# ---- dcr_main ----
dcr_main/final_clocks.png
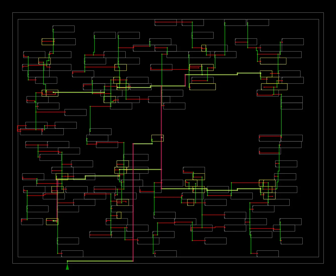
[src/rtl/dcr_pkg.sv]
// dcr_pkg: shared constants and state type for the receiver front end
package dcr_pkg;
    localparam int FRAME_BITS = 32;
    localparam int FEC_REP = 3;
    localparam logic [15:0] CRC_POLY = 16'h1021;
    localparam logic [15:0] CRC_INIT = 16'h0000;
    typedef enum logic {RECV, DONE} dcr_state_t;
endpackage

[src/rtl/crc16_serial.sv]
// crc16_serial: bit-serial CRC-16/XMODEM, MSB first, updated while enabled
module crc16_serial
    import dcr_pkg::*;
(
    input  logic        clk,
    input  logic        rst_n,
    input  logic        enable,
    input  logic        bit_in,
    output logic [15:0] crc
);
    // shift in one bit per enabled edge, folding in the polynomial on feedback
    always_ff @(posedge clk or negedge rst_n)
        if (!rst_n) crc <= CRC_INIT;
        else if (enable) crc <= {crc[14:0], 1'b0} ^ ((crc[15] ^ bit_in) ? CRC_POLY : 16'h0);
endmodule

[src/rtl/dcr_main.sv]
// dcr_main: frame deserializer with running CRC-16 and repetition-FEC image (FEC register built only with DCR_FEC_EN)
module dcr_main #(
    parameter int FRAME_BITS = dcr_pkg::FRAME_BITS
) (
    input  logic                                 clck,
    input  logic                                 start,
    input  logic                                 x,
    output logic [dcr_pkg::FEC_REP*FRAME_BITS-1:0] out,
    output logic [dcr_pkg::FEC_REP*FRAME_BITS-1:0] fec,
    output logic [15:0]                          crc,
    output logic                                 status
);
    import dcr_pkg::*;
    localparam int W = FEC_REP * FRAME_BITS;
    localparam int CW = $clog2(FRAME_BITS);
    dcr_state_t state, next_state;
    logic [CW-1:0] cnt;
    logic recv, last;
    assign recv = (state == RECV);
    assign last = recv && (cnt == CW'(FRAME_BITS - 1));
    assign status = (state == DONE);
    // state register; DONE is only left through reset
    always_ff @(posedge clck or negedge start)
        if (!start) state <= RECV;
        else state <= next_state;
    // advance to DONE on the edge that samples the final bit
    always_comb next_state = last ? DONE : state;
    // count sampled bits while receiving
    always_ff @(posedge clck or negedge start)
        if (!start) cnt <= '0;
        else if (recv) cnt <= cnt + 1'b1;
    // shift window takes a bit every receiving edge and freezes in DONE
    always_ff @(posedge clck or negedge start)
        if (!start) out <= '0;
        else if (recv) out <= {out[W-2:0], x};
    crc16_serial u_crc (
        .clk    (clck),
        .rst_n  (start),
        .enable (recv),
        .bit_in (x),
        .crc    (crc)
    );
`ifdef DCR_FEC_EN
    logic [FRAME_BITS-1:0] d;
    logic [W-1:0] rep, fec_q;
    assign d = {out[FRAME_BITS-2:0], x};
    for (genvar i = 0; i < FRAME_BITS; i++) begin : g_rep
        assign rep[FEC_REP*i +: FEC_REP] = {FEC_REP{d[i]}};
    end
    // capture the expanded frame together with the last bit
    always_ff @(posedge clck or negedge start)
        if (!start) fec_q <= '0;
        else if (last) fec_q <= rep;
    assign fec = fec_q;
`else
    assign fec = '0;
`endif
endmodule

[config.mk]
export PLATFORM = sky130hd
export DESIGN_NAME = dcr_main
export DESIGN_NICKNAME = d
export VERILOG_FILES = /design/src/rtl/dcr_pkg.sv /design/src/rtl/crc16_serial.sv /design/src/rtl/dcr_main.sv
export SDC_FILE = /design/constraint.sdc
export NUM_CORES = 1
export LEC_CHECK = 0
export CAP_MARGIN = 30
export CORE_ASPECT_RATIO = 0.8
export CORE_MARGIN = 2
export CORE_UTILIZATION = 40
export CTS_BUF_LIST = sky130_fd_sc_hd__clkbuf_4 sky130_fd_sc_hd__clkbuf_8
export DETAILED_ROUTE_END_ITERATION = 12
export PLACE_DENSITY = 0.84
export SYNTH_ARGS = -nofsm -noshare
export SYNTH_HDL_FRONTEND = slang
export SYNTH_SLANG_ARGS = --single-unit
[constraint.sdc]
create_clock -name clck -period 1.4 [get_ports clck]
set_input_delay 0.14 -clock clck [delete_from_list [all_inputs] [get_ports clck]]
set_output_delay 0.14 -clock clck [all_outputs]
set_load 0.02 [all_outputs]
==> run summary <==
The flow completed. Clock transition at the registers of the reported paths landed at 0.07 ns. The critical path is of the register to register type. The synthesis report lists the most area-consuming cells as sky130_fd_sc_hd__dfrtp_1 (57%), sky130_fd_sc_hd__mux2_2 (24%), sky130_fd_sc_hd__buf_4 (14%). The tree is rooted in a sky130_fd_sc_hd__clkbuf_8. Detailed placement ended at an HPWL of 6320 µm. During I/O placement, the number of pins put on the boundary was 212. Die boundary width landed at 132 µm. Reported leakage power landed at 3.60 nW.

Detail-routed via count per cell landed at 4.17. Max-cap check violation count landed at 0. Count of flip-flops with a built-in enable after synthesis landed at 0. Via count landed at 2,812. Of the cells placed in the final design, the portion with a size suffix greater than 1 is 0.322. The final timing report gives a worst setup slack of 0.0400 ns. Fraction of area in non-clock buffers landed at 0.172.

The power report attributes to the clock group a share of 0.383. The highest layer touched by signal routing is met4. Yosys shows that the main logic family after synthesis is multiplexers. At the floorplan stage, the core utilization is reported as 0.407. In this run, the synthesized area fraction spent on xor and xnor cells is recorded as 0.0153.

The run finished with clean final reports. Post-route period utilization is reported as 0.971. In this run the cell area of the synthesized design comes to 5220 µm².

Routing resource usage on met3 recorded by global route was 0.0491. Flop count landed at 118.
Notes on dcr_main/final_clocks.png above:
number of buffers created by CTS: 17
clk sinks: 118
insertion delay of the later-clocked pin in the worst-skew pair: 0.43 ns

-- worst paths after layout --
kind                                    startpoint                   to  slack, ns
worst max-delay path            cnt[1]$_DFFE_PN0N_   cnt[4]$_DFFE_PN0N_       0.04
worst min-delay path                         start  out[76]$_DFFE_PN0N_       0.28
worst max register to register  cnt[1]$_DFFE_PN0N_   cnt[4]$_DFFE_PN0N_       0.04
worst min register to register  cnt[3]$_DFFE_PN0N_   cnt[3]$_DFFE_PN0N_       0.50
max in group asynchronous                    start   out[0]$_DFFE_PN0N_       0.63
min in group clck               cnt[3]$_DFFE_PN0N_   cnt[3]$_DFFE_PN0N_       0.50

# ---- shift_add_multiplier ----
shift_add_multiplier/cell_classes.png
Drawn at 8 px/µm.
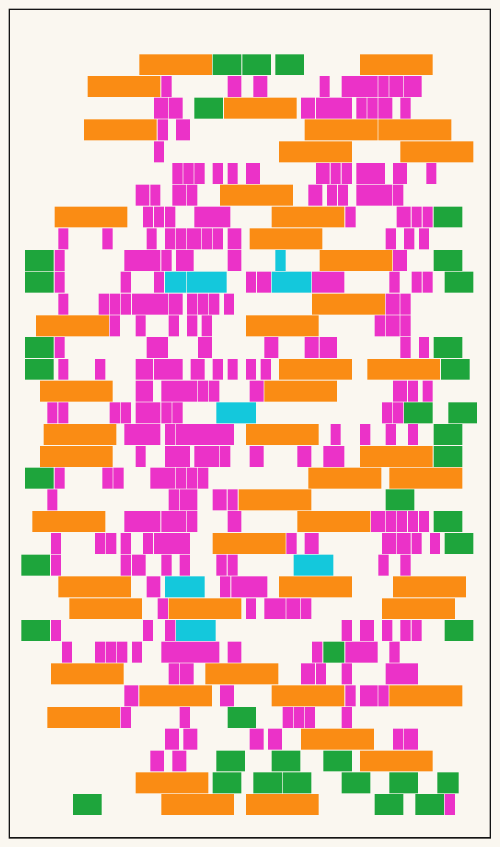
shift_add_multiplier/pins.png
Drawn at 4 px/µm. Pins as bars across the die edge, other pins in grey.
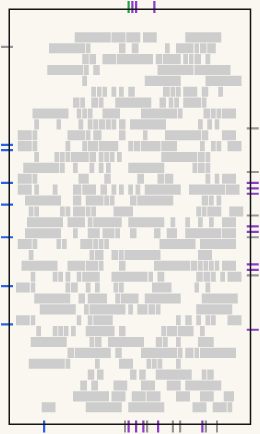
==> src/rtl/shift_add_multiplier_pkg.sv <==
// Shared definitions for the sequential shift-and-add multiplier.
package shift_add_multiplier_pkg;

  localparam int unsigned DEFAULT_SIZE = 8;

  // Controller state encoding; 2'd3 is unreachable and recovers to IDLE.
  typedef enum logic [1:0] {
    S_IDLE = 2'd0,
    S_RUN  = 2'd1,
    S_DONE = 2'd2
  } state_e;

endpackage

==> src/rtl/full_adder.sv <==
// Parameterised SIZE-bit adder with carry out, shared with the ALU datapath.
module full_adder #(
  parameter int unsigned SIZE = 8
) (
  input  logic [SIZE-1:0] in1,
  input  logic [SIZE-1:0] in2,
  output logic [SIZE-1:0] out,
  output logic            cout
);

  // Zero-extend both operands so the carry lands in the extra bit.
  always_comb begin
    {cout, out} = {1'b0, in1} + {1'b0, in2};
  end

endmodule

==> src/rtl/shift_add_multiplier.sv <==
// Sequential unsigned radix-2 shift-and-add multiplier: one partial
// product per cycle through a shared full_adder, SIZE+1 cycles start->done.
module shift_add_multiplier
  import shift_add_multiplier_pkg::*;
#(
  parameter int unsigned SIZE = DEFAULT_SIZE
) (
  input  logic              clk,
  input  logic              rst,
  input  logic              start,
  input  logic [SIZE-1:0]   multiplicand,
  input  logic [SIZE-1:0]   multiplier,
  output logic              busy,
  output logic              done,
  output logic [2*SIZE-1:0] product
);

  localparam int unsigned CW = $clog2(SIZE + 1);

  state_e              state_q, state_d;
  logic [SIZE-1:0]     m_q, m_d;
  logic [SIZE-1:0]     q_q, q_d;
  logic [SIZE-1:0]     acc_q, acc_d;
  logic [CW-1:0]       cnt_q, cnt_d;
  logic                busy_q, busy_d;
  logic                done_q, done_d;
  logic [2*SIZE-1:0]   product_q, product_d;

  logic [SIZE-1:0]     addend;
  logic [SIZE-1:0]     fa_out;
  logic                fa_cout;

  // Add M only when the current multiplier LSB is set.
  always_comb begin
    addend = q_q[0] ? m_q : '0;
  end

  full_adder #(.SIZE(SIZE)) u_full_adder (
    .in1  (acc_q),
    .in2  (addend),
    .out  (fa_out),
    .cout (fa_cout)
  );

  // Next-state, datapath shift and registered Moore output decode.
  // The carry bit C is always shifted back to zero at the end of an
  // iteration, so the adder carry is fed straight into the ACC MSB
  // instead of being held in a separate flop.
  always_comb begin
    state_d   = state_q;
    m_d       = m_q;
    q_d       = q_q;
    acc_d     = acc_q;
    cnt_d     = cnt_q;
    product_d = product_q;
    unique case (state_q)
      S_IDLE: begin
        if (start) begin
          m_d     = multiplicand;
          q_d     = multiplier;
          acc_d   = '0;
          cnt_d   = CW'(SIZE);
          state_d = S_RUN;
        end
      end
      S_RUN: begin
        acc_d = {fa_cout, fa_out[SIZE-1:1]};
        q_d   = {fa_out[0], q_q[SIZE-1:1]};
        cnt_d = cnt_q - CW'(1);
        if (cnt_q == CW'(1)) begin
          state_d   = S_DONE;
          product_d = {acc_d, q_d};
        end
      end
      S_DONE: begin
        state_d = S_IDLE;
      end
      default: begin
        state_d = S_IDLE;
      end
    endcase
    busy_d = (state_d == S_RUN);
    done_d = (state_d == S_DONE);
  end

  // State and datapath registers with asynchronous clear.
  always_ff @(posedge clk or posedge rst) begin
    if (rst) begin
      state_q   <= S_IDLE;
      m_q       <= '0;
      q_q       <= '0;
      acc_q     <= '0;
      cnt_q     <= '0;
      busy_q    <= 1'b0;
      done_q    <= 1'b0;
      product_q <= '0;
    end else begin
      state_q   <= state_d;
      m_q       <= m_d;
      q_q       <= q_d;
      acc_q     <= acc_d;
      cnt_q     <= cnt_d;
      busy_q    <= busy_d;
      done_q    <= done_d;
      product_q <= product_d;
    end
  end

  assign busy    = busy_q;
  assign done    = done_q;
  assign product = product_q;

endmodule
==> config.mk <==
export PLATFORM = sky130hd
export DESIGN_NAME = shift_add_multiplier
export DESIGN_NICKNAME = d
export VERILOG_FILES = /design/src/rtl/shift_add_multiplier_pkg.sv /design/src/rtl/full_adder.sv /design/src/rtl/shift_add_multiplier.sv
export SDC_FILE = /design/constraint.sdc
export NUM_CORES = 1
export LEC_CHECK = 0
export ABC_AREA = 1
export CORE_ASPECT_RATIO = 1.75
export CORE_UTILIZATION = 42
export CTS_CLUSTER_DIAMETER = 120
export DETAILED_ROUTE_END_ITERATION = 12
export SLEW_MARGIN = 20
export SYNTH_ARGS = -nofsm -noshare
export SYNTH_HDL_FRONTEND = slang
export SYNTH_HIERARCHICAL = 1
export SYNTH_SLANG_ARGS = --single-unit
==> constraint.sdc <==
create_clock -name clk -period 2.8 [get_ports clk]
set_input_delay 0.28 -clock clk [delete_from_list [all_inputs] [get_ports clk]]
set_output_delay 0.28 -clock clk [all_outputs]
set_load 0.05 [all_outputs]
==> run summary <==
The flow completed. The flow ran to the end, and the final reports show no timing, DRC or antenna violations. For this floorplan the total number of well-tap instances is 76. Looking at the critical path, the single cell with the biggest stage delay is sky130_fd_sc_hd__dfrtp_1. Leftover overflow at the end of global routing landed at 0. Number of placed instances, taps included landed at 399. Area of all sequential standard cells landed at 1200 µm². Share of layout cells above drive strength 1 landed at 0.0906. The most critical hold endpoint after final layout shows a slack of 0.441 ns. The synthesis report lists the Yosys warning total as 6. Per STA, the worst path accumulates the most delay in the family simple AND/OR/NAND/NOR gates. Post-layout net count landed at 360. The number of antenna violations at the first check in global routing is 0. The power report lists cell-internal power as 1.89 mW. The library cells used most frequently in the layout, excluding fill and tap cells, are sky130_fd_sc_hd__nand2_1 (93), sky130_fd_sc_hd__dfrtp_1 (48), sky130_fd_sc_hd__clkdlybuf4s50_1 (36).

Per the timing report, the achievable frequency comes out to 503 MHz. Number of ports placed on the die boundary landed at 37. Iteration-0 DRC count of the detailed router landed at 90.

Post-CTS repair changed the size of 0 cells. Largest voltage drop on the vdd net landed at 0.000398 V. Final worst clock skew landed at 0.00722 ns.
About shift_add_multiplier/cell_classes.png:
Key: cyan = clock drivers and dummy loads [cells 8, share of their area 3.3%]; orange = flops [cells 48, share of their area 42%]; magenta = all other logic [cells 237, share of their area 41%]; green = other buffers and delay cells [cells 38, share of their area 13%]

About shift_add_multiplier/pins.png:
Key: blue = multiplicand [pins 8, direction input, edge 7 west, 1 south]; purple = product [pins 16, direction output, edge 8 east, 5 south, 3 north]; green = done [pins 1, direction output, edge north]

[worst min-delay path: cells and delay by family]
family | cells | cell delay, ns
buf+inv | 3 | 0.94
[sequential cells by signal, summed over array words and instances, names as in the netlist]
| signal | cells |
|---|---|
| acc_q | 8 |
| q_q | 8 |
| done | 1 |
| m_q | 8 |
| product | 16 |
| cnt_q | 4 |
| state_q | 2 |
| busy | 1 |
[layer usage]
layer,track usage,vias to the layer above,routed length (µm)
met1,0.219,902,2090
met2,0.340,31,2730
met5,0,-,0
met3,0.0249,7,106
met4,0.0805,0,94
li1,-,984,-

# ---- uart_rx_deser_param_flat ----
### config.mk
export PLATFORM = sky130hd
export DESIGN_NAME = uart_rx_deser_param_flat
export DESIGN_NICKNAME = d
export VERILOG_FILES = /design/src/rtl/uart_rx_deser_param_if.sv /design/src/rtl/uart_rx_deser_param.sv /design/src/flat_wrapper.sv
export SDC_FILE = /design/constraint.sdc
export NUM_CORES = 1
export LEC_CHECK = 0
export ABC_CLOCK_PERIOD_IN_PS = 5000
export CORE_UTILIZATION = 55
export CTS_CLUSTER_SIZE = 16
export DETAILED_ROUTE_END_ITERATION = 12
export MAX_ROUTING_LAYER = met4
export PLACE_DENSITY = 0.8
export SKIP_LAST_GASP = 1
export SLEW_MARGIN = 20
export SYNTH_ARGS = -nofsm -noshare
export SYNTH_HDL_FRONTEND = slang
export SYNTH_SLANG_ARGS = --single-unit
### constraint.sdc
create_clock -name clk -period 5 [get_ports clk]
set_input_delay 0.75 -clock clk [delete_from_list [all_inputs] [get_ports clk]]
set_output_delay 0.75 -clock clk [all_outputs]
set_load 0.005 [all_outputs]
### src/rtl/uart_rx_deser_param_if.sv
// uart_rx_deser_param_if: bit-sampler/RX-FSM side bundle of the UART RX deserializer
interface uart_rx_deser_param_if #(parameter int DATA_W = 8);
  localparam int LW = $clog2(DATA_W + 1);
  logic sampled_bit, bit_stb, deser_en, par_odd;
  logic [LW-1:0] cfg_len;
  logic [DATA_W-1:0] p_data;
  logic data_valid, busy, parity_err;
  modport master(output sampled_bit, bit_stb, deser_en, cfg_len, par_odd, input p_data, data_valid, busy, parity_err);
  modport slave(input sampled_bit, bit_stb, deser_en, cfg_len, par_odd, output p_data, data_valid, busy, parity_err);
endinterface

### src/rtl/uart_rx_deser_param.sv
// uart_rx_deser_param: assembles strobed UART RX bits into a parallel word; define
// UART_RX_DESER_PARITY_EN to add the parity-bit stage and parity_err.
module uart_rx_deser_param #(
  parameter int DATA_W = 8,
  parameter bit MSB_FIRST = 1'b0
) (
  input logic clk,
  input logic rst,
  uart_rx_deser_param_if.slave s
);
  localparam int LW = $clog2(DATA_W + 1);
  localparam logic [1:0] IDLE = 2'd0, SHIFT = 2'd1, PARITY = 2'd2, DONE = 2'd3;
`ifdef UART_RX_DESER_PARITY_EN
  localparam bit PAR_EN = 1'b1;
`else
  localparam bit PAR_EN = 1'b0;
`endif
  logic [1:0] state_q, state_d;
  logic [LW-1:0] len_q, len_d, cnt_q, cnt_d, len_in, len_c, cnt_c, idx;
  logic [DATA_W-1:0] sreg_q, sreg_d, p_data_q, p_data_d, mask;
  logic par_odd_q, par_odd_d, perr_q, perr_d, dv_q, dv_d, idle, take, last, fin;
  always_comb begin
    idle = state_q == IDLE;
    len_in = s.cfg_len < LW'(5) ? LW'(5) : s.cfg_len > LW'(DATA_W) ? LW'(DATA_W) : s.cfg_len;
    // in IDLE the frame starts this cycle, so a same-cycle strobe uses the fresh length
    len_c = idle ? len_in : len_q;
    cnt_c = idle ? '0 : cnt_q;
    idx = MSB_FIRST ? len_c - cnt_c - LW'(1) : cnt_c;
    take = s.deser_en && s.bit_stb && (idle || state_q == SHIFT);
    last = take && cnt_c == len_c - LW'(1);
    fin = (last && !PAR_EN) || (s.deser_en && s.bit_stb && state_q == PARITY);
    state_d = !s.deser_en ? IDLE : idle ? SHIFT : last ? (PAR_EN ? PARITY : DONE) : fin ? DONE : state_q;
    len_d = idle ? len_in : len_q;
    par_odd_d = idle ? s.par_odd : par_odd_q;
    cnt_d = !s.deser_en ? '0 : take ? cnt_c + LW'(1) : cnt_c;
    sreg_d = (!s.deser_en || idle) ? '0 : sreg_q;
    for (int i = 0; i < DATA_W; i++) begin
      mask[i] = LW'(i) < len_c;
      if (take && LW'(i) == idx) sreg_d[i] = s.sampled_bit;
    end
    p_data_d = fin ? sreg_d & mask : p_data_q;
    perr_d = (fin && PAR_EN) ? ^(sreg_d & mask) ^ s.sampled_bit ^ par_odd_q : perr_q;
    dv_d = fin;
  end
  always_ff @(posedge clk or negedge rst)
    if (!rst) begin
      state_q <= IDLE;
      len_q <= '0;
      cnt_q <= '0;
      sreg_q <= '0;
      p_data_q <= '0;
      par_odd_q <= 1'b0;
      perr_q <= 1'b0;
      dv_q <= 1'b0;
    end else begin
      state_q <= state_d;
      len_q <= len_d;
      cnt_q <= cnt_d;
      sreg_q <= sreg_d;
      p_data_q <= p_data_d;
      par_odd_q <= par_odd_d;
      perr_q <= perr_d;
      dv_q <= dv_d;
    end
  assign s.p_data = p_data_q;
  assign s.data_valid = dv_q;
  assign s.busy = state_q == SHIFT || state_q == PARITY;
  assign s.parity_err = PAR_EN & perr_q;
endmodule

### src/flat_wrapper.sv
// flat-port wrapper written by rule: the top's interface ports become plain ports
module uart_rx_deser_param_flat 
#(
  parameter int DATA_W = 8,
  parameter bit MSB_FIRST = 1'b0
)
  (clk, rst, s_sampled_bit, s_bit_stb, s_deser_en, s_cfg_len, s_par_odd, s_p_data, s_data_valid, s_busy, s_parity_err);
  uart_rx_deser_param_if #(.DATA_W(DATA_W)) s_i ();
  input logic clk;
  input logic rst;
  input wire logic [$bits(s_i.sampled_bit)-1:0] s_sampled_bit;
  input wire logic [$bits(s_i.bit_stb)-1:0] s_bit_stb;
  input wire logic [$bits(s_i.deser_en)-1:0] s_deser_en;
  input wire logic [$bits(s_i.cfg_len)-1:0] s_cfg_len;
  input wire logic [$bits(s_i.par_odd)-1:0] s_par_odd;
  output wire logic [$bits(s_i.p_data)-1:0] s_p_data;
  output wire logic [$bits(s_i.data_valid)-1:0] s_data_valid;
  output wire logic [$bits(s_i.busy)-1:0] s_busy;
  output wire logic [$bits(s_i.parity_err)-1:0] s_parity_err;
  assign s_i.sampled_bit = s_sampled_bit;
  assign s_i.bit_stb = s_bit_stb;
  assign s_i.deser_en = s_deser_en;
  assign s_i.cfg_len = s_cfg_len;
  assign s_i.par_odd = s_par_odd;
  assign s_p_data = s_i.p_data;
  assign s_data_valid = s_i.data_valid;
  assign s_busy = s_i.busy;
  assign s_parity_err = s_i.parity_err;
  uart_rx_deser_param #(.DATA_W(DATA_W), .MSB_FIRST(MSB_FIRST)) u_core (.clk(clk), .rst(rst), .s(s_i));
endmodule
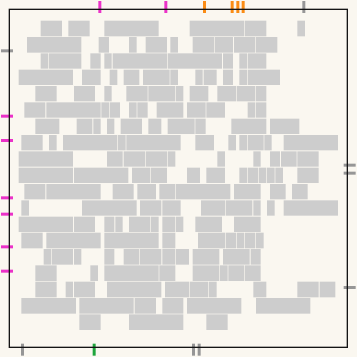
uart_rx_deser_param_flat/pins.png
Drawn at 6 px/µm. Pins as bars across the die edge, other pins in grey.
Key: green = s_data_valid [pins 1, direction output, edge south]; magenta = s_p_data [pins 8, direction output, edge 6 west, 2 north]; orange = s_cfg_len [pins 4, direction input, edge north]

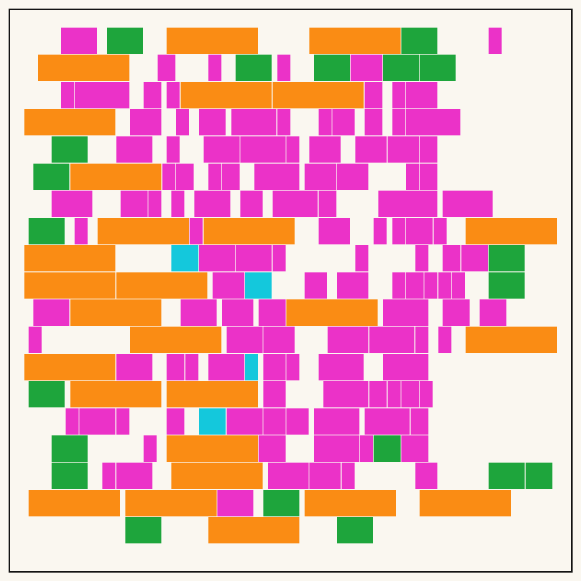
uart_rx_deser_param_flat/cell_classes.png
Drawn at 10 px/µm.
Key: green = other buffers and delay cells [cells 20, share of their area 11%]; magenta = all other logic [cells 123, share of their area 49%]; orange = flops [cells 27, share of their area 38%]; cyan = clock drivers and dummy loads [cells 4, share of their area 1.5%]

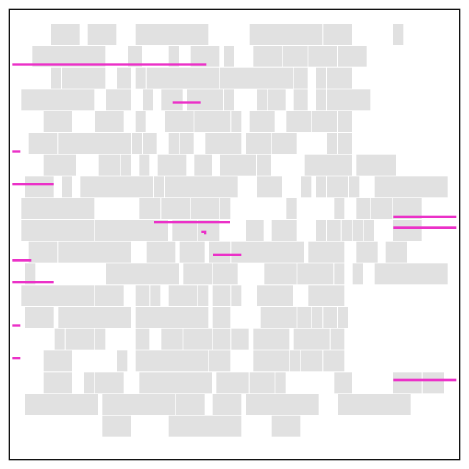
uart_rx_deser_param_flat/met3.png
Drawn at 8 px/µm. Cells faint in the background.
The layer holds 2.3% of the routed length. 13 nets have wire on it. The wires run mostly horizontal.

==> run summary <==
The flow completed. The run finished with clean final reports. Total met3 wirelength after detailed routing landed at 76 µm. STA on the placed design reports a worst setup slack of 1.20 ns. The synthesized instance count is 158.

Multi-input logic area landed at 805 µm². Dividing the synthesized area by the synthesized cell count gives 10.2 µm². Area share of xor/xnor cells in the synthesized design landed at 0.0326. Tally of non-filler cells in the final layout landed at 205. Via count landed at 1,200. Switching share of power landed at 0.305. Number of stages on the worst hold path landed at 1. After synthesis, the netlist uses 43 different library cells.

Proportion of synthesized flip-flops having asynchronous set or reset landed at 1.00. The number of global-route vias before repair is 1,266. CTS added clock buffers totalling 3. Proportion of cell area occupied by multi-input gates landed at 0.445. Once detail routing completed, the nets flagged for antenna violations numbered 0.
-- cells by family after synthesis --
group                      after synthesis
muxes                                   12
other                                    1
buffers and inverters                   26
AOI/OAI and AO/OA                       29
adders and majority gates               11
xor gates and xnor gates                 6
and+or+nand+nor                         46
DFF                                     27
-- power by group through the flow --
stage,sequential [mW],combinational (mW),clock (mW)
after global placement,0.272,0.154,0
after floorplan,0.274,0.0764,0
final,0.270,0.159,0.0986
after detailed placement,0.274,0.159,0
after CTS,0.270,0.160,0.0989
after global routing,0.274,0.177,0.107

# ---- sky_cycle_ctrl ----
sky_cycle_ctrl/pins.png
Drawn at 4 px/µm. Pins as bars across the die edge, other pins in grey.
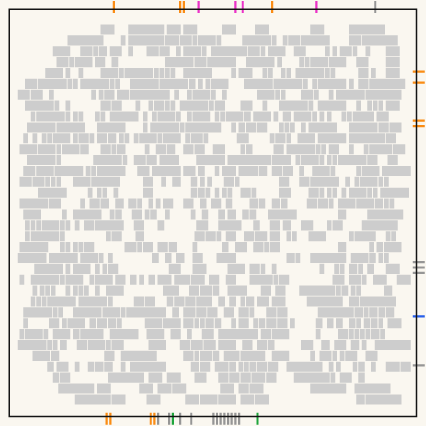
[config.mk]
export PLATFORM = sky130hd
export DESIGN_NAME = sky_cycle_ctrl
export DESIGN_NICKNAME = d
export VERILOG_FILES = /design/src/rtl/sky_pkg.sv /design/src/rtl/rgb444_blend.sv /design/src/rtl/sky_cycle_ctrl.sv
export SDC_FILE = /design/constraint.sdc
export NUM_CORES = 1
export LEC_CHECK = 0
export CAP_MARGIN = 20
export CORE_UTILIZATION = 50
export CTS_CLUSTER_DIAMETER = 150
export DETAILED_ROUTE_END_ITERATION = 16
export PLACE_DENSITY = 0.7
export SLEW_MARGIN = 10
export SYNTH_ARGS = -nofsm -noshare
export SYNTH_HDL_FRONTEND = slang
export SYNTH_SLANG_ARGS = --single-unit
[constraint.sdc]
create_clock -name clk -period 7.5 [get_ports clk]
set_input_delay 1.875 -clock clk [delete_from_list [all_inputs] [get_ports clk]]
set_output_delay 1.875 -clock clk [all_outputs]
set_load 0.02 [all_outputs]
[src/rtl/sky_pkg.sv]
// Shared types and constants for the sky day/night sequencer.
package sky_pkg;

  typedef enum logic [1:0] {
    PH_DAY   = 2'd0,
    PH_DUSK  = 2'd1,
    PH_NIGHT = 2'd2,
    PH_DAWN  = 2'd3
  } phase_t;

  typedef logic [2:0] band_t;

  // Last scanline (inclusive) of each sky band; anything past BAND4_MAX is not sky.
  localparam int unsigned BAND0_MAX = 20;
  localparam int unsigned BAND1_MAX = 60;
  localparam int unsigned BAND2_MAX = 135;
  localparam int unsigned BAND3_MAX = 235;
  localparam int unsigned BAND4_MAX = 384;

  // Number of frames at the end of each phase spent crossfading to the next one.
  localparam int unsigned FADE_STEPS = 16;

  // 4:4:4 palettes, indexed [phase][band], band 0 at the top of the screen.
  localparam logic [11:0] SKY_PAL [4][5] = '{
    '{12'h138, 12'h04d, 12'h0af, 12'h3df, 12'haff},  // DAY
    '{12'h213, 12'h435, 12'h846, 12'hc64, 12'hf94},  // DUSK
    '{12'h001, 12'h002, 12'h013, 12'h024, 12'h035},  // NIGHT
    '{12'h124, 12'h346, 12'h869, 12'hca8, 12'hfdb}   // DAWN
  };

endpackage

[src/rtl/rgb444_blend.sv]
// Combinational 4:4:4 crossfade: per channel (a*(16-k) + b*k) >> 4, truncated.
module rgb444_blend (
  input  logic [11:0] a,
  input  logic [11:0] b,
  input  logic [3:0]  k,
  output logic [11:0] rgb
);

  // Weighted sum of one 4-bit channel; the 8-bit sum peaks at 240 so it cannot wrap.
  function automatic logic [3:0] mix_ch(input logic [3:0] ca, input logic [3:0] cb,
                                        input logic [3:0] kk);
    logic [4:0] wa;
    logic [7:0] sum;
    wa  = 5'd16 - {1'b0, kk};
    sum = ({4'b0, ca} * {3'b0, wa}) + ({4'b0, cb} * {4'b0, kk});
    return sum[7:4];
  endfunction

  // Blend each channel independently.
  always_comb begin
    rgb[11:8] = mix_ch(a[11:8], b[11:8], k);
    rgb[7:4]  = mix_ch(a[7:4],  b[7:4],  k);
    rgb[3:0]  = mix_ch(a[3:0],  b[3:0],  k);
  end

endmodule

[src/rtl/sky_cycle_ctrl.sv]
// Day/night sky sequencer: phase FSM with frame counter and crossfade level,
// plus a one-stage registered per-scanline palette lookup and blend.
module sky_cycle_ctrl
  import sky_pkg::*;
#(
  parameter int FRAMES_PER_PHASE = 600,
  parameter int Y_W              = 10
) (
  input  logic           clk,
  input  logic           reset_n,
  input  logic           frame_tick,
  input  logic           pause,
  input  logic           restart,
  input  logic [Y_W-1:0] y,
  output logic [11:0]    sky_rgb,
  output logic           is_sky,
  output logic [1:0]     phase,
  output logic [3:0]     fade_level,
  output logic           night,
  output logic           phase_step
);

  localparam int FCNT_W = $clog2(FRAMES_PER_PHASE);
  localparam logic [FCNT_W-1:0] FCNT_LAST  = FCNT_W'(FRAMES_PER_PHASE - 1);
  localparam logic [FCNT_W-1:0] FADE_START = FCNT_W'(FRAMES_PER_PHASE - int'(FADE_STEPS));

  phase_t            phase_q, phase_d;
  logic [FCNT_W-1:0] fcnt_q, fcnt_d;
  logic              step_q, step_d;
  logic              tick_ok;
  logic [3:0]        fade_w;
  logic              night_w;

  logic [31:0]       y_ext_p0;
  band_t             band_p0;
  logic              vld_p0;
  logic [1:0]        ph_nxt_p0;
  logic [11:0]       pal_cur_p0, pal_nxt_p0, mix_p0;
  logic [11:0]       rgb_p1;
  logic              vld_p1;

  // Maps a scanline to its sky band; callers gate the result with the sky flag.
  function automatic band_t band_of(input logic [31:0] yy);
    if (yy <= BAND0_MAX)      return 3'd0;
    else if (yy <= BAND1_MAX) return 3'd1;
    else if (yy <= BAND2_MAX) return 3'd2;
    else if (yy <= BAND3_MAX) return 3'd3;
    else                      return 3'd4;
  endfunction

  // A tick only counts when not frozen and not overridden by restart.
  assign tick_ok = frame_tick & ~pause & ~restart;

  // State register: phase, frame counter and the phase-advance pulse.
  always_ff @(posedge clk or negedge reset_n) begin
    if (!reset_n) begin
      phase_q <= PH_DAY;
      fcnt_q  <= '0;
      step_q  <= 1'b0;
    end else begin
      phase_q <= phase_d;
      fcnt_q  <= fcnt_d;
      step_q  <= step_d;
    end
  end

  // Next state: restart wins over a same-cycle tick; state otherwise holds all frame.
  always_comb begin
    phase_d = phase_q;
    fcnt_d  = fcnt_q;
    step_d  = 1'b0;
    if (restart) begin
      phase_d = PH_DAY;
      fcnt_d  = '0;
    end else if (tick_ok) begin
      if (fcnt_q == FCNT_LAST) begin
        fcnt_d  = '0;
        phase_d = phase_t'(phase_q + 2'd1);
        step_d  = 1'b1;
      end else begin
        fcnt_d = fcnt_q + 1'b1;
      end
    end
  end

  // Outputs decoded from the held state: fade ramps 0..15 over the last frames of a phase.
  always_comb begin
    fade_w  = 4'd0;
    night_w = (phase_q == PH_NIGHT);
    if (fcnt_q >= FADE_START) fade_w = 4'(fcnt_q - FADE_START);
  end

  assign phase      = phase_q;
  assign fade_level = fade_w;
  assign night      = night_w;
  assign phase_step = step_q;

  // ---- stage p0: band decode and palette fetch for the incoming scanline ----
  always_comb begin
    y_ext_p0   = 32'(y);
    vld_p0     = (y_ext_p0 <= BAND4_MAX);
    band_p0    = vld_p0 ? band_of(y_ext_p0) : 3'd0;
    ph_nxt_p0  = phase_q + 2'd1;
    pal_cur_p0 = SKY_PAL[phase_q][band_p0];
    pal_nxt_p0 = SKY_PAL[ph_nxt_p0][band_p0];
  end

  rgb444_blend u_blend (
    .a   (pal_cur_p0),
    .b   (pal_nxt_p0),
    .k   (fade_w),
    .rgb (mix_p0)
  );

  // ---- stage p1: registered pixel colour, black outside the sky region ----
  always_ff @(posedge clk or negedge reset_n) begin
    if (!reset_n) begin
      rgb_p1 <= 12'h000;
      vld_p1 <= 1'b0;
    end else begin
      rgb_p1 <= vld_p0 ? mix_p0 : 12'h000;
      vld_p1 <= vld_p0;
    end
  end

  assign sky_rgb = rgb_p1;
  assign is_sky  = vld_p1;

endmodule

==> run summary <==
The flow completed. Mean area per synthesized cell landed at 8.00 µm². At the floorplan stage, the core utilization is reported as 0.525. Per the synthesis report, the adder-cell share of the synthesized area is 0.378. sky130_fd_sc_hd__fa_1 takes more of the synthesized area than any other cell. Count of buffering cells on the critical path with inverters included landed at 5.

The timing report gives the clock slew at the launch and capture registers of the worst setup and hold paths as 0.11 ns. Global-route met1 utilization landed at 0.346. The synthesis log from Yosys contains 0 warnings. Actual slew at the worst max-slew pin landed at 0.770 ns. Number of setup violations in the final report landed at 0. The run finished with clean final reports.

Average detailed-routed wire length per instance landed at 15.8 µm. Multiplexer area fraction after synthesis landed at 0.00405. In the routed layout, each cell is associated on average with a via count of 5.40. Leaving out fill and tap cells, the most frequent cells in the layout are sky130_fd_sc_hd__nor2_1 (136), sky130_fd_sc_hd__inv_1 (97), sky130_fd_sc_hd__buf_4 (83).

Number of antenna-violating nets in the routed design landed at 0. Summing every instance area after synthesis gives 4940 µm². The most critical setup path has its endpoint at sky_rgb[2]$_DFF_PN0_. Required time at the endpoint of the critical path landed at 7.69 ns.

Post-synthesis cell count from yosys landed at 618. Post-route period utilization is reported as 0.970. The pre-antenna-repair detailed-routing pass consisted of 5 iterations. Cell count along the critical path landed at 22. Number of H-tree levels landed at 1. Clock skew on the completed layout was measured at 0.00533 ns. Looking at hold timing, the worst path starts from fcnt_q[9]$_DFFE_PN0P_. The tree is rooted in a sky130_fd_sc_hd__clkbuf_8. Counting flops with a built-in enable in the synthesized netlist gives 0.

Signal nets in the final route climb as high as met4. Total met3 wirelength after detailed routing landed at 532 µm.
Notes on sky_cycle_ctrl/pins.png above:
Key: blue = restart [pins 1, direction input, edge east]; magenta = fade_level [pins 4, direction output, edge north]; orange = sky_rgb [pins 12, direction output, edge 4 east, 4 south, 4 north]; green = phase [pins 2, direction output, edge south]

[power breakdown]
| group | internal, mW | switching [mW] |
|---|---|---|
| sequential | 0.145 | 0.00198 |
| combinational | 0.0809 | 0.0893 |
| clock | 0.0716 | 0.0534 |
| total | 0.298 | 0.145 |
[flip-flops by register name, summed over array words and instances, names as in the netlist]
signal,flops
phase_step,1
sky_rgb,12
fcnt_q,10
is_sky,1
phase,2
[cell type report]
cell class,count,share of cell area
tap,129,0.0259
multi-input combinational,470,0.637
clock buffer,3,0.00662
inverter,99,0.0596
timing repair buffer,120,0.162
clock inverter,1,0.00481
sequential,26,0.104

# ---- aurora_rx_merger_flat ----
[src/rtl/aurora_rx_merger_if.sv]
// Merger bus: per-channel Aurora RX inputs, merged output handshake and drop statistics.
// The merger takes the slave view; the producer/consumer side takes the master view.
interface aurora_rx_merger_if #(
   parameter int CNO   = 8,
   parameter int DW    = 32,
   parameter int CHW   = 3,
   parameter int CNT_W = 16
);
   logic [DW*CNO-1:0]    rx_d;
   logic [CNO-1:0]       rx_src_rdy_n;
   logic [CNO-1:0]       channel_up;
   logic [DW-1:0]        out_d;
   logic [CHW-1:0]       out_ch;
   logic                 out_src_rdy_n;
   logic                 out_dst_rdy_n;
   logic [CNO-1:0]       fifo_full;
   logic [CNO-1:0]       overflow;
   logic [CNT_W*CNO-1:0] ovf_count;
   logic                 clear_stats;

   modport master (
      output rx_d, rx_src_rdy_n, channel_up, out_dst_rdy_n, clear_stats,
      input  out_d, out_ch, out_src_rdy_n, fifo_full, overflow, ovf_count
   );

   modport slave (
      input  rx_d, rx_src_rdy_n, channel_up, out_dst_rdy_n, clear_stats,
      output out_d, out_ch, out_src_rdy_n, fifo_full, overflow, ovf_count
   );
endinterface

[src/rtl/aurora_rx_merger.sv]
// Merges CNO Aurora RX channels through per-channel FIFOs and a round-robin arbiter
// into one registered output stream; full FIFOs drop and count, down channels flush.
module aurora_rx_merger #(
   parameter int CNO   = 8,
   parameter int DW    = 32,
   parameter int DEPTH = 16,
   parameter int CHW   = 3,
   parameter int CNT_W = 16
) (
   input logic             user_clk,
   input logic             reset,
   aurora_rx_merger_if.slave bus
);
   localparam int AW = $clog2(DEPTH);
   localparam logic [AW:0] FULL_OCC = (AW+1)'(DEPTH);

   logic [CNO-1:0]    w_flush, w_wr, w_drop, w_elig, w_rd;
   logic [DW*CNO-1:0] w_head;
   logic [2*CNO-1:0]  w_dbl;
   logic [CNO-1:0]    w_rot;
   logic [CHW-1:0]    w_start, w_gnt;
   logic              w_gnt_vld, w_load;
   logic [DW-1:0]     w_mux;
   int                w_off, w_sum;

   logic              r_vld;
   logic [DW-1:0]     r_dat;
   logic [CHW-1:0]    r_ch, r_last;

   // The output register reloads whenever it is empty or its word leaves this cycle.
   assign w_load = ~r_vld | ~bus.out_dst_rdy_n;

   for (genvar i = 0; i < CNO; i++) begin : g_ch
      logic [DW-1:0]    r_mem [DEPTH];
      logic [AW-1:0]    r_wptr, r_rptr;
      logic [AW:0]      r_occ, w_occ_nxt;
      logic [CNT_W-1:0] r_cnt;
      logic             r_full, r_ovf;

      assign w_flush[i] = ~bus.channel_up[i];
      assign w_wr[i]    = ~bus.rx_src_rdy_n[i] & bus.channel_up[i] & (r_occ != FULL_OCC);
      assign w_drop[i]  = ~bus.rx_src_rdy_n[i] & bus.channel_up[i] & (r_occ == FULL_OCC);
      assign w_elig[i]  = bus.channel_up[i] & (r_occ != '0);
      assign w_rd[i]    = w_load & w_gnt_vld & (w_gnt == CHW'(i));
      assign w_head[DW*i +: DW] = r_mem[r_rptr];

      always_comb begin
         w_occ_nxt = r_occ;
         if (w_flush[i])
            w_occ_nxt = '0;
         else if (w_wr[i] && !w_rd[i])
            w_occ_nxt = r_occ + (AW+1)'(1);
         else if (!w_wr[i] && w_rd[i])
            w_occ_nxt = r_occ - (AW+1)'(1);
      end

      always_ff @(posedge user_clk or posedge reset) begin
         if (reset) begin
            r_occ  <= '0;
            r_wptr <= '0;
            r_rptr <= '0;
            r_full <= 1'b0;
         end else begin
            r_occ  <= w_occ_nxt;
            r_full <= (w_occ_nxt == FULL_OCC);
            if (w_flush[i]) begin
               r_wptr <= '0;
               r_rptr <= '0;
            end else begin
               if (w_wr[i]) r_wptr <= r_wptr + AW'(1);
               if (w_rd[i]) r_rptr <= r_rptr + AW'(1);
            end
         end
      end

      always_ff @(posedge user_clk) begin
         if (w_wr[i]) r_mem[r_wptr] <= bus.rx_d[DW*i +: DW];
      end

      // Clear takes priority over a drop on the same edge.
      always_ff @(posedge user_clk or posedge reset) begin
         if (reset) begin
            r_ovf <= 1'b0;
            r_cnt <= '0;
         end else if (bus.clear_stats) begin
            r_ovf <= 1'b0;
            r_cnt <= '0;
         end else if (w_drop[i]) begin
            r_ovf <= 1'b1;
            if (r_cnt != '1) r_cnt <= r_cnt + CNT_W'(1);
         end
      end

      assign bus.fifo_full[i]                 = r_full;
      assign bus.overflow[i]                  = r_ovf;
      assign bus.ovf_count[CNT_W*i +: CNT_W]  = r_cnt;
   end

   // Rotate eligibility so the channel after the last grant sits at bit 0.
   assign w_start = (r_last == CHW'(CNO-1)) ? '0 : r_last + CHW'(1);
   assign w_dbl   = {w_elig, w_elig} >> w_start;
   assign w_rot   = w_dbl[CNO-1:0];

   always_comb begin
      w_off     = 0;
      w_gnt_vld = |w_rot;
      for (int j = CNO-1; j >= 0; j--) begin
         if (w_rot[j]) w_off = j;
      end
      w_sum = int'(w_start) + w_off;
      if (w_sum >= CNO) w_sum = w_sum - CNO;
      w_gnt = CHW'(w_sum);
   end

   always_comb begin
      w_mux = '0;
      for (int j = 0; j < CNO; j++) begin
         if (w_gnt == CHW'(j)) w_mux = w_head[DW*j +: DW];
      end
   end

   always_ff @(posedge user_clk or posedge reset) begin
      if (reset) begin
         r_vld  <= 1'b0;
         r_dat  <= '0;
         r_ch   <= '0;
         r_last <= CHW'(CNO-1);
      end else if (w_load) begin
         r_vld <= w_gnt_vld;
         if (w_gnt_vld) begin
            r_dat  <= w_mux;
            r_ch   <= w_gnt;
            r_last <= w_gnt;
         end
      end
   end

   assign bus.out_src_rdy_n = ~r_vld;
   assign bus.out_d         = r_dat;
   assign bus.out_ch        = r_ch;
endmodule
[src/flat_wrapper.sv]
// flat-port wrapper written by rule: the top's interface ports become plain ports
module aurora_rx_merger_flat 
#(
   parameter int CNO   = 8,
   parameter int DW    = 32,
   parameter int DEPTH = 16,
   parameter int CHW   = 3,
   parameter int CNT_W = 16
)
  (user_clk, reset, bus_rx_d, bus_rx_src_rdy_n, bus_channel_up, bus_out_dst_rdy_n, bus_clear_stats, bus_out_d, bus_out_ch, bus_out_src_rdy_n, bus_fifo_full, bus_overflow, bus_ovf_count);
  aurora_rx_merger_if #(.CNO(CNO), .DW(DW), .CHW(CHW), .CNT_W(CNT_W)) bus_i ();
  input logic user_clk;
  input logic reset;
  input wire logic [$bits(bus_i.rx_d)-1:0] bus_rx_d;
  input wire logic [$bits(bus_i.rx_src_rdy_n)-1:0] bus_rx_src_rdy_n;
  input wire logic [$bits(bus_i.channel_up)-1:0] bus_channel_up;
  input wire logic [$bits(bus_i.out_dst_rdy_n)-1:0] bus_out_dst_rdy_n;
  input wire logic [$bits(bus_i.clear_stats)-1:0] bus_clear_stats;
  output wire logic [$bits(bus_i.out_d)-1:0] bus_out_d;
  output wire logic [$bits(bus_i.out_ch)-1:0] bus_out_ch;
  output wire logic [$bits(bus_i.out_src_rdy_n)-1:0] bus_out_src_rdy_n;
  output wire logic [$bits(bus_i.fifo_full)-1:0] bus_fifo_full;
  output wire logic [$bits(bus_i.overflow)-1:0] bus_overflow;
  output wire logic [$bits(bus_i.ovf_count)-1:0] bus_ovf_count;
  assign bus_i.rx_d = bus_rx_d;
  assign bus_i.rx_src_rdy_n = bus_rx_src_rdy_n;
  assign bus_i.channel_up = bus_channel_up;
  assign bus_i.out_dst_rdy_n = bus_out_dst_rdy_n;
  assign bus_i.clear_stats = bus_clear_stats;
  assign bus_out_d = bus_i.out_d;
  assign bus_out_ch = bus_i.out_ch;
  assign bus_out_src_rdy_n = bus_i.out_src_rdy_n;
  assign bus_fifo_full = bus_i.fifo_full;
  assign bus_overflow = bus_i.overflow;
  assign bus_ovf_count = bus_i.ovf_count;
  aurora_rx_merger #(.CNO(CNO), .DW(DW), .DEPTH(DEPTH), .CHW(CHW), .CNT_W(CNT_W)) u_core (.user_clk(user_clk), .reset(reset), .bus(bus_i));
endmodule
[config.mk]
export PLATFORM = sky130hd
export DESIGN_NAME = aurora_rx_merger_flat
export DESIGN_NICKNAME = d
export VERILOG_FILES = /design/src/rtl/aurora_rx_merger_if.sv /design/src/rtl/aurora_rx_merger.sv /design/src/flat_wrapper.sv
export SDC_FILE = /design/constraint.sdc
export NUM_CORES = 2
export LEC_CHECK = 0
export ABC_AREA = 1
export CAP_MARGIN = 25
export CORE_UTILIZATION = 40
export CTS_CLUSTER_DIAMETER = 200
export DETAILED_ROUTE_END_ITERATION = 8
export MAX_ROUTING_LAYER = met4
export PLACE_DENSITY = 0.59
export RECOVER_POWER = 100
export SKIP_CTS_REPAIR_TIMING = 1
export SYNTH_ARGS = -nofsm -noshare
export SYNTH_HDL_FRONTEND = slang
export SYNTH_SLANG_ARGS = --single-unit
[constraint.sdc]
create_clock -name user_clk -period 19.8 [get_ports user_clk]
set_input_delay 1.98 -clock user_clk [delete_from_list [all_inputs] [get_ports user_clk]]
set_output_delay 1.98 -clock user_clk [all_outputs]
set_load 0.03 [all_outputs]
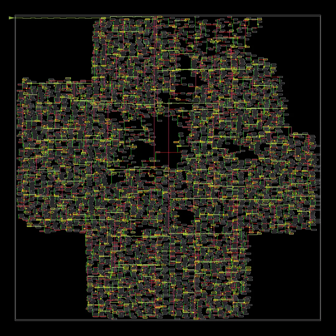
aurora_rx_merger_flat/final_clocks.png
clk sinks: 4,383
number of buffers created by CTS: 446
flip-flop and latch count: 4,383
clock network power: 8.37 mW

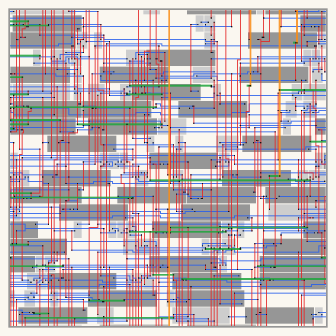
aurora_rx_merger_flat/zoom.png
Region (473, 473) to (523, 523) µm. Cells in grey, sequential cells in the stronger grey; small squares are vias.
Key: green = met3; blue = met1; orange = met4; red = met2
101 logic cells have their middle in the window. Netlist names of flops here include u_core.g_ch.r_mem (36). Sequential cells in the window: 36. Most frequent: edfxtp_1 (36), o21ai_0 (12), nand2_1 (11).

==> run summary <==
The flow completed. Later-pin clock latency in the skew report landed at 1.03 ns. Inverter count of the layout excluding clock inverters landed at 582. Number of rows created at floorplan landed at 242. The main area contributors are sky130_fd_sc_hd__edfxtp_1 (70%), sky130_fd_sc_hd__nand2_1 (4.5%), sky130_fd_sc_hd__o21ai_0 (4.5%). For reference, the mux area share after synthesis is 0. Final-layout fill cell count landed at 38,361. Tracing the worst setup path back leads to its startpoint at bus_channel_up[2]. Of the post-synthesis cell area, the dominant cell type holds 0.703.

Looking at the cell usage after synthesis, the top flip-flop cell is sky130_fd_sc_hd__edfxtp_1. The final reports fail on capacitance limit, slew limit. Maximum fanout along the worst path landed at 49.

The endpoint identified for the worst register-to-register timing path is u_core.g_ch[3].r_full$_DFF_PP0_. Actual slew at the worst max-slew pin landed at 6.80 ns. Largest voltage drop on the vdd net landed at 0.000193 V. The count of cells in the finished layout, fillers not included, comes to 20,403. After synthesis, the mean cell area works out to 12.8 µm². Sorting the Yosys area breakdown by cell type puts at the top sky130_fd_sc_hd__edfxtp_1.

Average detailed-routed wire length per instance landed at 27.3 µm. For reference, the final report shows the max-slew violation count at 4,329. Number of placed instances, taps included landed at 19,396.

The die covers 440,000 µm². After detailed routing, the number of remaining DRC violations is 0. The library cells used most frequently in the layout, excluding fill and tap cells, are sky130_fd_sc_hd__edfxtp_1 (4,096), sky130_fd_sc_hd__nand2_1 (2,090), sky130_fd_sc_hd__o21ai_0 (1,513).

Critical path arrival landed at 10.36 ns. Max-cap check violation count landed at 152. The cell-mix breakdown from Yosys lists the simple-gate area share as 0.109. The run finished, with violations left.

By area, the combinational part of the netlist is dominated by simple AND/OR/NAND/NOR gates.
==> through the flow <==
stage	hold slack, ns	setup slack [ns]
final	0.476	10.33
after floorplan	0.445	9.90
after global routing	0.498	9.89
after CTS	0.475	13.35
after global placement	0.459	12.40
after detailed placement	0.465	12.31
==> routing by layer <==
layer / track usage / part of all wire / vias to the layer above
met5: - / 0 / -
met2: 0.380 / 0.46 / 4972
met1: 0.321 / 0.40 / 57634
met4: 0.135 / 0.058 / 0
met3: 0.0527 / 0.089 / 1121
li1: - / - / 51538

# ---- if_fetch_queue ----
if_fetch_queue/met4.png
Drawn at 3 px/µm. Supply wires on this layer in grey. Cells faint in the background.
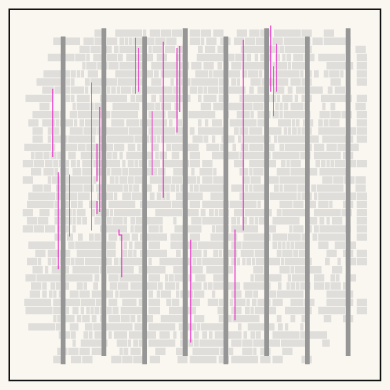
if_fetch_queue/pins.png
Drawn at 3 px/µm. Pins as bars across the die edge, other pins in grey.
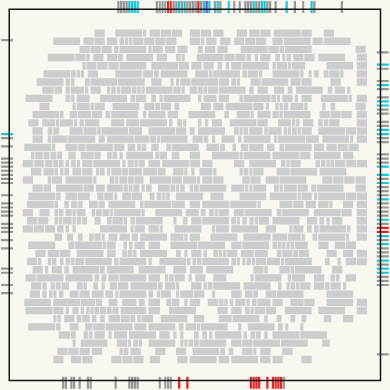
$ cat config.mk
export PLATFORM = sky130hd
export DESIGN_NAME = if_fetch_queue
export DESIGN_NICKNAME = d
export VERILOG_FILES = /design/src/rtl/if_pkg.sv /design/src/rtl/if_queue2.sv /design/src/rtl/if_fetch_queue.sv
export SDC_FILE = /design/constraint.sdc
export NUM_CORES = 1
export LEC_CHECK = 0
export CORE_MARGIN = 4
export CORE_UTILIZATION = 59
export DETAILED_ROUTE_END_ITERATION = 10
export PLACE_DENSITY = 0.83
export SLEW_MARGIN = 20
export SYNTH_ARGS = -nofsm -noshare
export SYNTH_HDL_FRONTEND = slang
export SYNTH_HIERARCHICAL = 1
export SYNTH_SLANG_ARGS = --single-unit
$ cat constraint.sdc
create_clock -name clk -period 8.35 [get_ports clk]
set_clock_uncertainty 0.2 [all_clocks]
set_input_delay 1.67 -clock clk [delete_from_list [all_inputs] [get_ports clk]]
set_output_delay 1.67 -clock clk [all_outputs]
set_load 0.05 [all_outputs]
$ cat src/rtl/if_pkg.sv
// Shared types and constants for the instruction fetch queue.
// Queue entries carry the PC at a fixed maximum width; users slice down to their ADDR_W.
package if_pkg;

    localparam int unsigned INSTR_W  = 32;
    localparam int unsigned PC_MAX_W = 32;

    localparam logic [6:0] OPC_B_UNCOND = 7'b1100000;

    typedef enum logic [1:0] {
        ST_FETCH,
        ST_WAIT,
        ST_DRAIN,
        ST_HALTED
    } fetch_state_e;

    typedef struct packed {
        logic [INSTR_W-1:0]  word;
        logic [PC_MAX_W-1:0] pc;
    } fq_entry_t;

endpackage

$ cat src/rtl/if_queue2.sv
// Two-entry shift queue: head is always slot 0, flush wins over push/pop.
// Empty slots are forced to zero so decode never sees stale words.
module if_queue2
    import if_pkg::*;
(
    input  logic      clk,
    input  logic      rst_n,
    input  logic      push_i,
    input  fq_entry_t entry_i,
    input  logic      pop_i,
    input  logic      flush_i,
    output fq_entry_t head_o,
    output fq_entry_t next_o,
    output logic [1:0] count_o
);

    fq_entry_t  head_q, head_d;
    fq_entry_t  next_q, next_d;
    logic [1:0] count_q, count_d;
    logic       pop_ok;

    assign pop_ok = pop_i && (count_q != 2'd0);

    // NOTE: every variable gets a default before the case, so no path leaves it unassigned and no latch is inferred.
    always_comb begin
        head_d  = head_q;
        next_d  = next_q;
        count_d = count_q;
        if (flush_i) begin
            head_d  = '0;
            next_d  = '0;
            count_d = 2'd0;
        end else begin
            unique case ({push_i, pop_ok})
                2'b10: begin
                    if (count_q == 2'd0) begin
                        head_d  = entry_i;
                        count_d = 2'd1;
                    end else if (count_q == 2'd1) begin
                        next_d  = entry_i;
                        count_d = 2'd2;
                    end
                end
                2'b01: begin
                    head_d  = next_q;
                    next_d  = '0;
                    count_d = count_q - 2'd1;
                end
                2'b11: begin
                    if (count_q == 2'd1) begin
                        head_d = entry_i;
                    end else begin
                        head_d = next_q;
                        next_d = entry_i;
                    end
                end
                default: ;
            endcase
        end
    end

    // NOTE: the two slots are plain flops, not a RAM, so they take the async reset like any other state.
    always_ff @(posedge clk or negedge rst_n) begin
        if (!rst_n) begin
            head_q  <= '0;
            next_q  <= '0;
            count_q <= 2'd0;
        end else begin
            // NOTE: non-blocking updates so every flop samples the pre-edge values.
            head_q  <= head_d;
            next_q  <= next_d;
            count_q <= count_d;
        end
    end

    assign head_o  = head_q;
    assign next_o  = next_q;
    assign count_o = count_q;

endmodule

$ cat src/rtl/if_fetch_queue.sv
// Fetch stage: owns the PC, talks req/ack to imem, feeds decode a head + lookahead word.
// Define FETCH_BRANCH_PREDECODE_EN to follow unconditional B targets at fetch time.
module if_fetch_queue
    import if_pkg::*;
#(
    parameter int unsigned       ADDR_W   = 16,
    parameter logic [ADDR_W-1:0] RESET_PC = '0
) (
    input  logic               clk,
    input  logic               rst_n,
    output logic               imem_req,
    output logic [ADDR_W-1:0]  imem_addr,
    input  logic               imem_ack,
    input  logic [INSTR_W-1:0] imem_rdata,
    input  logic               redirect_valid,
    input  logic [ADDR_W-1:0]  redirect_target,
    input  logic               halt,
    input  logic               id_ready,
    output logic               instr_valid,
    output logic [INSTR_W-1:0] Instruction,
    output logic [ADDR_W-1:0]  instr_pc,
    output logic               next_valid,
    output logic [INSTR_W-1:0] Instruction_next,
    output logic               halted
);

    fetch_state_e      state_q, state_d;
    logic [ADDR_W-1:0] pc_q, pc_d;
    logic [ADDR_W-1:0] req_addr_q, req_addr_d;
    logic              halt_pend_q, halt_pend_d;

    logic              req_int;
    logic              unacked;
    logic              pop;
    logic              push;
    logic              flush;
    logic [1:0]        q_count;
    logic [1:0]        count_eff;
    logic [ADDR_W-1:0] next_pc;
    fq_entry_t         q_head, q_next, push_entry;
    logic              pc_hi_unused;

    assign instr_valid = (q_count != 2'd0);
    assign next_valid  = (q_count == 2'd2);
    assign pop         = instr_valid && id_ready;
    assign count_eff   = q_count - {1'b0, pop};
    assign unacked     = req_int && !imem_ack;

`ifdef FETCH_BRANCH_PREDECODE_EN
    logic [ADDR_W+15:0] br_ofs_ext;
    assign br_ofs_ext = {{ADDR_W{imem_rdata[15]}}, imem_rdata[15:0]};
    assign next_pc = (imem_rdata[31:25] == OPC_B_UNCOND) ? imem_addr + br_ofs_ext[ADDR_W-1:0]
                                                         : imem_addr + ADDR_W'(1);
`else
    assign next_pc = imem_addr + ADDR_W'(1);
`endif

    always_ff @(posedge clk or negedge rst_n) begin
        if (!rst_n) begin
            state_q     <= ST_FETCH;
            pc_q        <= RESET_PC;
            req_addr_q  <= RESET_PC;
            halt_pend_q <= 1'b0;
        end else begin
            state_q     <= state_d;
            pc_q        <= pc_d;
            req_addr_q  <= req_addr_d;
            halt_pend_q <= halt_pend_d;
        end
    end

    // Halt outranks redirect, which outranks the normal fetch/drain flow.
    always_comb begin
        state_d     = state_q;
        pc_d        = pc_q;
        req_addr_d  = req_addr_q;
        halt_pend_d = halt_pend_q;
        push        = 1'b0;
        flush       = 1'b0;
        if (unacked) begin
            req_addr_d = imem_addr;
        end
        if (state_q == ST_HALTED) begin
            state_d = ST_HALTED;
        end else if (halt) begin
            flush       = 1'b1;
            halt_pend_d = 1'b1;
            state_d     = unacked ? ST_DRAIN : ST_HALTED;
        end else if (redirect_valid) begin
            flush = 1'b1;
            pc_d  = redirect_target;
            if (unacked) begin
                state_d = ST_DRAIN;
            end else begin
                state_d = halt_pend_q ? ST_HALTED : ST_FETCH;
            end
        end else if (state_q == ST_DRAIN) begin
            if (imem_ack) begin
                state_d = halt_pend_q ? ST_HALTED : ST_FETCH;
            end
        end else if (req_int) begin
            if (imem_ack) begin
                push    = 1'b1;
                pc_d    = next_pc;
                state_d = ST_FETCH;
            end else begin
                state_d = ST_WAIT;
            end
        end
    end

    // An outstanding request keeps its captured address even if the PC is redirected.
    always_comb begin
        req_int   = 1'b0;
        imem_addr = pc_q;
        halted    = 1'b0;
        unique case (state_q)
            ST_FETCH:          req_int = (count_eff < 2'd2);
            ST_WAIT, ST_DRAIN: begin
                req_int   = 1'b1;
                imem_addr = req_addr_q;
            end
            ST_HALTED:         halted = 1'b1;
            default: ;
        endcase
        imem_req = req_int && rst_n;
    end

    assign push_entry = '{word: imem_rdata, pc: PC_MAX_W'(imem_addr)};

    if_queue2 u_queue (
        .clk     (clk),
        .rst_n   (rst_n),
        .push_i  (push),
        .entry_i (push_entry),
        .pop_i   (pop),
        .flush_i (flush),
        .head_o  (q_head),
        .next_o  (q_next),
        .count_o (q_count)
    );

    assign Instruction      = q_head.word;
    assign instr_pc         = q_head.pc[ADDR_W-1:0];
    assign Instruction_next = q_next.word;
    assign pc_hi_unused     = ^{q_head.pc, q_next.pc};

endmodule
==> run summary <==
The flow completed. The run finished with clean final reports. The horizontal die dimension reported for this design is 123 µm. Clock transition at the registers of the reported paths landed at 0.05 ns.

In this run the clock root is driven by a sky130_fd_sc_hd__clkbuf_16. The largest part of the power goes to combinational cells. Clock net sink count landed at 133. The iteration count recorded for the first detailed-route pass is 8.

The worst-case IR drop observed on VDD is 0.000207 V. Entering global routing, the biggest net connects 69 pins. Max-cap check violation count landed at 0.

Average detailed-routed wire length per instance landed at 19.3 µm. In the routed design, unresolved DRC markers number 0. Relative contribution of sequential cells to total power landed at 0.267.

Reported sequential group power landed at 1.16 mW. Counting every net in the synthesized netlist gives 880. Per the gpl log, the routability congestion estimate is 0.911. After global routing the overflow that remains totals 0. Later-pin clock latency in the skew report landed at 0.42 ns. The repair_antennas step left the layout with diodes totalling 0. The launch point of the worst min-delay path is recorded as u_queue/head_o[52]$_DFFE_PN0P_.

The most critical setup path has its startpoint at redirect_valid. The final timing report counts setup violations totalling 0. The launch point of the worst register-to-register path is recorded as state_q[0]$_DFFE_PN0P_. In the final report, the number of pins over their slew limit comes to 0. The worst path in the final design needs a cycle of 5.41 ns, including I/O delays and setup.
About if_fetch_queue/met4.png:
The longest straight run is 63.2 µm. 17 nets have wire on it.

About if_fetch_queue/pins.png:
Key: cyan = imem_rdata [pins 32, direction input, edge 16 east, 15 north, 1 west]; purple = instr_valid [pins 1, direction output, edge north]; red = instr_pc [pins 16, direction output, edge 11 south, 3 north, 2 east]

[layer usage]
metal	share of wire	vias up	track usage
met1	0.41	3357	0.388
li1	-	3069	-
met5	0	-	0
met2	0.50	326	0.468
met4	0.025	0	0.118
met3	0.069	50	0.0535
[layout make-up]
cell class	count	area [µm²]	share of cell area
clock buffer	26	519	0.0532
clock inverter	4	20.0	0.00205
inverter	20	75.1	0.00769
multi-input combinational	592	4010	0.410
sequential	133	3330	0.341
tap	172	215	0.0220
timing repair buffer	163	1600	0.164

# ---- stop_watch_disp_mux ----
<file path="src/rtl/stop_watch_disp_mux.sv">
// Four-digit common-anode seven-segment scanner for the stopwatch core.
// Digits are snapshotted once per scan frame; anodes are blanked for a guard interval at each slot start.
module stop_watch_disp_mux #(
  parameter int unsigned REFRESH_DIV = 50000,
  parameter int unsigned GUARD       = 2,
  parameter int unsigned BLANK_LZ    = 1
) (
  input  logic       clk,
  input  logic       reset,
  input  logic [3:0] d3,
  input  logic [3:0] d2,
  input  logic [3:0] d1,
  input  logic [3:0] d0,
  input  logic [3:0] dp_in,
  output logic [3:0] an,
  output logic [7:0] sseg
);

  localparam int unsigned CNT_W = 18;
  localparam logic [CNT_W-1:0] CNT_MAX   = CNT_W'(REFRESH_DIV - 1);
  localparam logic [CNT_W-1:0] GUARD_CNT = CNT_W'(GUARD);
  localparam bit LZ_EN = (BLANK_LZ != 0);

  logic [CNT_W-1:0] cnt;
  logic [1:0]       idx;
  logic [3:0]       s3, s2, s1, s0;
  logic [3:0]       sdp;

  logic             last_cnt;
  logic [3:0]       val;
  logic             blank;
  logic [6:0]       pat;
  logic [3:0]       an_c;
  logic [7:0]       sseg_c;

  // Next-output decode from the current slot position and the frame snapshot
  always_comb begin
    last_cnt = (cnt == CNT_MAX);
    val      = s0;
    blank    = 1'b0;
    pat      = 7'h3F;

    unique case (idx)
      2'd0: val = s0;
      2'd1: val = s1;
      2'd2: val = s2;
      2'd3: val = s3;
      default: val = s0;
    endcase

    // Only the minutes and seconds-tens digits are candidates for blanking
    if (LZ_EN) begin
      blank = ((idx == 2'd3) && (s3 == 4'd0)) ||
              ((idx == 2'd2) && (s3 == 4'd0) && (s2 == 4'd0));
    end

    case (val)
      4'd0:    pat = 7'h40;
      4'd1:    pat = 7'h79;
      4'd2:    pat = 7'h24;
      4'd3:    pat = 7'h30;
      4'd4:    pat = 7'h19;
      4'd5:    pat = 7'h12;
      4'd6:    pat = 7'h02;
      4'd7:    pat = 7'h78;
      4'd8:    pat = 7'h00;
      4'd9:    pat = 7'h10;
      default: pat = 7'h3F;
    endcase

    an_c   = (cnt < GUARD_CNT) ? 4'hF : ~(4'b0001 << idx);
    sseg_c = blank ? 8'hFF : {~sdp[idx], pat};
  end

  // Slot counter, digit index, shadows and registered pin drivers
  always_ff @(posedge clk) begin
    if (reset) begin
      cnt  <= '0;
      idx  <= '0;
      an   <= 4'hF;
      sseg <= 8'hFF;
      s3   <= d3;
      s2   <= d2;
      s1   <= d1;
      s0   <= d0;
      sdp  <= dp_in;
    end else begin
      an   <= an_c;
      sseg <= sseg_c;
      if (last_cnt) begin
        cnt <= '0;
        idx <= idx + 2'd1;
        // Frame boundary: take a coherent copy of all four digits
        if (idx == 2'd3) begin
          s3  <= d3;
          s2  <= d2;
          s1  <= d1;
          s0  <= d0;
          sdp <= dp_in;
        end
      end else begin
        cnt <= cnt + CNT_W'(1);
      end
    end
  end

endmodule

</file>
<file path="config.mk">
export PLATFORM = sky130hd
export DESIGN_NAME = stop_watch_disp_mux
export DESIGN_NICKNAME = d
export VERILOG_FILES = /design/src/rtl/stop_watch_disp_mux.sv
export SDC_FILE = /design/constraint.sdc
export NUM_CORES = 1
export LEC_CHECK = 0
export CAP_MARGIN = 20
export CORE_MARGIN = 4
export CORE_UTILIZATION = 55
export CTS_BUF_LIST = sky130_fd_sc_hd__clkbuf_8
export CTS_CLUSTER_DIAMETER = 50
export CTS_CLUSTER_SIZE = 10
export DETAILED_ROUTE_END_ITERATION = 8
export HOLD_SLACK_MARGIN = 0.1
export PLACE_DENSITY = 0.9
export SLEW_MARGIN = 20
export SYNTH_ARGS = -nofsm -noshare
export SYNTH_HDL_FRONTEND = slang
export SYNTH_SLANG_ARGS = --single-unit
</file>
<file path="constraint.sdc">
create_clock -name clk -period 2.14 [get_ports clk]
set_input_delay 0.214 -clock clk [delete_from_list [all_inputs] [get_ports clk]]
set_output_delay 0.214 -clock clk [all_outputs]
set_load 0.01 [all_outputs]
</file>
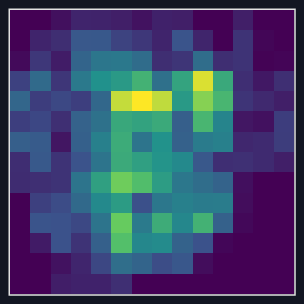
stop_watch_disp_mux/wire_density.png
Drawn at 4 px/µm. The die is cut into 14 by 14 equal tiles; dark purple is low, yellow is high, scaled to the fullest tile. Values are wire area over tile area, all layers added.
The densest ninth of the die: centre. The fullest tile reaches 0.58. 21% of the tiles are nearly empty. The mean over all tiles is 0.14.

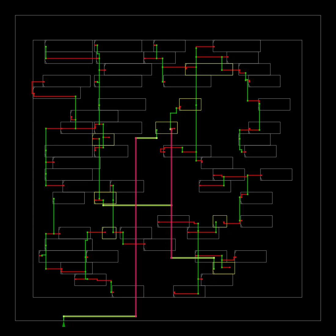
stop_watch_disp_mux/final_clocks.png
flip-flop and latch count: 52
clk sinks: 52

==> run summary <==
The flow completed. In the detailed route, the total length drawn on met3 is 252 µm. Post-synthesis cell count landed at 193. Yosys synthesis chip area landed at 2190 µm². Among all stages on the critical path, the maximum delay recorded is 0.39 ns. In the post-synthesis netlist, the cell with the most instances is sky130_fd_sc_hd__dfxtp_1.

Reported leakage power landed at 1.01 nW. Looking at the reg2reg group, the worst path ends at sseg[4]$_SDFF_PP1_. Logic depth of the worst register-to-register path landed at 8. The power report attributes to the combinational group a share of 0.091. The HPWL after detailed placement is 3250 µm. The run finished with clean final reports. Hold analysis lists the worst path endpoint as s0[3]$_DFFE_PP_. Excluding fillers, the count of instances in the completed layout stands at 283.

The detailed placer reported the number of placed instances as 274. Per the detailed-route log, wirelength across all metal layers totals 4470 µm. The global routing report lists met3 layer usage as 0.0384.

The gate-level netlist out of Yosys references 43 unique cell types. Note that the worst hold path type here is primary input to register. For this configuration, the core starts out at a cell density of 0.584.

The cell sitting at the root of the clock tree is a sky130_fd_sc_hd__clkbuf_8. STA classifies the critical path startpoint as a register.
==> cells by family (layout without fill, tap and decap cells) <==
family                   Yosys count  after routing  synth area share
AND-OR/OR-AND                     38             38             0.118
XOR/XNOR                          11             11            0.0441
adder cells (fa/ha/maj)            9              9            0.0515
buffers and inverters             13             55            0.0286
flip-flops                        52             52             0.568
multiplexers                       3              3            0.0200
AND/OR/NAND/NOR                   67             67             0.170
==> sequential cells by signal, summed over array words and instances, names as in the netlist, 4 cells and up <==
register and count:
sdp 4, s0 4, cnt 18, an 4, s1 4, sseg 8
s3 4, s2 4

# ---- uart_matrix_formatter ----
uart_matrix_formatter/final_clocks.png
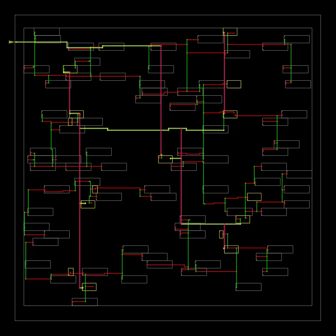
uart_matrix_formatter/pins.png
Drawn at 3 px/µm. Pins as bars across the die edge, other pins in grey.
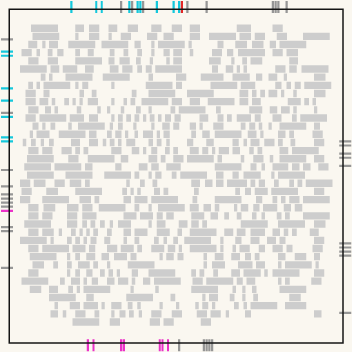
==> src/rtl/uart_matrix_formatter.sv <==
// uart_matrix_formatter: streams a rows x cols matrix of elements to a
// byte-wide UART as ASCII hex or raw bytes. Columns are separated by
// SEP_CHAR and each row ends with CR LF.
module uart_matrix_formatter #(
    parameter int unsigned DATA_W   = 8,
    parameter int unsigned DIM_W    = 8,
    parameter logic [7:0]  SEP_CHAR = 8'h20
) (
    input  logic                 system_clock,
    input  logic                 rst_n,
    input  logic                 clock_enable,
    input  logic                 start,
    input  logic                 abort,
    input  logic                 mode_hex,
    input  logic [DIM_W-1:0]     num_rows,
    input  logic [DIM_W-1:0]     num_cols,
    input  logic [DATA_W-1:0]    data_in,
    input  logic                 data_valid,
    output logic                 data_req,
    input  logic                 busy_uart,
    output logic                 start_uart,
    output logic [7:0]           urt_tx_data,
    output logic                 busy,
    output logic                 done,
    output logic [2*DIM_W-1:0]   elem_count
);

    localparam int unsigned NIBBLES = DATA_W / 4;
    localparam int unsigned BYTES   = DATA_W / 8;
    localparam logic [3:0]  HEX_LEN = 4'(NIBBLES);
    localparam logic [3:0]  RAW_LEN = 4'(BYTES);

    localparam logic [DIM_W-1:0]   DIM_ONE   = {{(DIM_W-1){1'b0}}, 1'b1};
    localparam logic [2*DIM_W-1:0] COUNT_ONE = {{(2*DIM_W-1){1'b0}}, 1'b1};

    typedef enum logic [2:0] {
        IDLE,
        FETCH,
        LOAD,
        KICK,
        WAIT_TX,
        NEXT
    } state_t;

    state_t            state;
    logic              cfg_hex;
    logic [DIM_W-1:0]  cfg_rows;
    logic [DIM_W-1:0]  cfg_cols;
    logic [DIM_W-1:0]  row_idx;
    logic [DIM_W-1:0]  col_idx;
    logic [3:0]        char_idx;
    logic [DATA_W-1:0] elem_reg;

    logic [3:0]        elem_len;
    logic [3:0]        seq_len;
    logic [3:0]        pos;
    logic              last_col;
    logic              last_row;
    logic [3:0]        nibble;
    logic [7:0]        byte_sel;
    logic [7:0]        cur_char;

    // Element/suffix geometry derived from the latched configuration and indices
    always_comb begin
        elem_len = cfg_hex ? HEX_LEN : RAW_LEN;
        last_col = (col_idx == cfg_cols - DIM_ONE);
        last_row = (row_idx == cfg_rows - DIM_ONE);
        seq_len  = elem_len + (last_col ? 4'd2 : 4'd1);
        pos      = elem_len - 4'd1 - char_idx;
    end

    // Character selected by char_idx: element digits MSB first, then separator or CR LF
    always_comb begin
        nibble   = '0;
        byte_sel = '0;
        cur_char = '0;
        for (int unsigned i = 0; i < NIBBLES; i++) begin
            if (pos == 4'(i)) begin
                nibble = elem_reg[i*4 +: 4];
            end
        end
        for (int unsigned i = 0; i < BYTES; i++) begin
            if (pos == 4'(i)) begin
                byte_sel = elem_reg[i*8 +: 8];
            end
        end
        if (char_idx < elem_len) begin
            if (cfg_hex) begin
                cur_char = (nibble < 4'd10) ? (8'h30 + {4'h0, nibble})
                                            : (8'h37 + {4'h0, nibble});
            end else begin
                cur_char = byte_sel;
            end
        end else if (!last_col) begin
            cur_char = SEP_CHAR;
        end else if (char_idx == elem_len) begin
            cur_char = 8'h0D;
        end else begin
            cur_char = 8'h0A;
        end
    end

    // Frame sequencer with registered handshake and status outputs
    always_ff @(posedge system_clock or negedge rst_n) begin
        if (!rst_n) begin
            state       <= IDLE;
            cfg_hex     <= 1'b0;
            cfg_rows    <= '0;
            cfg_cols    <= '0;
            row_idx     <= '0;
            col_idx     <= '0;
            char_idx    <= '0;
            elem_reg    <= '0;
            data_req    <= 1'b0;
            start_uart  <= 1'b0;
            urt_tx_data <= 8'h00;
            busy        <= 1'b0;
            done        <= 1'b0;
            elem_count  <= '0;
        end else if (clock_enable) begin
            done <= 1'b0;
            if (abort) begin
                state      <= IDLE;
                start_uart <= 1'b0;
                data_req   <= 1'b0;
                busy       <= 1'b0;
            end else begin
                case (state)
                    IDLE: begin
                        if (start) begin
                            elem_count <= '0;
                            row_idx    <= '0;
                            col_idx    <= '0;
                            char_idx   <= '0;
                            if (num_rows == '0 || num_cols == '0) begin
                                done <= 1'b1;
                            end else begin
                                cfg_hex  <= mode_hex;
                                cfg_rows <= num_rows;
                                cfg_cols <= num_cols;
                                busy     <= 1'b1;
                                data_req <= 1'b1;
                                state    <= FETCH;
                            end
                        end
                    end
                    FETCH: begin
                        if (data_req && data_valid) begin
                            elem_reg   <= data_in;
                            elem_count <= elem_count + COUNT_ONE;
                            data_req   <= 1'b0;
                            state      <= LOAD;
                        end
                    end
                    LOAD: begin
                        urt_tx_data <= cur_char;
                        start_uart  <= 1'b1;
                        state       <= KICK;
                    end
                    KICK: begin
                        start_uart <= 1'b0;
                        state      <= WAIT_TX;
                    end
                    WAIT_TX: begin
                        if (!busy_uart) begin
                            state <= NEXT;
                        end
                    end
                    NEXT: begin
                        if (char_idx + 4'd1 < seq_len) begin
                            char_idx <= char_idx + 4'd1;
                            state    <= LOAD;
                        end else begin
                            char_idx <= '0;
                            if (last_row && last_col) begin
                                busy  <= 1'b0;
                                done  <= 1'b1;
                                state <= IDLE;
                            end else begin
                                if (last_col) begin
                                    col_idx <= '0;
                                    row_idx <= row_idx + DIM_ONE;
                                end else begin
                                    col_idx <= col_idx + DIM_ONE;
                                end
                                data_req <= 1'b1;
                                state    <= FETCH;
                            end
                        end
                    end
                    default: begin
                        state <= IDLE;
                    end
                endcase
            end
        end
    end

endmodule

==> config.mk <==
export PLATFORM = sky130hd
export DESIGN_NAME = uart_matrix_formatter
export DESIGN_NICKNAME = d
export VERILOG_FILES = /design/src/rtl/uart_matrix_formatter.sv
export SDC_FILE = /design/constraint.sdc
export NUM_CORES = 1
export LEC_CHECK = 0
export CELL_PAD_IN_SITES_DETAIL_PLACEMENT = 1
export CELL_PAD_IN_SITES_GLOBAL_PLACEMENT = 1
export CORE_MARGIN = 3
export CORE_UTILIZATION = 43
export CTS_CLUSTER_SIZE = 24
export DETAILED_ROUTE_END_ITERATION = 6
export PLACE_DENSITY_LB_ADDON = 0.1
export SLEW_MARGIN = 30
export SYNTH_ARGS = -nofsm -noshare
export SYNTH_HDL_FRONTEND = slang
export SYNTH_SLANG_ARGS = --single-unit
==> constraint.sdc <==
create_clock -name system_clock -period 4.8 [get_ports system_clock]
set_input_delay 1.44 -clock system_clock [delete_from_list [all_inputs] [get_ports system_clock]]
set_output_delay 1.44 -clock system_clock [all_outputs]
set_load 0.005 [all_outputs]
==> run summary <==
The flow completed. The flow ran to the end, and the final reports show no timing, DRC or antenna violations. For the worst setup path, the data arrival time is 4.15 ns. Checking max transition, the worst relative margin is 0.464. The largest part of the power goes to combinational cells. Per STA, the library cell used most along the worst path is sky130_fd_sc_hd__ha_1. The layout report lists the clock-cell share of area as 0.0300. After floorplanning, the core was sized to cover 10,500 µm². In this run, post-CTS hold repair placed 0 buffers. The post-route report lists met1 wire length as 5990 µm. Multiplexer area fraction after synthesis landed at 0.0657. In this run the cell area of the synthesized design comes to 4720 µm². STA classifies the critical path endpoint as a register. Number of ports placed on the die boundary landed at 60. Maximum number of pins on one net before global-route repair landed at 42.

By instance count after routing, the leading logic cell types are sky130_fd_sc_hd__dfrtp_1 (76), sky130_fd_sc_hd__clkdlybuf4s50_1 (58), sky130_fd_sc_hd__nand2_1 (57). Final-report max-slew violation count landed at 0. TritonCTS built the clock tree. The cell-mix breakdown from Yosys lists the XOR/XNOR area share as 0.0482.

In this run the deepest clock path goes through 2 buffers.
## Picture notes: uart_matrix_formatter/final_clocks.png
clk sinks: 76
Final Skew: 0.0145 ns
insertion delay of the later-clocked pin in the worst-skew pair: 0.38 ns
number of clock buffer instances in the layout: 13
clock network power: 0.458 mW

## Picture notes: uart_matrix_formatter/pins.png
Key: red = data_req [pins 1, direction output, edge north]; cyan = elem_count [pins 16, direction output, edge 9 north, 7 west]; magenta = urt_tx_data [pins 8, direction output, edge 7 south, 1 west]
All pins by edge: 19 west, 19 north, 12 south, 10 east.

-- how the worst max path moves through the flow --
stage	endpoint	slack [ns]	cells past startpoint
4_1_cts	row_idx[3]$_DFFE_PN0P_	1.01	14
6_report	row_idx[3]$_DFFE_PN0P_	0.96	14
3_5_place_dp	row_idx[3]$_DFFE_PN0P_	0.73	8
5_1_grt	row_idx[3]$_DFFE_PN0P_	0.66	14
3_3_place_gp	row_idx[3]$_DFFE_PN0P_	0.86	8
2_1_floorplan	row_idx[4]$_DFFE_PN0P_	1.37	14

# ---- serial_addsub ----
serial_addsub/final_clocks.png
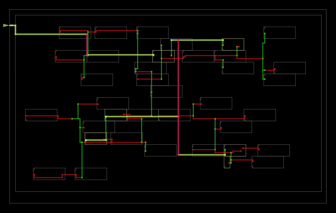
serial_addsub/wire_density.png
Drawn at 4 px/µm. The die is cut into 15 by 9 equal tiles; dark purple is low, yellow is high, scaled to the fullest tile. Values are wire area over tile area, all layers added.
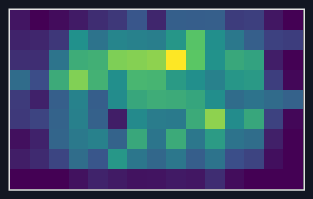
**config.mk**
```make
export PLATFORM = sky130hd
export DESIGN_NAME = serial_addsub
export DESIGN_NICKNAME = d
export VERILOG_FILES = /design/src/rtl/serial_addsub_pkg.sv /design/src/rtl/fulladder.sv /design/src/rtl/serial_addsub.sv
export SDC_FILE = /design/constraint.sdc
export NUM_CORES = 1
export LEC_CHECK = 0
export ABC_AREA = 1
export CORE_ASPECT_RATIO = 0.6
export CORE_MARGIN = 1
export CORE_UTILIZATION = 50
export CTS_CLUSTER_SIZE = 20
export DETAILED_ROUTE_END_ITERATION = 10
export PLACE_DENSITY = 0.88
export RECOVER_POWER = 50
export SYNTH_ARGS = -nofsm -noshare
export SYNTH_HDL_FRONTEND = slang
export SYNTH_SLANG_ARGS = --single-unit
export TNS_END_PERCENT = 30
```
**constraint.sdc**
```tcl
create_clock -name clk -period 1.4 [get_ports clk]
set_clock_uncertainty 0.05 [all_clocks]
set_input_delay 0.21 -clock clk [delete_from_list [all_inputs] [get_ports clk]]
set_output_delay 0.21 -clock clk [all_outputs]
set_load 0.05 [all_outputs]
```
**src/rtl/serial_addsub_pkg.sv**
```systemverilog
// rtl/serial_addsub_pkg.sv - shared state encoding and operation-select constants for serial_addsub
package serial_addsub_pkg;

  typedef enum logic [1:0] {
    IDLE  = 2'd0,
    SHIFT = 2'd1,
    DONE  = 2'd2
  } state_t;

  localparam logic SUB_ADD = 1'b0;
  localparam logic SUB_SUB = 1'b1;

endpackage

```
**src/rtl/fulladder.sv**
```systemverilog
// rtl/fulladder.sv - one-bit full-adder cell
module fulladder (
  input  logic a,
  input  logic b,
  input  logic cin,
  output logic sum,
  output logic cout
);

  assign sum  = a ^ b ^ cin;
  assign cout = (a & b) | (cin & (a ^ b));

endmodule

```
**src/rtl/serial_addsub.sv**
```systemverilog
// rtl/serial_addsub.sv - bit-serial add/subtract, LSB first, one full-adder cell
// SERIAL_ADDSUB_OVF_EN adds a signed-overflow output ovf.
module serial_addsub
  import serial_addsub_pkg::*;
#(
  parameter int WIDTH = 8
) (
  input  logic             clk,
  input  logic             rst_n,
  input  logic             in_valid,
  output logic             in_ready,
  input  logic [WIDTH-1:0] a,
  input  logic [WIDTH-1:0] b,
  input  logic             sub,
  output logic             out_valid,
  input  logic             out_ready,
  output logic [WIDTH-1:0] result,
  output logic             cout
`ifdef SERIAL_ADDSUB_OVF_EN
  ,
  output logic             ovf
`endif
);

  localparam int CW = $clog2(WIDTH) + 1;
  localparam logic [CW-1:0] LAST = CW'(WIDTH - 1);
  localparam logic [CW-1:0] ONE  = CW'(1);

  state_t           state_q, state_d;
  logic [WIDTH-1:0] opa_q, opa_d;
  logic [WIDTH-1:0] opb_q, opb_d;
  logic [WIDTH-1:0] res_q, res_d;
  logic             carry_q, carry_d;
  logic [CW-1:0]    cnt_q, cnt_d;
  logic             fa_sum, fa_cout;
`ifdef SERIAL_ADDSUB_OVF_EN
  logic             ovf_q, ovf_d;
`endif

  fulladder u_fa (
    .a    (opa_q[0]),
    .b    (opb_q[0]),
    .cin  (carry_q),
    .sum  (fa_sum),
    .cout (fa_cout)
  );

  always_ff @(posedge clk) begin
    if (!rst_n) begin
      state_q <= IDLE;
      opa_q   <= '0;
      opb_q   <= '0;
      res_q   <= '0;
      carry_q <= 1'b0;
      cnt_q   <= '0;
`ifdef SERIAL_ADDSUB_OVF_EN
      ovf_q   <= 1'b0;
`endif
    end else begin
      state_q <= state_d;
      opa_q   <= opa_d;
      opb_q   <= opb_d;
      res_q   <= res_d;
      carry_q <= carry_d;
      cnt_q   <= cnt_d;
`ifdef SERIAL_ADDSUB_OVF_EN
      ovf_q   <= ovf_d;
`endif
    end
  end

  always_comb begin
    state_d   = state_q;
    opa_d     = opa_q;
    opb_d     = opb_q;
    res_d     = res_q;
    carry_d   = carry_q;
    cnt_d     = cnt_q;
    in_ready  = 1'b0;
    out_valid = 1'b0;
`ifdef SERIAL_ADDSUB_OVF_EN
    ovf_d     = ovf_q;
`endif
    case (state_q)
      IDLE: begin
        in_ready = 1'b1;
        if (in_valid) begin
          // Subtraction is a + ~b + 1: invert b here, the +1 enters as the initial carry.
          opa_d   = a;
          opb_d   = b ^ {WIDTH{sub == SUB_SUB}};
          carry_d = (sub == SUB_SUB);
          cnt_d   = '0;
          state_d = SHIFT;
        end
      end
      SHIFT: begin
        opa_d   = opa_q >> 1;
        opb_d   = opb_q >> 1;
        res_d   = {fa_sum, res_q[WIDTH-1:1]};
        carry_d = fa_cout;
        cnt_d   = cnt_q + ONE;
        if (cnt_q == LAST) begin
          state_d = DONE;
`ifdef SERIAL_ADDSUB_OVF_EN
          ovf_d   = carry_q ^ fa_cout;
`endif
        end
      end
      DONE: begin
        out_valid = 1'b1;
        if (out_ready) begin
          state_d = IDLE;
        end
      end
      default: begin
        state_d = IDLE;
      end
    endcase
  end

  assign result = res_q;
  assign cout   = carry_q;
`ifdef SERIAL_ADDSUB_OVF_EN
  assign ovf    = ovf_q;
`endif

endmodule

```
==> run summary <==
The flow completed. Largest voltage drop on the vdd net landed at 0.000543 V. Switching share of power landed at 0.330. Area of all sequential standard cells landed at 621 µm². In this run, the synthesized area fraction spent on adder and majority cells is recorded as 0.0213. Number of antenna violations at the first check in global routing landed at 0. Number of remaining DRC errors landed at 0. Relative contribution of sequential cells to total power landed at 0.447.

The setup path with the least slack is of type register to output pin. Summed over all nets, the half-perimeter wirelength after detailed placement is 2460 µm. The layout summary lists the proportion of cells stronger than drive strength 1 as 0.119. Number of rows created at floorplan landed at 15. STA classifies the critical path endpoint as an output pin. Number of H-tree levels landed at 2. Clock-pin slew was measured on the worst setup and hold paths at 0.06 ns. The last timing report of the flow puts the setup violation total at 0. Per the cell usage report, the commonest logic cells after layout are sky130_fd_sc_hd__nand2_1 (61), sky130_fd_sc_hd__nor2_1 (54), sky130_fd_sc_hd__dfxtp_1 (31).

Of the total power, combinational logic draws 0.273. The run finished with clean final reports. The worst path in the final design needs a cycle of 1.36 ns, including I/O delays and setup. OpenSTA lists the critical path endpoint as out_valid. Cell count along the critical path landed at 3.

By instance count after routing, the leading logic cell type is sky130_fd_sc_hd__nand2_1. Tally of non-filler cells in the final layout landed at 311. Fraction of the core area covered by cells at the end of the flow landed at 0.682. Total design power landed at 2.28 mW.
## Picture notes: serial_addsub/final_clocks.png
number of clock buffer instances in the layout: 6
clk sinks: 31
insertion delay of the later-clocked pin in the worst-skew pair: 0.28 ns
number of buffers created by CTS: 5
flip-flop and latch count: 31

## Picture notes: serial_addsub/wire_density.png
The fullest tile reaches 0.53. 9.6% of the tiles are nearly empty. 23% of the tiles are over half the peak. The mean over all tiles is 0.17.

[final cells by class]
class / count / area share
clock buffer: 6 / 0.0368
sequential: 31 / 0.315
timing repair buffer: 40 / 0.194
tap: 42 / 0.0266
inverter: 22 / 0.0444
multi-input combinational: 170 / 0.384
[per-layer routing]
layer | up-vias | GRT usage
met1 | 687 | 0.303
met3 | 7 | 0.0737
met4 | 0 | 0.0769
met2 | 48 | 0.346
met5 | - | 0
li1 | 794 | -

# ---- mul_share_arb ----
[src/rtl/mul_share_arb.sv]
// mul_share_arb: one 8x8 unsigned multiplier shared by NREQ requesters.
// Round-robin arbitration feeds a two-stage pipeline: an issue register,
// the carry-save multiplier array, and a response register with
// valid/ready backpressure and requester-ID return.
module mul_share_arb #(
    parameter int WIDTH = 8,
    parameter int NREQ  = 4,
    parameter int IDW   = 2,
    parameter int CNTW  = 16
) (
    input  logic                  clk,
    input  logic                  rst_n,
    input  logic [NREQ-1:0]       req_valid,
    output logic [NREQ-1:0]       req_ready,
    input  logic [NREQ*WIDTH-1:0] req_x,
    input  logic [NREQ*WIDTH-1:0] req_y,
    output logic                  resp_valid,
    input  logic                  resp_ready,
    output logic [IDW-1:0]        resp_id,
    output logic [2*WIDTH-1:0]    resp_p,
    output logic                  busy,
    output logic [CNTW-1:0]       op_cnt
);

    localparam int PW = 2 * WIDTH;

    // Partial-product array reduced with 3:2 carry-save compressors, then
    // one final carry-propagate add. Carries past the top bit are dropped;
    // the true product always fits in PW bits, so the result is exact.
    function automatic logic [PW-1:0] wallace_mul(input logic [WIDTH-1:0] a,
                                                  input logic [WIDTH-1:0] b);
        logic [PW-1:0] s;
        logic [PW-1:0] c;
        logic [PW-1:0] pp;
        logic [PW-1:0] t;
        s = b[0] ? PW'(a) : '0;
        c = b[1] ? (PW'(a) << 1) : '0;
        for (int i = 2; i < WIDTH; i++) begin
            pp = b[i] ? (PW'(a) << i) : '0;
            t  = s ^ c ^ pp;
            c  = ((s & c) | (s & pp) | (c & pp)) << 1;
            s  = t;
        end
        return s + c;
    endfunction

    // Control state (reset)
    logic [IDW-1:0]  rr_ptr_q, rr_ptr_d;
    logic            s1_vld_q, s1_vld_d;
    logic            resp_valid_q, resp_valid_d;
    logic [IDW-1:0]  resp_id_q, resp_id_d;
    logic [PW-1:0]   resp_p_q, resp_p_d;
    logic [CNTW-1:0] op_cnt_q, op_cnt_d;
    // Issue-stage payload (no reset; qualified by s1_vld_q)
    logic [IDW-1:0]   s1_id_q, s1_id_d;
    logic [WIDTH-1:0] s1_x_q, s1_x_d;
    logic [WIDTH-1:0] s1_y_q, s1_y_d;

    logic             s1_adv, s2_adv, grant;
    logic             gnt_vld;
    logic [IDW-1:0]   gnt_id;
    logic [IDW:0]     scan;
    logic [WIDTH-1:0] gnt_x, gnt_y;

    assign s2_adv = !resp_valid_q || resp_ready;
    assign s1_adv = !s1_vld_q || s2_adv;
    assign grant  = gnt_vld && s1_adv;

    // Round-robin scan from rr_ptr upward; first valid requester wins.
    always_comb begin
        gnt_vld = 1'b0;
        gnt_id  = '0;
        scan    = '0;
        for (int k = 0; k < NREQ; k++) begin
            scan = {1'b0, rr_ptr_q} + (IDW+1)'(k);
            if (scan >= (IDW+1)'(NREQ)) begin
                scan = scan - (IDW+1)'(NREQ);
            end
            if (!gnt_vld && req_valid[scan[IDW-1:0]]) begin
                gnt_vld = 1'b1;
                gnt_id  = scan[IDW-1:0];
            end
        end
    end

    // Operand select and one-hot ready for the winning requester.
    always_comb begin
        gnt_x     = '0;
        gnt_y     = '0;
        req_ready = '0;
        for (int k = 0; k < NREQ; k++) begin
            if (gnt_id == IDW'(k)) begin
                gnt_x = req_x[k*WIDTH +: WIDTH];
                gnt_y = req_y[k*WIDTH +: WIDTH];
            end
            req_ready[k] = rst_n && grant && (gnt_id == IDW'(k));
        end
    end

    // Next-state for pointer, both pipeline stages and the op counter.
    always_comb begin
        rr_ptr_d     = rr_ptr_q;
        s1_vld_d     = s1_vld_q;
        s1_id_d      = s1_id_q;
        s1_x_d       = s1_x_q;
        s1_y_d       = s1_y_q;
        resp_valid_d = resp_valid_q;
        resp_id_d    = resp_id_q;
        resp_p_d     = resp_p_q;
        op_cnt_d     = op_cnt_q;

        if (grant) begin
            rr_ptr_d = (gnt_id == IDW'(NREQ-1)) ? '0 : gnt_id + 1'b1;
        end
        if (s1_adv) begin
            s1_vld_d = gnt_vld;
            if (gnt_vld) begin
                s1_id_d = gnt_id;
                s1_x_d  = gnt_x;
                s1_y_d  = gnt_y;
            end
        end
        if (s2_adv) begin
            resp_valid_d = s1_vld_q;
            resp_id_d    = s1_id_q;
            resp_p_d     = wallace_mul(s1_x_q, s1_y_q);
        end
        if (resp_valid_q && resp_ready) begin
            op_cnt_d = op_cnt_q + 1'b1;
        end
    end

    // Control registers with asynchronous reset.
    always_ff @(posedge clk or negedge rst_n) begin
        if (!rst_n) begin
            rr_ptr_q     <= '0;
            s1_vld_q     <= 1'b0;
            resp_valid_q <= 1'b0;
            resp_id_q    <= '0;
            resp_p_q     <= '0;
            op_cnt_q     <= '0;
        end else begin
            rr_ptr_q     <= rr_ptr_d;
            s1_vld_q     <= s1_vld_d;
            resp_valid_q <= resp_valid_d;
            resp_id_q    <= resp_id_d;
            resp_p_q     <= resp_p_d;
            op_cnt_q     <= op_cnt_d;
        end
    end

    // Issue-stage payload registers.
    always_ff @(posedge clk) begin
        s1_id_q <= s1_id_d;
        s1_x_q  <= s1_x_d;
        s1_y_q  <= s1_y_d;
    end

    assign resp_valid = resp_valid_q;
    assign resp_id    = resp_id_q;
    assign resp_p     = resp_p_q;
    assign op_cnt     = op_cnt_q;
    assign busy       = s1_vld_q || resp_valid_q;

endmodule

[config.mk]
export PLATFORM = sky130hd
export DESIGN_NAME = mul_share_arb
export DESIGN_NICKNAME = d
export VERILOG_FILES = /design/src/rtl/mul_share_arb.sv
export SDC_FILE = /design/constraint.sdc
export NUM_CORES = 1
export LEC_CHECK = 0
export CAP_MARGIN = 5
export CORE_MARGIN = 5
export CORE_UTILIZATION = 25
export CTS_CLUSTER_SIZE = 8
export DETAILED_ROUTE_END_ITERATION = 16
export GPL_TIMING_DRIVEN = 0
export SLEW_MARGIN = 20
export SYNTH_ARGS = -nofsm -noshare
export SYNTH_HDL_FRONTEND = slang
export SYNTH_SLANG_ARGS = --single-unit
[constraint.sdc]
create_clock -name clk -period 15.1 [get_ports clk]
set_input_delay 3.775 -clock clk [delete_from_list [all_inputs] [get_ports clk]]
set_output_delay 3.775 -clock clk [all_outputs]
set_load 0.02 [all_outputs]
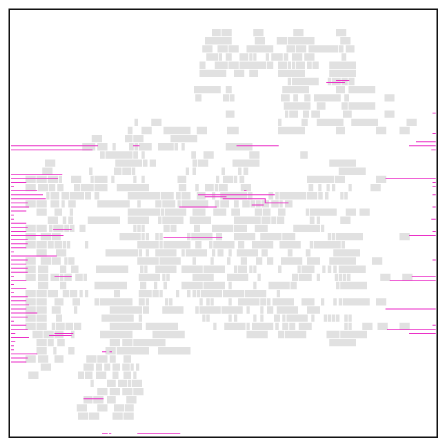
mul_share_arb/met3.png
Drawn at 3 px/µm. Cells faint in the background.
The wires run mostly horizontal. The longest straight run is 28.8 µm. The layer carries 588 µm of wire. The layer holds 5.5% of the routed length.

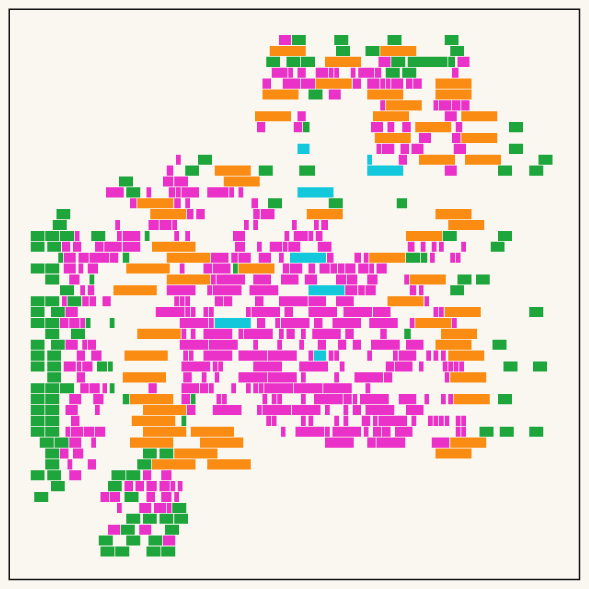
mul_share_arb/cell_classes.png
Drawn at 4 px/µm.
Key: orange = flops [cells 56, share of their area 26%]; green = other buffers and delay cells [cells 129, share of their area 22%]; cyan = clock drivers and dummy loads [cells 8, share of their area 2.6%]; magenta = all other logic [cells 367, share of their area 49%]

==> run summary <==
The flow completed. The run finished with clean final reports. Power per unit of standard cell area landed at 268 nW/µm². Net switching component of the power landed at 0.755 mW. Per the gpl log, the routability congestion estimate is 0.830. Per the log, the first TritonRoute iteration ended with a DRC count of 139. Share of the cycle needed by the critical path after routing landed at 0.696. The kind of cell with the highest combined delay along the critical path is buffers and inverters. Number of antenna violations at the first check in global routing landed at 0. The synthesized design contains 18 enable-type register cells. Detail-routed via count per cell landed at 4.48. The worst setup path is of the primary input to output pin kind. Highest clock frequency the design can meet landed at 95.1 MHz. According to the timing report, the data required time at the worst endpoint equals 11.32 ns.

In this run, CTS created clock tree buffers numbering 5. Proportion of synthesized flip-flops having asynchronous set or reset landed at 0.679. Power attributed to sequential cells is 0.283 mW. At the placement stage, the worst setup path has a slack of 4.58 ns. Maximum fanout along the worst path landed at 10. Final hold slack landed at 0.469 ns. In this run the clock root is driven by a sky130_fd_sc_hd__clkbuf_16. The final report gives the standard cell area, fillers excluded, as 5920 µm². Buffer depth of the longest clock path landed at 2. Of the total power, the share spent switching nets is 0.477. The share of total power dissipated in sequential elements is 0.179.
## final cells by class
class,instances,area [µm²]
Inverter,28,105
Timing Repair Buffer,111,1120
Fill cell,1750,11300
Clock inverter,3,21.3
Tap cell,225,282
Multi-Input combinational cell,339,2680
Buffer,18,88.8
Clock buffer,5,125
Sequential cell,56,1490
## worst min-delay path: stages, from the launching register on
cell                      delay, ns
sky130_fd_sc_hd__dfrtp_1       0.35
sky130_fd_sc_hd__nand2_1       0.05
sky130_fd_sc_hd__nand2_1       0.05

# ---- sub_pipe_seq_flat ----
sub_pipe_seq_flat/met3.png
Drawn at 3 px/µm. Cells faint in the background.
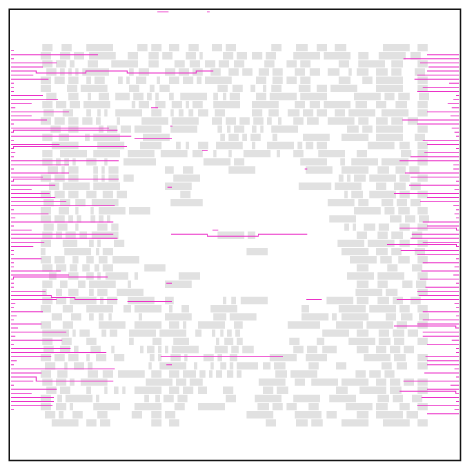
**src/rtl/sub_pipe_pkg.sv**
```systemverilog
// Shared types and defaults for the sub1->sub2 request sequencer.
package sub_pipe_pkg;

  localparam int NUM_REQ_DEF = 2;
  localparam int LAT_DEF     = 2;
  localparam int CNT_W       = 4;

  typedef logic [2:0][7:0] byte3_t;

  typedef enum logic [1:0] {
    ST_IDLE  = 2'd0,
    ST_ISSUE = 2'd1,
    ST_WAIT  = 2'd2,
    ST_RESP  = 2'd3
  } state_e;

  typedef struct packed {
    logic       a;
    logic [1:0] b;
    byte3_t     c;
    byte3_t     d;
  } operand_t;

  typedef struct packed {
    logic       i;
    logic [1:0] j;
    byte3_t     k;
    byte3_t     l;
  } result_t;

endpackage

```
**src/rtl/sub_pipe_if.sv**
```systemverilog
// Requester, datapath and response signals of sub_pipe_seq.
interface sub_pipe_if
  import sub_pipe_pkg::*;
#(
  parameter int NUM_REQ = NUM_REQ_DEF
);
  localparam int ID_W = $clog2(NUM_REQ);

  logic [NUM_REQ-1:0]      req_valid;
  logic [NUM_REQ-1:0]      req_ready;
  logic [NUM_REQ-1:0]      req_a;
  logic [NUM_REQ-1:0][1:0] req_b;
  byte3_t [NUM_REQ-1:0]    req_c;
  byte3_t [NUM_REQ-1:0]    req_d;

  logic                    sig_a;
  logic [1:0]              sig_b;
  byte3_t                  sig_c;
  byte3_t                  sig_d;
  logic                    dp_start;

  logic                    sig_i;
  logic [1:0]              sig_j;
  byte3_t                  sig_k;
  byte3_t                  sig_l;

  logic                    rsp_valid;
  logic                    rsp_ready;
  logic [ID_W-1:0]         rsp_id;
  logic                    rsp_i;
  logic [1:0]              rsp_j;
  byte3_t                  rsp_k;
  byte3_t                  rsp_l;
  logic                    busy;

  modport master (
    output req_valid, req_a, req_b, req_c, req_d,
    output sig_i, sig_j, sig_k, sig_l,
    output rsp_ready,
    input  req_ready, sig_a, sig_b, sig_c, sig_d, dp_start,
    input  rsp_valid, rsp_id, rsp_i, rsp_j, rsp_k, rsp_l, busy
  );

  modport slave (
    input  req_valid, req_a, req_b, req_c, req_d,
    input  sig_i, sig_j, sig_k, sig_l,
    input  rsp_ready,
    output req_ready, sig_a, sig_b, sig_c, sig_d, dp_start,
    output rsp_valid, rsp_id, rsp_i, rsp_j, rsp_k, rsp_l, busy
  );

endinterface

```
**src/rtl/sub_pipe_seq_rr_arb.sv**
```systemverilog
// Round-robin arbiter: the requester after the last grantee gets first priority.
module rr_arb
  import sub_pipe_pkg::*;
#(
  parameter int N     = NUM_REQ_DEF,
  parameter int IDX_W = $clog2(N)
) (
  input  logic             clk,
  input  logic             rst_n,
  input  logic [N-1:0]     req,
  input  logic             advance,
  output logic [N-1:0]     grant,
  output logic [IDX_W-1:0] idx
);

  logic [IDX_W-1:0] ptr;
  logic [IDX_W-1:0] cand;
  logic             found;

  always_comb begin
    grant = '0;
    idx   = '0;
    found = 1'b0;
    cand  = '0;
    for (int unsigned k = 0; k < N; k++) begin
      cand = IDX_W'((32'(ptr) + k) % 32'(N));
      if (!found && req[cand]) begin
        found       = 1'b1;
        grant[cand] = 1'b1;
        idx         = cand;
      end
    end
  end

  always_ff @(posedge clk or negedge rst_n) begin
    if (!rst_n) begin
      ptr <= '0;
    end else if (advance) begin
      ptr <= (idx == IDX_W'(N - 1)) ? '0 : idx + 1'b1;
    end
  end

endmodule

```
**src/rtl/sub_pipe_seq.sv**
```systemverilog
// Shares one fixed-latency sub1->sub2 datapath between NUM_REQ requesters,
// one operation at a time: accept, launch, wait LAT cycles, hold the response.
module sub_pipe_seq
  import sub_pipe_pkg::*;
#(
  parameter int NUM_REQ = NUM_REQ_DEF,
  parameter int LAT     = LAT_DEF
) (
  input  logic     clk,
  input  logic     rst_n,
  sub_pipe_if.slave bus
);

  localparam int ID_W = $clog2(NUM_REQ);

  state_e             state;
  logic [CNT_W-1:0]   cnt;
  logic [NUM_REQ-1:0] grant;
  logic [ID_W-1:0]    grant_idx;
  logic [ID_W-1:0]    owner;
  logic               accept;
  logic               dp_start_q;
  logic               rsp_valid_q;
  logic [ID_W-1:0]    rsp_id_q;
  operand_t           sel_ops;
  operand_t           ops;
  result_t            rsp;

  rr_arb #(
    .N     (NUM_REQ),
    .IDX_W (ID_W)
  ) u_arb (
    .clk     (clk),
    .rst_n   (rst_n),
    .req     (bus.req_valid),
    .advance (accept),
    .grant   (grant),
    .idx     (grant_idx)
  );

  // The arbiter is combinational, so gate with rst_n to keep the strobe low during reset.
  assign bus.req_ready = (state == ST_IDLE && rst_n) ? grant : '0;
  assign accept        = |bus.req_ready;

  always_comb begin
    sel_ops   = '0;
    sel_ops.a = bus.req_a[grant_idx];
    sel_ops.b = bus.req_b[grant_idx];
    sel_ops.c = bus.req_c[grant_idx];
    sel_ops.d = bus.req_d[grant_idx];
  end

  always_ff @(posedge clk or negedge rst_n) begin
    if (!rst_n) begin
      state       <= ST_IDLE;
      cnt         <= '0;
      ops         <= '0;
      owner       <= '0;
      dp_start_q  <= 1'b0;
      rsp_valid_q <= 1'b0;
      rsp_id_q    <= '0;
      rsp         <= '0;
    end else begin
      dp_start_q <= 1'b0;
      case (state)
        ST_IDLE: begin
          if (accept) begin
            ops        <= sel_ops;
            owner      <= grant_idx;
            dp_start_q <= 1'b1;
            state      <= ST_ISSUE;
          end
        end
        ST_ISSUE: begin
          cnt   <= CNT_W'(LAT);
          state <= ST_WAIT;
        end
        ST_WAIT: begin
          // A count of 1 here is exactly LAT cycles after the dp_start cycle.
          if (cnt == CNT_W'(1)) begin
            rsp         <= '{i: bus.sig_i, j: bus.sig_j, k: bus.sig_k, l: bus.sig_l};
            rsp_id_q    <= owner;
            rsp_valid_q <= 1'b1;
            cnt         <= '0;
            state       <= ST_RESP;
          end else begin
            cnt <= cnt - 1'b1;
          end
        end
        ST_RESP: begin
          if (bus.rsp_ready) begin
            rsp_valid_q <= 1'b0;
            state       <= ST_IDLE;
          end
        end
        default: state <= ST_IDLE;
      endcase
    end
  end

  assign bus.sig_a     = ops.a;
  assign bus.sig_b     = ops.b;
  assign bus.sig_c     = ops.c;
  assign bus.sig_d     = ops.d;
  assign bus.dp_start  = dp_start_q;
  assign bus.rsp_valid = rsp_valid_q;
  assign bus.rsp_id    = rsp_id_q;
  assign bus.rsp_i     = rsp.i;
  assign bus.rsp_j     = rsp.j;
  assign bus.rsp_k     = rsp.k;
  assign bus.rsp_l     = rsp.l;
  assign bus.busy      = (state != ST_IDLE);

endmodule

```
**src/flat_wrapper.sv**
```systemverilog
// flat-port wrapper written by rule: the top's interface ports become plain ports
module sub_pipe_seq_flat import sub_pipe_pkg::*;
#(
  parameter int NUM_REQ = NUM_REQ_DEF,
  parameter int LAT     = LAT_DEF
)
  (clk, rst_n, bus_req_valid, bus_req_a, bus_req_b, bus_req_c, bus_req_d, bus_sig_i, bus_sig_j, bus_sig_k, bus_sig_l, bus_rsp_ready, bus_req_ready, bus_sig_a, bus_sig_b, bus_sig_c, bus_sig_d, bus_dp_start, bus_rsp_valid, bus_rsp_id, bus_rsp_i, bus_rsp_j, bus_rsp_k, bus_rsp_l, bus_busy);
  sub_pipe_if #(.NUM_REQ(NUM_REQ)) bus_i ();
  input  logic clk;
  input  logic rst_n;
  input wire logic [$bits(bus_i.req_valid)-1:0] bus_req_valid;
  input wire logic [$bits(bus_i.req_a)-1:0] bus_req_a;
  input wire logic [$bits(bus_i.req_b)-1:0] bus_req_b;
  input wire logic [$bits(bus_i.req_c)-1:0] bus_req_c;
  input wire logic [$bits(bus_i.req_d)-1:0] bus_req_d;
  input wire logic [$bits(bus_i.sig_i)-1:0] bus_sig_i;
  input wire logic [$bits(bus_i.sig_j)-1:0] bus_sig_j;
  input wire logic [$bits(bus_i.sig_k)-1:0] bus_sig_k;
  input wire logic [$bits(bus_i.sig_l)-1:0] bus_sig_l;
  input wire logic [$bits(bus_i.rsp_ready)-1:0] bus_rsp_ready;
  output wire logic [$bits(bus_i.req_ready)-1:0] bus_req_ready;
  output wire logic [$bits(bus_i.sig_a)-1:0] bus_sig_a;
  output wire logic [$bits(bus_i.sig_b)-1:0] bus_sig_b;
  output wire logic [$bits(bus_i.sig_c)-1:0] bus_sig_c;
  output wire logic [$bits(bus_i.sig_d)-1:0] bus_sig_d;
  output wire logic [$bits(bus_i.dp_start)-1:0] bus_dp_start;
  output wire logic [$bits(bus_i.rsp_valid)-1:0] bus_rsp_valid;
  output wire logic [$bits(bus_i.rsp_id)-1:0] bus_rsp_id;
  output wire logic [$bits(bus_i.rsp_i)-1:0] bus_rsp_i;
  output wire logic [$bits(bus_i.rsp_j)-1:0] bus_rsp_j;
  output wire logic [$bits(bus_i.rsp_k)-1:0] bus_rsp_k;
  output wire logic [$bits(bus_i.rsp_l)-1:0] bus_rsp_l;
  output wire logic [$bits(bus_i.busy)-1:0] bus_busy;
  assign bus_i.req_valid = bus_req_valid;
  assign bus_i.req_a = bus_req_a;
  assign bus_i.req_b = bus_req_b;
  assign bus_i.req_c = bus_req_c;
  assign bus_i.req_d = bus_req_d;
  assign bus_i.sig_i = bus_sig_i;
  assign bus_i.sig_j = bus_sig_j;
  assign bus_i.sig_k = bus_sig_k;
  assign bus_i.sig_l = bus_sig_l;
  assign bus_i.rsp_ready = bus_rsp_ready;
  assign bus_req_ready = bus_i.req_ready;
  assign bus_sig_a = bus_i.sig_a;
  assign bus_sig_b = bus_i.sig_b;
  assign bus_sig_c = bus_i.sig_c;
  assign bus_sig_d = bus_i.sig_d;
  assign bus_dp_start = bus_i.dp_start;
  assign bus_rsp_valid = bus_i.rsp_valid;
  assign bus_rsp_id = bus_i.rsp_id;
  assign bus_rsp_i = bus_i.rsp_i;
  assign bus_rsp_j = bus_i.rsp_j;
  assign bus_rsp_k = bus_i.rsp_k;
  assign bus_rsp_l = bus_i.rsp_l;
  assign bus_busy = bus_i.busy;
  sub_pipe_seq #(.NUM_REQ(NUM_REQ), .LAT(LAT)) u_core (.clk(clk), .rst_n(rst_n), .bus(bus_i));
endmodule
```
**config.mk**
```make
export PLATFORM = sky130hd
export DESIGN_NAME = sub_pipe_seq_flat
export DESIGN_NICKNAME = d
export VERILOG_FILES = /design/src/rtl/sub_pipe_pkg.sv /design/src/rtl/sub_pipe_if.sv /design/src/rtl/sub_pipe_seq_rr_arb.sv /design/src/rtl/sub_pipe_seq.sv /design/src/flat_wrapper.sv
export SDC_FILE = /design/constraint.sdc
export NUM_CORES = 1
export LEC_CHECK = 0
export CELL_PAD_IN_SITES_DETAIL_PLACEMENT = 1
export CELL_PAD_IN_SITES_GLOBAL_PLACEMENT = 1
export CORE_MARGIN = 10
export CORE_UTILIZATION = 29
export DETAILED_ROUTE_END_ITERATION = 6
export GPL_ROUTABILITY_DRIVEN = 0
export PLACE_DENSITY = 0.91
export SLEW_MARGIN = 20
export SYNTH_ARGS = -nofsm -noshare
export SYNTH_HDL_FRONTEND = slang
export SYNTH_HIERARCHICAL = 1
export SYNTH_SLANG_ARGS = --single-unit
```
**constraint.sdc**
```tcl
create_clock -name clk -period 2.1 [get_ports clk]
set_input_delay 0.42 -clock clk [delete_from_list [all_inputs] [get_ports clk]]
set_output_delay 0.42 -clock clk [all_outputs]
set_load 0.02 [all_outputs]
```
==> run summary <==
The flow completed. The run finished with clean final reports. Entering global routing, the biggest net connects 114 pins. CTS placed an instance of sky130_fd_sc_hd__clkbuf_16 at the clock tree root. In this run the post-CTS setup repair buffer count came out at 0. The layout summary lists the proportion of cells stronger than drive strength 1 as 0.146. Before antenna repair, the detailed router went through 4 iterations.

Worst max-slew margin expressed relative to the limit landed at 0.584. Among the non-sequential cells, multiplexers take the most area. For reference, the top cells by count after synthesis are sky130_fd_sc_hd__dfrtp_1 (113), sky130_fd_sc_hd__nand2_1 (57), sky130_fd_sc_hd__o21ai_0 (54), sky130_fd_sc_hd__mux2i_1 (52), sky130_fd_sc_hd__mux2_2 (40). The first global-routing pass estimated 27,800 µm of wire. The required time at the worst endpoint is listed as 1.68 ns. Of all the cell area in the finished design, non-clock buffers hold 0.334.

For this design the top-level I/O count stands at 266. After filler insertion, the fill cell instance count of the layout stands at 1,737. Die boundary width landed at 150 µm.

Counting both buffers and inverters, the worst setup path holds a total of 3. In this run the layout overhead on the synthesized area is reported as 74.1%. Fraction of the core area covered by cells at the end of the flow landed at 0.514.

Tap cell count landed at 220. For the worst-skew pair, the clock arrives at the later sink with an insertion delay of 0.40 ns. Number of warnings in the stage logs landed at 31.

The number of antenna violations at the first check in global routing came to 0. Reg2reg setup slack landed at 0.13 ns. The critical path runs through a total of 6 cells. Area of all sequential standard cells landed at 2830 µm². Tally of non-filler cells in the final layout landed at 904. The tool flagged a number of max-cap violations equal to 0. At the worst endpoint, the arrival time is 1.60 ns. Proportion of cell area occupied by multi-input gates landed at 0.223. The share of total power dissipated in the clock network is 0.244.
Notes on sub_pipe_seq_flat/met3.png above:
182 nets have wire on it. The layer carries 2,130 µm of wire.

[routing by layer]
metal	GRT usage	share of wire	routed length (µm)	up-vias
met3	0.0785	0.12	2130	16
met2	0.275	0.49	9030	194
li1	-	-	-	1924
met5	0	0	0	-
met4	0.0530	0.014	254	0
met1	0.169	0.38	7020	1951
[sequential cells by signal (all words and copies together), names as in the netlist, 2 cells and up, named ones only]
signal	count
u_core/bus.rsp_k	24
u_core/bus.rsp_l	24
u_core/bus.sig_c	24
u_core/bus.sig_d	24
u_core/cnt	4
u_core/bus.rsp_j	2
u_core/bus.sig_b	2
u_core/state	2

# ---- key_evt_arbiter ----
### config.mk
export PLATFORM = sky130hd
export DESIGN_NAME = key_evt_arbiter
export DESIGN_NICKNAME = d
export VERILOG_FILES = /design/src/rtl/key_evt_pkg.sv /design/src/rtl/key_evt_fifo.sv /design/src/rtl/key_evt_arbiter.sv
export SDC_FILE = /design/constraint.sdc
export NUM_CORES = 1
export LEC_CHECK = 0
export CORE_AREA = 2 2 111 70
export CTS_BUF_LIST = sky130_fd_sc_hd__clkbuf_8
export CTS_CLUSTER_DIAMETER = 200
export CTS_CLUSTER_SIZE = 25
export DETAILED_ROUTE_END_ITERATION = 7
export DIE_AREA = 0 0 113 72
export DONT_BUFFER_PORTS = 1
export PLACE_DENSITY = 0.64
export SYNTH_ARGS = -nofsm -noshare
export SYNTH_HDL_FRONTEND = slang
export SYNTH_SLANG_ARGS = --single-unit
### constraint.sdc
create_clock -name clk -period 11.9 [get_ports clk]
set_input_delay 1.19 -clock clk [delete_from_list [all_inputs] [get_ports clk]]
set_output_delay 1.19 -clock clk [all_outputs]
set_load 0.02 [all_outputs]
### src/rtl/key_evt_pkg.sv
// Shared constants and record helpers for the key event arbiter.
package key_evt_pkg;

    localparam logic EVT_CLICK  = 1'b0;
    localparam logic EVT_LPRESS = 1'b1;

    localparam int unsigned DROP_CNT_W = 8;
    localparam int unsigned KEY_W_MAX  = 3;

    // Widest event record; narrower builds pack {key, type} into evt_w(NKEY) bits.
    typedef struct packed {
        logic [KEY_W_MAX-1:0] key;
        logic                 typ;
    } key_evt_t;

    function automatic int unsigned key_w(input int unsigned nkey);
        return (nkey > 1) ? $clog2(nkey) : 1;
    endfunction

    function automatic int unsigned evt_w(input int unsigned nkey);
        return key_w(nkey) + 1;
    endfunction

endpackage

### src/rtl/key_evt_fifo.sv
// Synchronous event FIFO with registered occupancy; head read straight from storage.
module key_evt_fifo #(
    parameter int unsigned W     = 3,
    parameter int unsigned DEPTH = 8
) (
    input  logic                     clk,
    input  logic                     rst,
    input  logic                     i_push,
    input  logic                     i_pop,
    input  logic [W-1:0]             i_din,
    output logic [W-1:0]             o_dout_c,
    output logic [$clog2(DEPTH):0]   o_level,
    output logic                     o_full_c,
    output logic                     o_empty_c
);

    localparam int unsigned AW    = $clog2(DEPTH);
    localparam int unsigned LVL_W = AW + 1;

    logic [W-1:0]     r_mem [DEPTH];
    logic [AW-1:0]    r_wr_ptr;
    logic [AW-1:0]    r_rd_ptr;
    logic [LVL_W-1:0] r_level;
    logic             w_push;
    logic             w_pop;

    assign o_full_c  = (r_level == LVL_W'(DEPTH));
    assign o_empty_c = (r_level == '0);
    assign w_push    = i_push & ~o_full_c;
    assign w_pop     = i_pop & ~o_empty_c;
    assign o_dout_c  = r_mem[r_rd_ptr];
    assign o_level   = r_level;

    always_ff @(posedge clk) begin
        if (rst) begin
            r_wr_ptr <= '0;
            r_rd_ptr <= '0;
            r_level  <= '0;
        end else begin
            if (w_push) r_wr_ptr <= r_wr_ptr + AW'(1);
            if (w_pop)  r_rd_ptr <= r_rd_ptr + AW'(1);
            case ({w_push, w_pop})
                2'b10:   r_level <= r_level + LVL_W'(1);
                2'b01:   r_level <= r_level - LVL_W'(1);
                default: r_level <= r_level;
            endcase
        end
    end

    // Storage needs no reset: occupancy gates every read.
    always_ff @(posedge clk) begin
        if (w_push) r_mem[r_wr_ptr] <= i_din;
    end

endmodule

### src/rtl/key_evt_arbiter.sv
// Pending flags, round-robin grant into the event FIFO, and overflow tracking.
// Optional drop counter enabled by defining KEY_EVT_DROP_CNT_EN.
module key_evt_arbiter
    import key_evt_pkg::*;
#(
    parameter int unsigned NKEY  = 4,
    parameter int unsigned DEPTH = 8
) (
    input  logic                      clk,
    input  logic                      rst,
    input  logic [NKEY-1:0]           click,
    input  logic [NKEY-1:0]           lpress,
    output logic                      evt_valid,
    input  logic                      evt_ready,
    output logic [key_w(NKEY)-1:0]    evt_key,
    output logic                      evt_type,
    output logic [$clog2(DEPTH):0]    evt_level,
    output logic                      ovf,
    input  logic                      ovf_clr
`ifdef KEY_EVT_DROP_CNT_EN
    ,
    output logic [DROP_CNT_W-1:0]     drop_cnt
`endif
);

    localparam int unsigned KEY_W = key_w(NKEY);
    localparam int unsigned EVT_W = evt_w(NKEY);
    localparam int unsigned NREQ  = 2 * NKEY;
    localparam int unsigned PTR_W = $clog2(NREQ);

    logic [NREQ-1:0]  r_pend;
    logic [PTR_W-1:0] r_rr_ptr;
    logic             r_ovf;

    logic [NREQ-1:0]  w_pulse;
    logic [NREQ-1:0]  w_gnt;
    logic [NREQ-1:0]  w_drop;
    logic [PTR_W-1:0] w_gnt_idx;
    logic             w_gnt_vld;
    logic             w_full;
    logic             w_empty;
    logic             w_pop;
    logic [EVT_W-1:0] w_push_evt;
    logic [EVT_W-1:0] w_head;

    function automatic logic [PTR_W-1:0] ptr_add(input logic [PTR_W-1:0] p, input int unsigned k);
        return PTR_W'((32'(p) + k) % NREQ);
    endfunction

    // Interleave keys into the request vector: bit 2k click, bit 2k+1 long press.
    always_comb begin
        w_pulse = '0;
        for (int k = 0; k < NKEY; k++) begin
            w_pulse[2*k]   = click[k];
            w_pulse[2*k+1] = lpress[k];
        end
    end

    // A full FIFO at the start of the cycle blocks the grant even if it pops.
    always_comb begin
        w_gnt     = '0;
        w_gnt_idx = '0;
        w_gnt_vld = 1'b0;
        if (!w_full) begin
            for (int unsigned i = 0; i < NREQ; i++) begin
                if (!w_gnt_vld && r_pend[ptr_add(r_rr_ptr, i)]) begin
                    w_gnt_vld = 1'b1;
                    w_gnt_idx = ptr_add(r_rr_ptr, i);
                end
            end
        end
        if (w_gnt_vld) w_gnt[w_gnt_idx] = 1'b1;
    end

    assign w_drop     = w_pulse & r_pend & ~w_gnt;
    assign w_push_evt = {KEY_W'(w_gnt_idx >> 1), (w_gnt_idx[0] ? EVT_LPRESS : EVT_CLICK)};
    assign w_pop      = evt_valid & evt_ready;

    always_ff @(posedge clk) begin
        if (rst) begin
            r_pend   <= '0;
            r_rr_ptr <= '0;
            r_ovf    <= 1'b0;
        end else begin
            r_pend <= (r_pend & ~w_gnt) | w_pulse;
            if (w_gnt_vld) r_rr_ptr <= ptr_add(w_gnt_idx, 1);
            if (|w_drop)      r_ovf <= 1'b1;
            else if (ovf_clr) r_ovf <= 1'b0;
        end
    end

    key_evt_fifo #(
        .W     (EVT_W),
        .DEPTH (DEPTH)
    ) u_fifo (
        .clk       (clk),
        .rst       (rst),
        .i_push    (w_gnt_vld),
        .i_pop     (w_pop),
        .i_din     (w_push_evt),
        .o_dout_c  (w_head),
        .o_level   (evt_level),
        .o_full_c  (w_full),
        .o_empty_c (w_empty)
    );

    assign evt_valid = ~w_empty;
    assign evt_key   = evt_valid ? w_head[EVT_W-1:1] : '0;
    assign evt_type  = evt_valid ? w_head[0] : 1'b0;
    assign ovf       = r_ovf;

`ifdef KEY_EVT_DROP_CNT_EN
    localparam int unsigned NDROP_W = $clog2(NREQ + 1);
    localparam int unsigned SUM_W   = DROP_CNT_W + 1;

    logic [DROP_CNT_W-1:0] r_drop_cnt;
    logic [NDROP_W-1:0]    w_ndrop;
    logic [SUM_W-1:0]      w_cnt_sum;

    // A clear in the same cycle as drops restarts the count from this cycle's drops.
    always_comb begin
        w_ndrop = '0;
        for (int k = 0; k < NREQ; k++) begin
            w_ndrop = w_ndrop + NDROP_W'(w_drop[k]);
        end
        w_cnt_sum = ovf_clr ? SUM_W'(w_ndrop) : ({1'b0, r_drop_cnt} + SUM_W'(w_ndrop));
    end

    always_ff @(posedge clk) begin
        if (rst) r_drop_cnt <= '0;
        else     r_drop_cnt <= w_cnt_sum[DROP_CNT_W] ? '1 : w_cnt_sum[DROP_CNT_W-1:0];
    end

    assign drop_cnt = r_drop_cnt;
`endif

endmodule
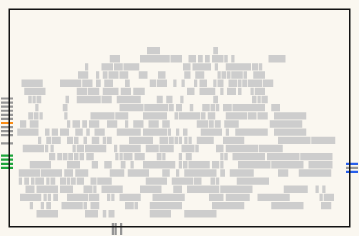
key_evt_arbiter/pins.png
Drawn at 3 px/µm. Pins as bars across the die edge, other pins in grey.
Key: green = evt_level [pins 4, direction output, edge west]; orange = ovf [pins 1, direction output, edge west]; blue = evt_key [pins 2, direction output, edge east]

==> run summary <==
The flow completed. Count of buffering cells on the critical path with inverters included landed at 2. The final layout contains routed wiring with a total length of 7080 µm.

TritonCTS built the clock tree. Met1 routed wirelength after detailed routing landed at 3610 µm. Number of detailed-route iterations in the first pass landed at 4. The worst setup path is captured at a register.

Tally of non-filler cells in the final layout landed at 381. The run finished with clean final reports. Multiplexer area fraction after synthesis landed at 0.198.

Per the layout report, the design carries 659 filler cells. Sorting the synthesized cells by how often they occur yields sky130_fd_sc_hd__nand2_1 (30), sky130_fd_sc_hd__nor2_1 (30), sky130_fd_sc_hd__a21oi_1 (25), sky130_fd_sc_hd__dfxtp_1 (25), sky130_fd_sc_hd__edfxtp_1 (24). Synthesis handed over a netlist of 292 instances. Setup repair after global routing left no endpoint under its margin.
[sequential cells by signal (all words and copies together) (netlist names), named ones only]
register         count
r_pend               8
u_fifo.r_mem        24
u_fifo.r_rd_ptr      3
u_fifo.r_wr_ptr      3
u_fifo.o_level       4
ovf                  1
r_rr_ptr             3
[final cells by class]
class                   instances  area (µm²)  area share
well taps                      91         114      0.0348
multi-input cells             219        1790       0.547
clock inverters                 3        15.0     0.00459
flip-flops and latches         49        1220       0.374
inverters                      13        53.8      0.0165
clock buffers                   5        68.8      0.0211
repair buffers                  1        7.51     0.00230


==> layout pictures side by side <==
Clock routing.
shot_01.png
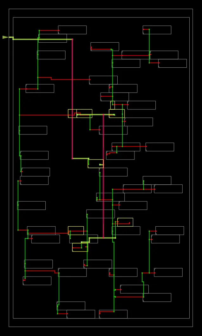
shot_02.png
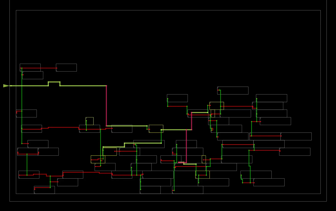
shot_03.png
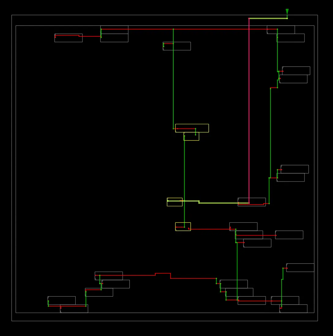
shot_04.png
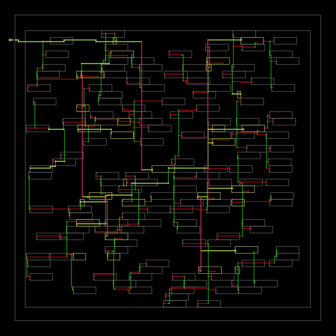
shot_05.png
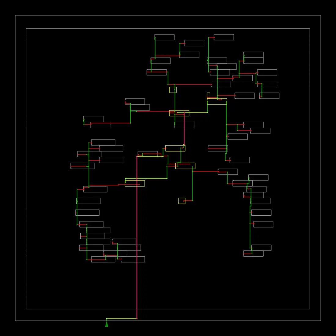
shot_06.png
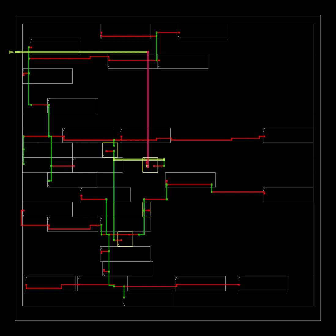
sky_cycle_ctrl -> shot_03.png
key_evt_arbiter -> shot_02.png
if_fetch_queue -> shot_04.png
mul_share_arb -> shot_05.png
shift_add_multiplier -> shot_01.png
uart_rx_deser_param_flat -> shot_06.png


==> screenshots <==
M3 wires.
(a)
Drawn at 6 px/µm. Cells faint in the background.
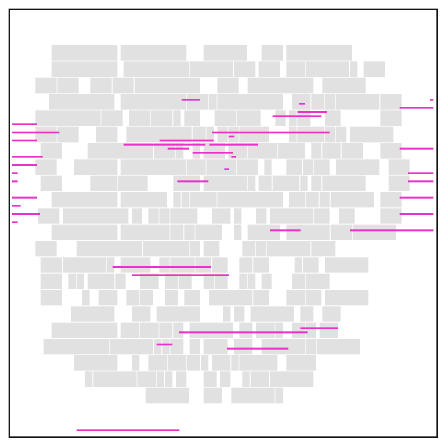
(b)
Drawn at 6 px/µm. Cells faint in the background.
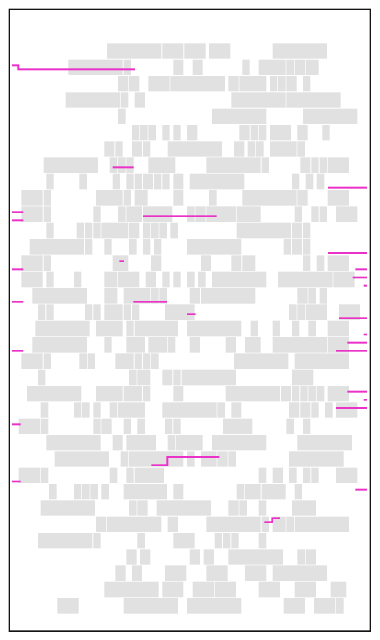
(c)
Drawn at 4 px/µm. Cells faint in the background.
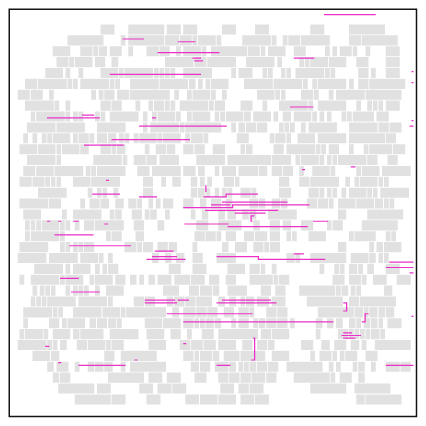
(d)
Drawn at 1 px/µm. Cells faint in the background.
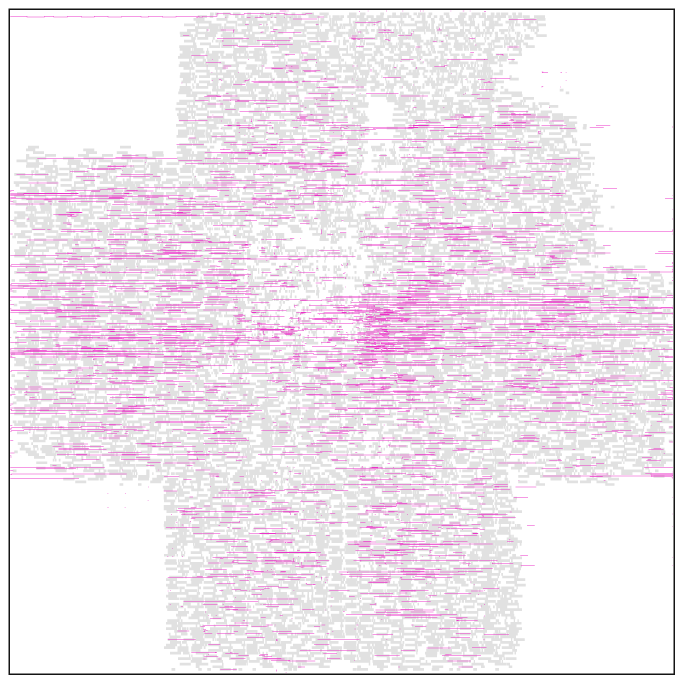
(e)
Drawn at 4 px/µm. Cells faint in the background.
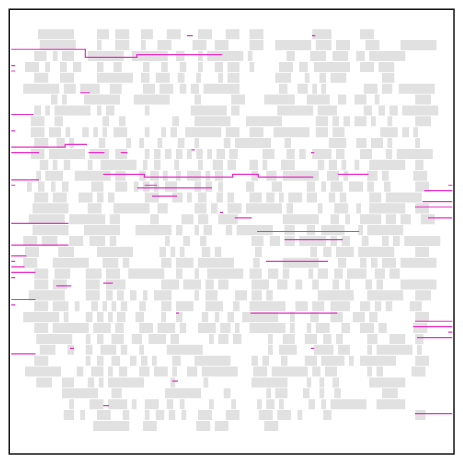
(f)
Drawn at 4 px/µm. Cells faint in the background.
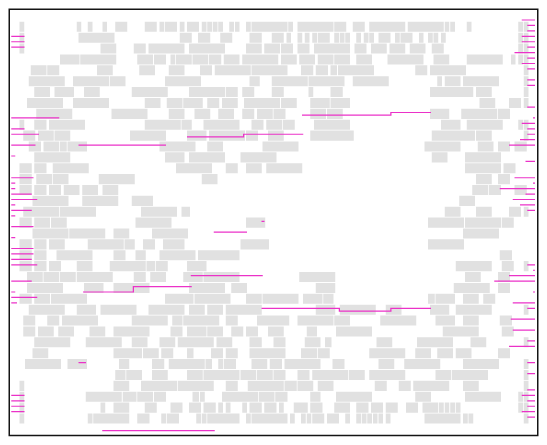
(f): dcr_main
(c): sky_cycle_ctrl
(e): uart_matrix_formatter
(d): aurora_rx_merger_flat
(b): shift_add_multiplier
(a): stop_watch_disp_mux
Of these, smallest die: (a)
Of these, largest die: (d)

Key to (d):
The longest straight run is 267 µm. The wires run mostly horizontal. The layer holds 8.9% of the routed length.

No activity file was given, so power comes from the tool's default toggle rates.
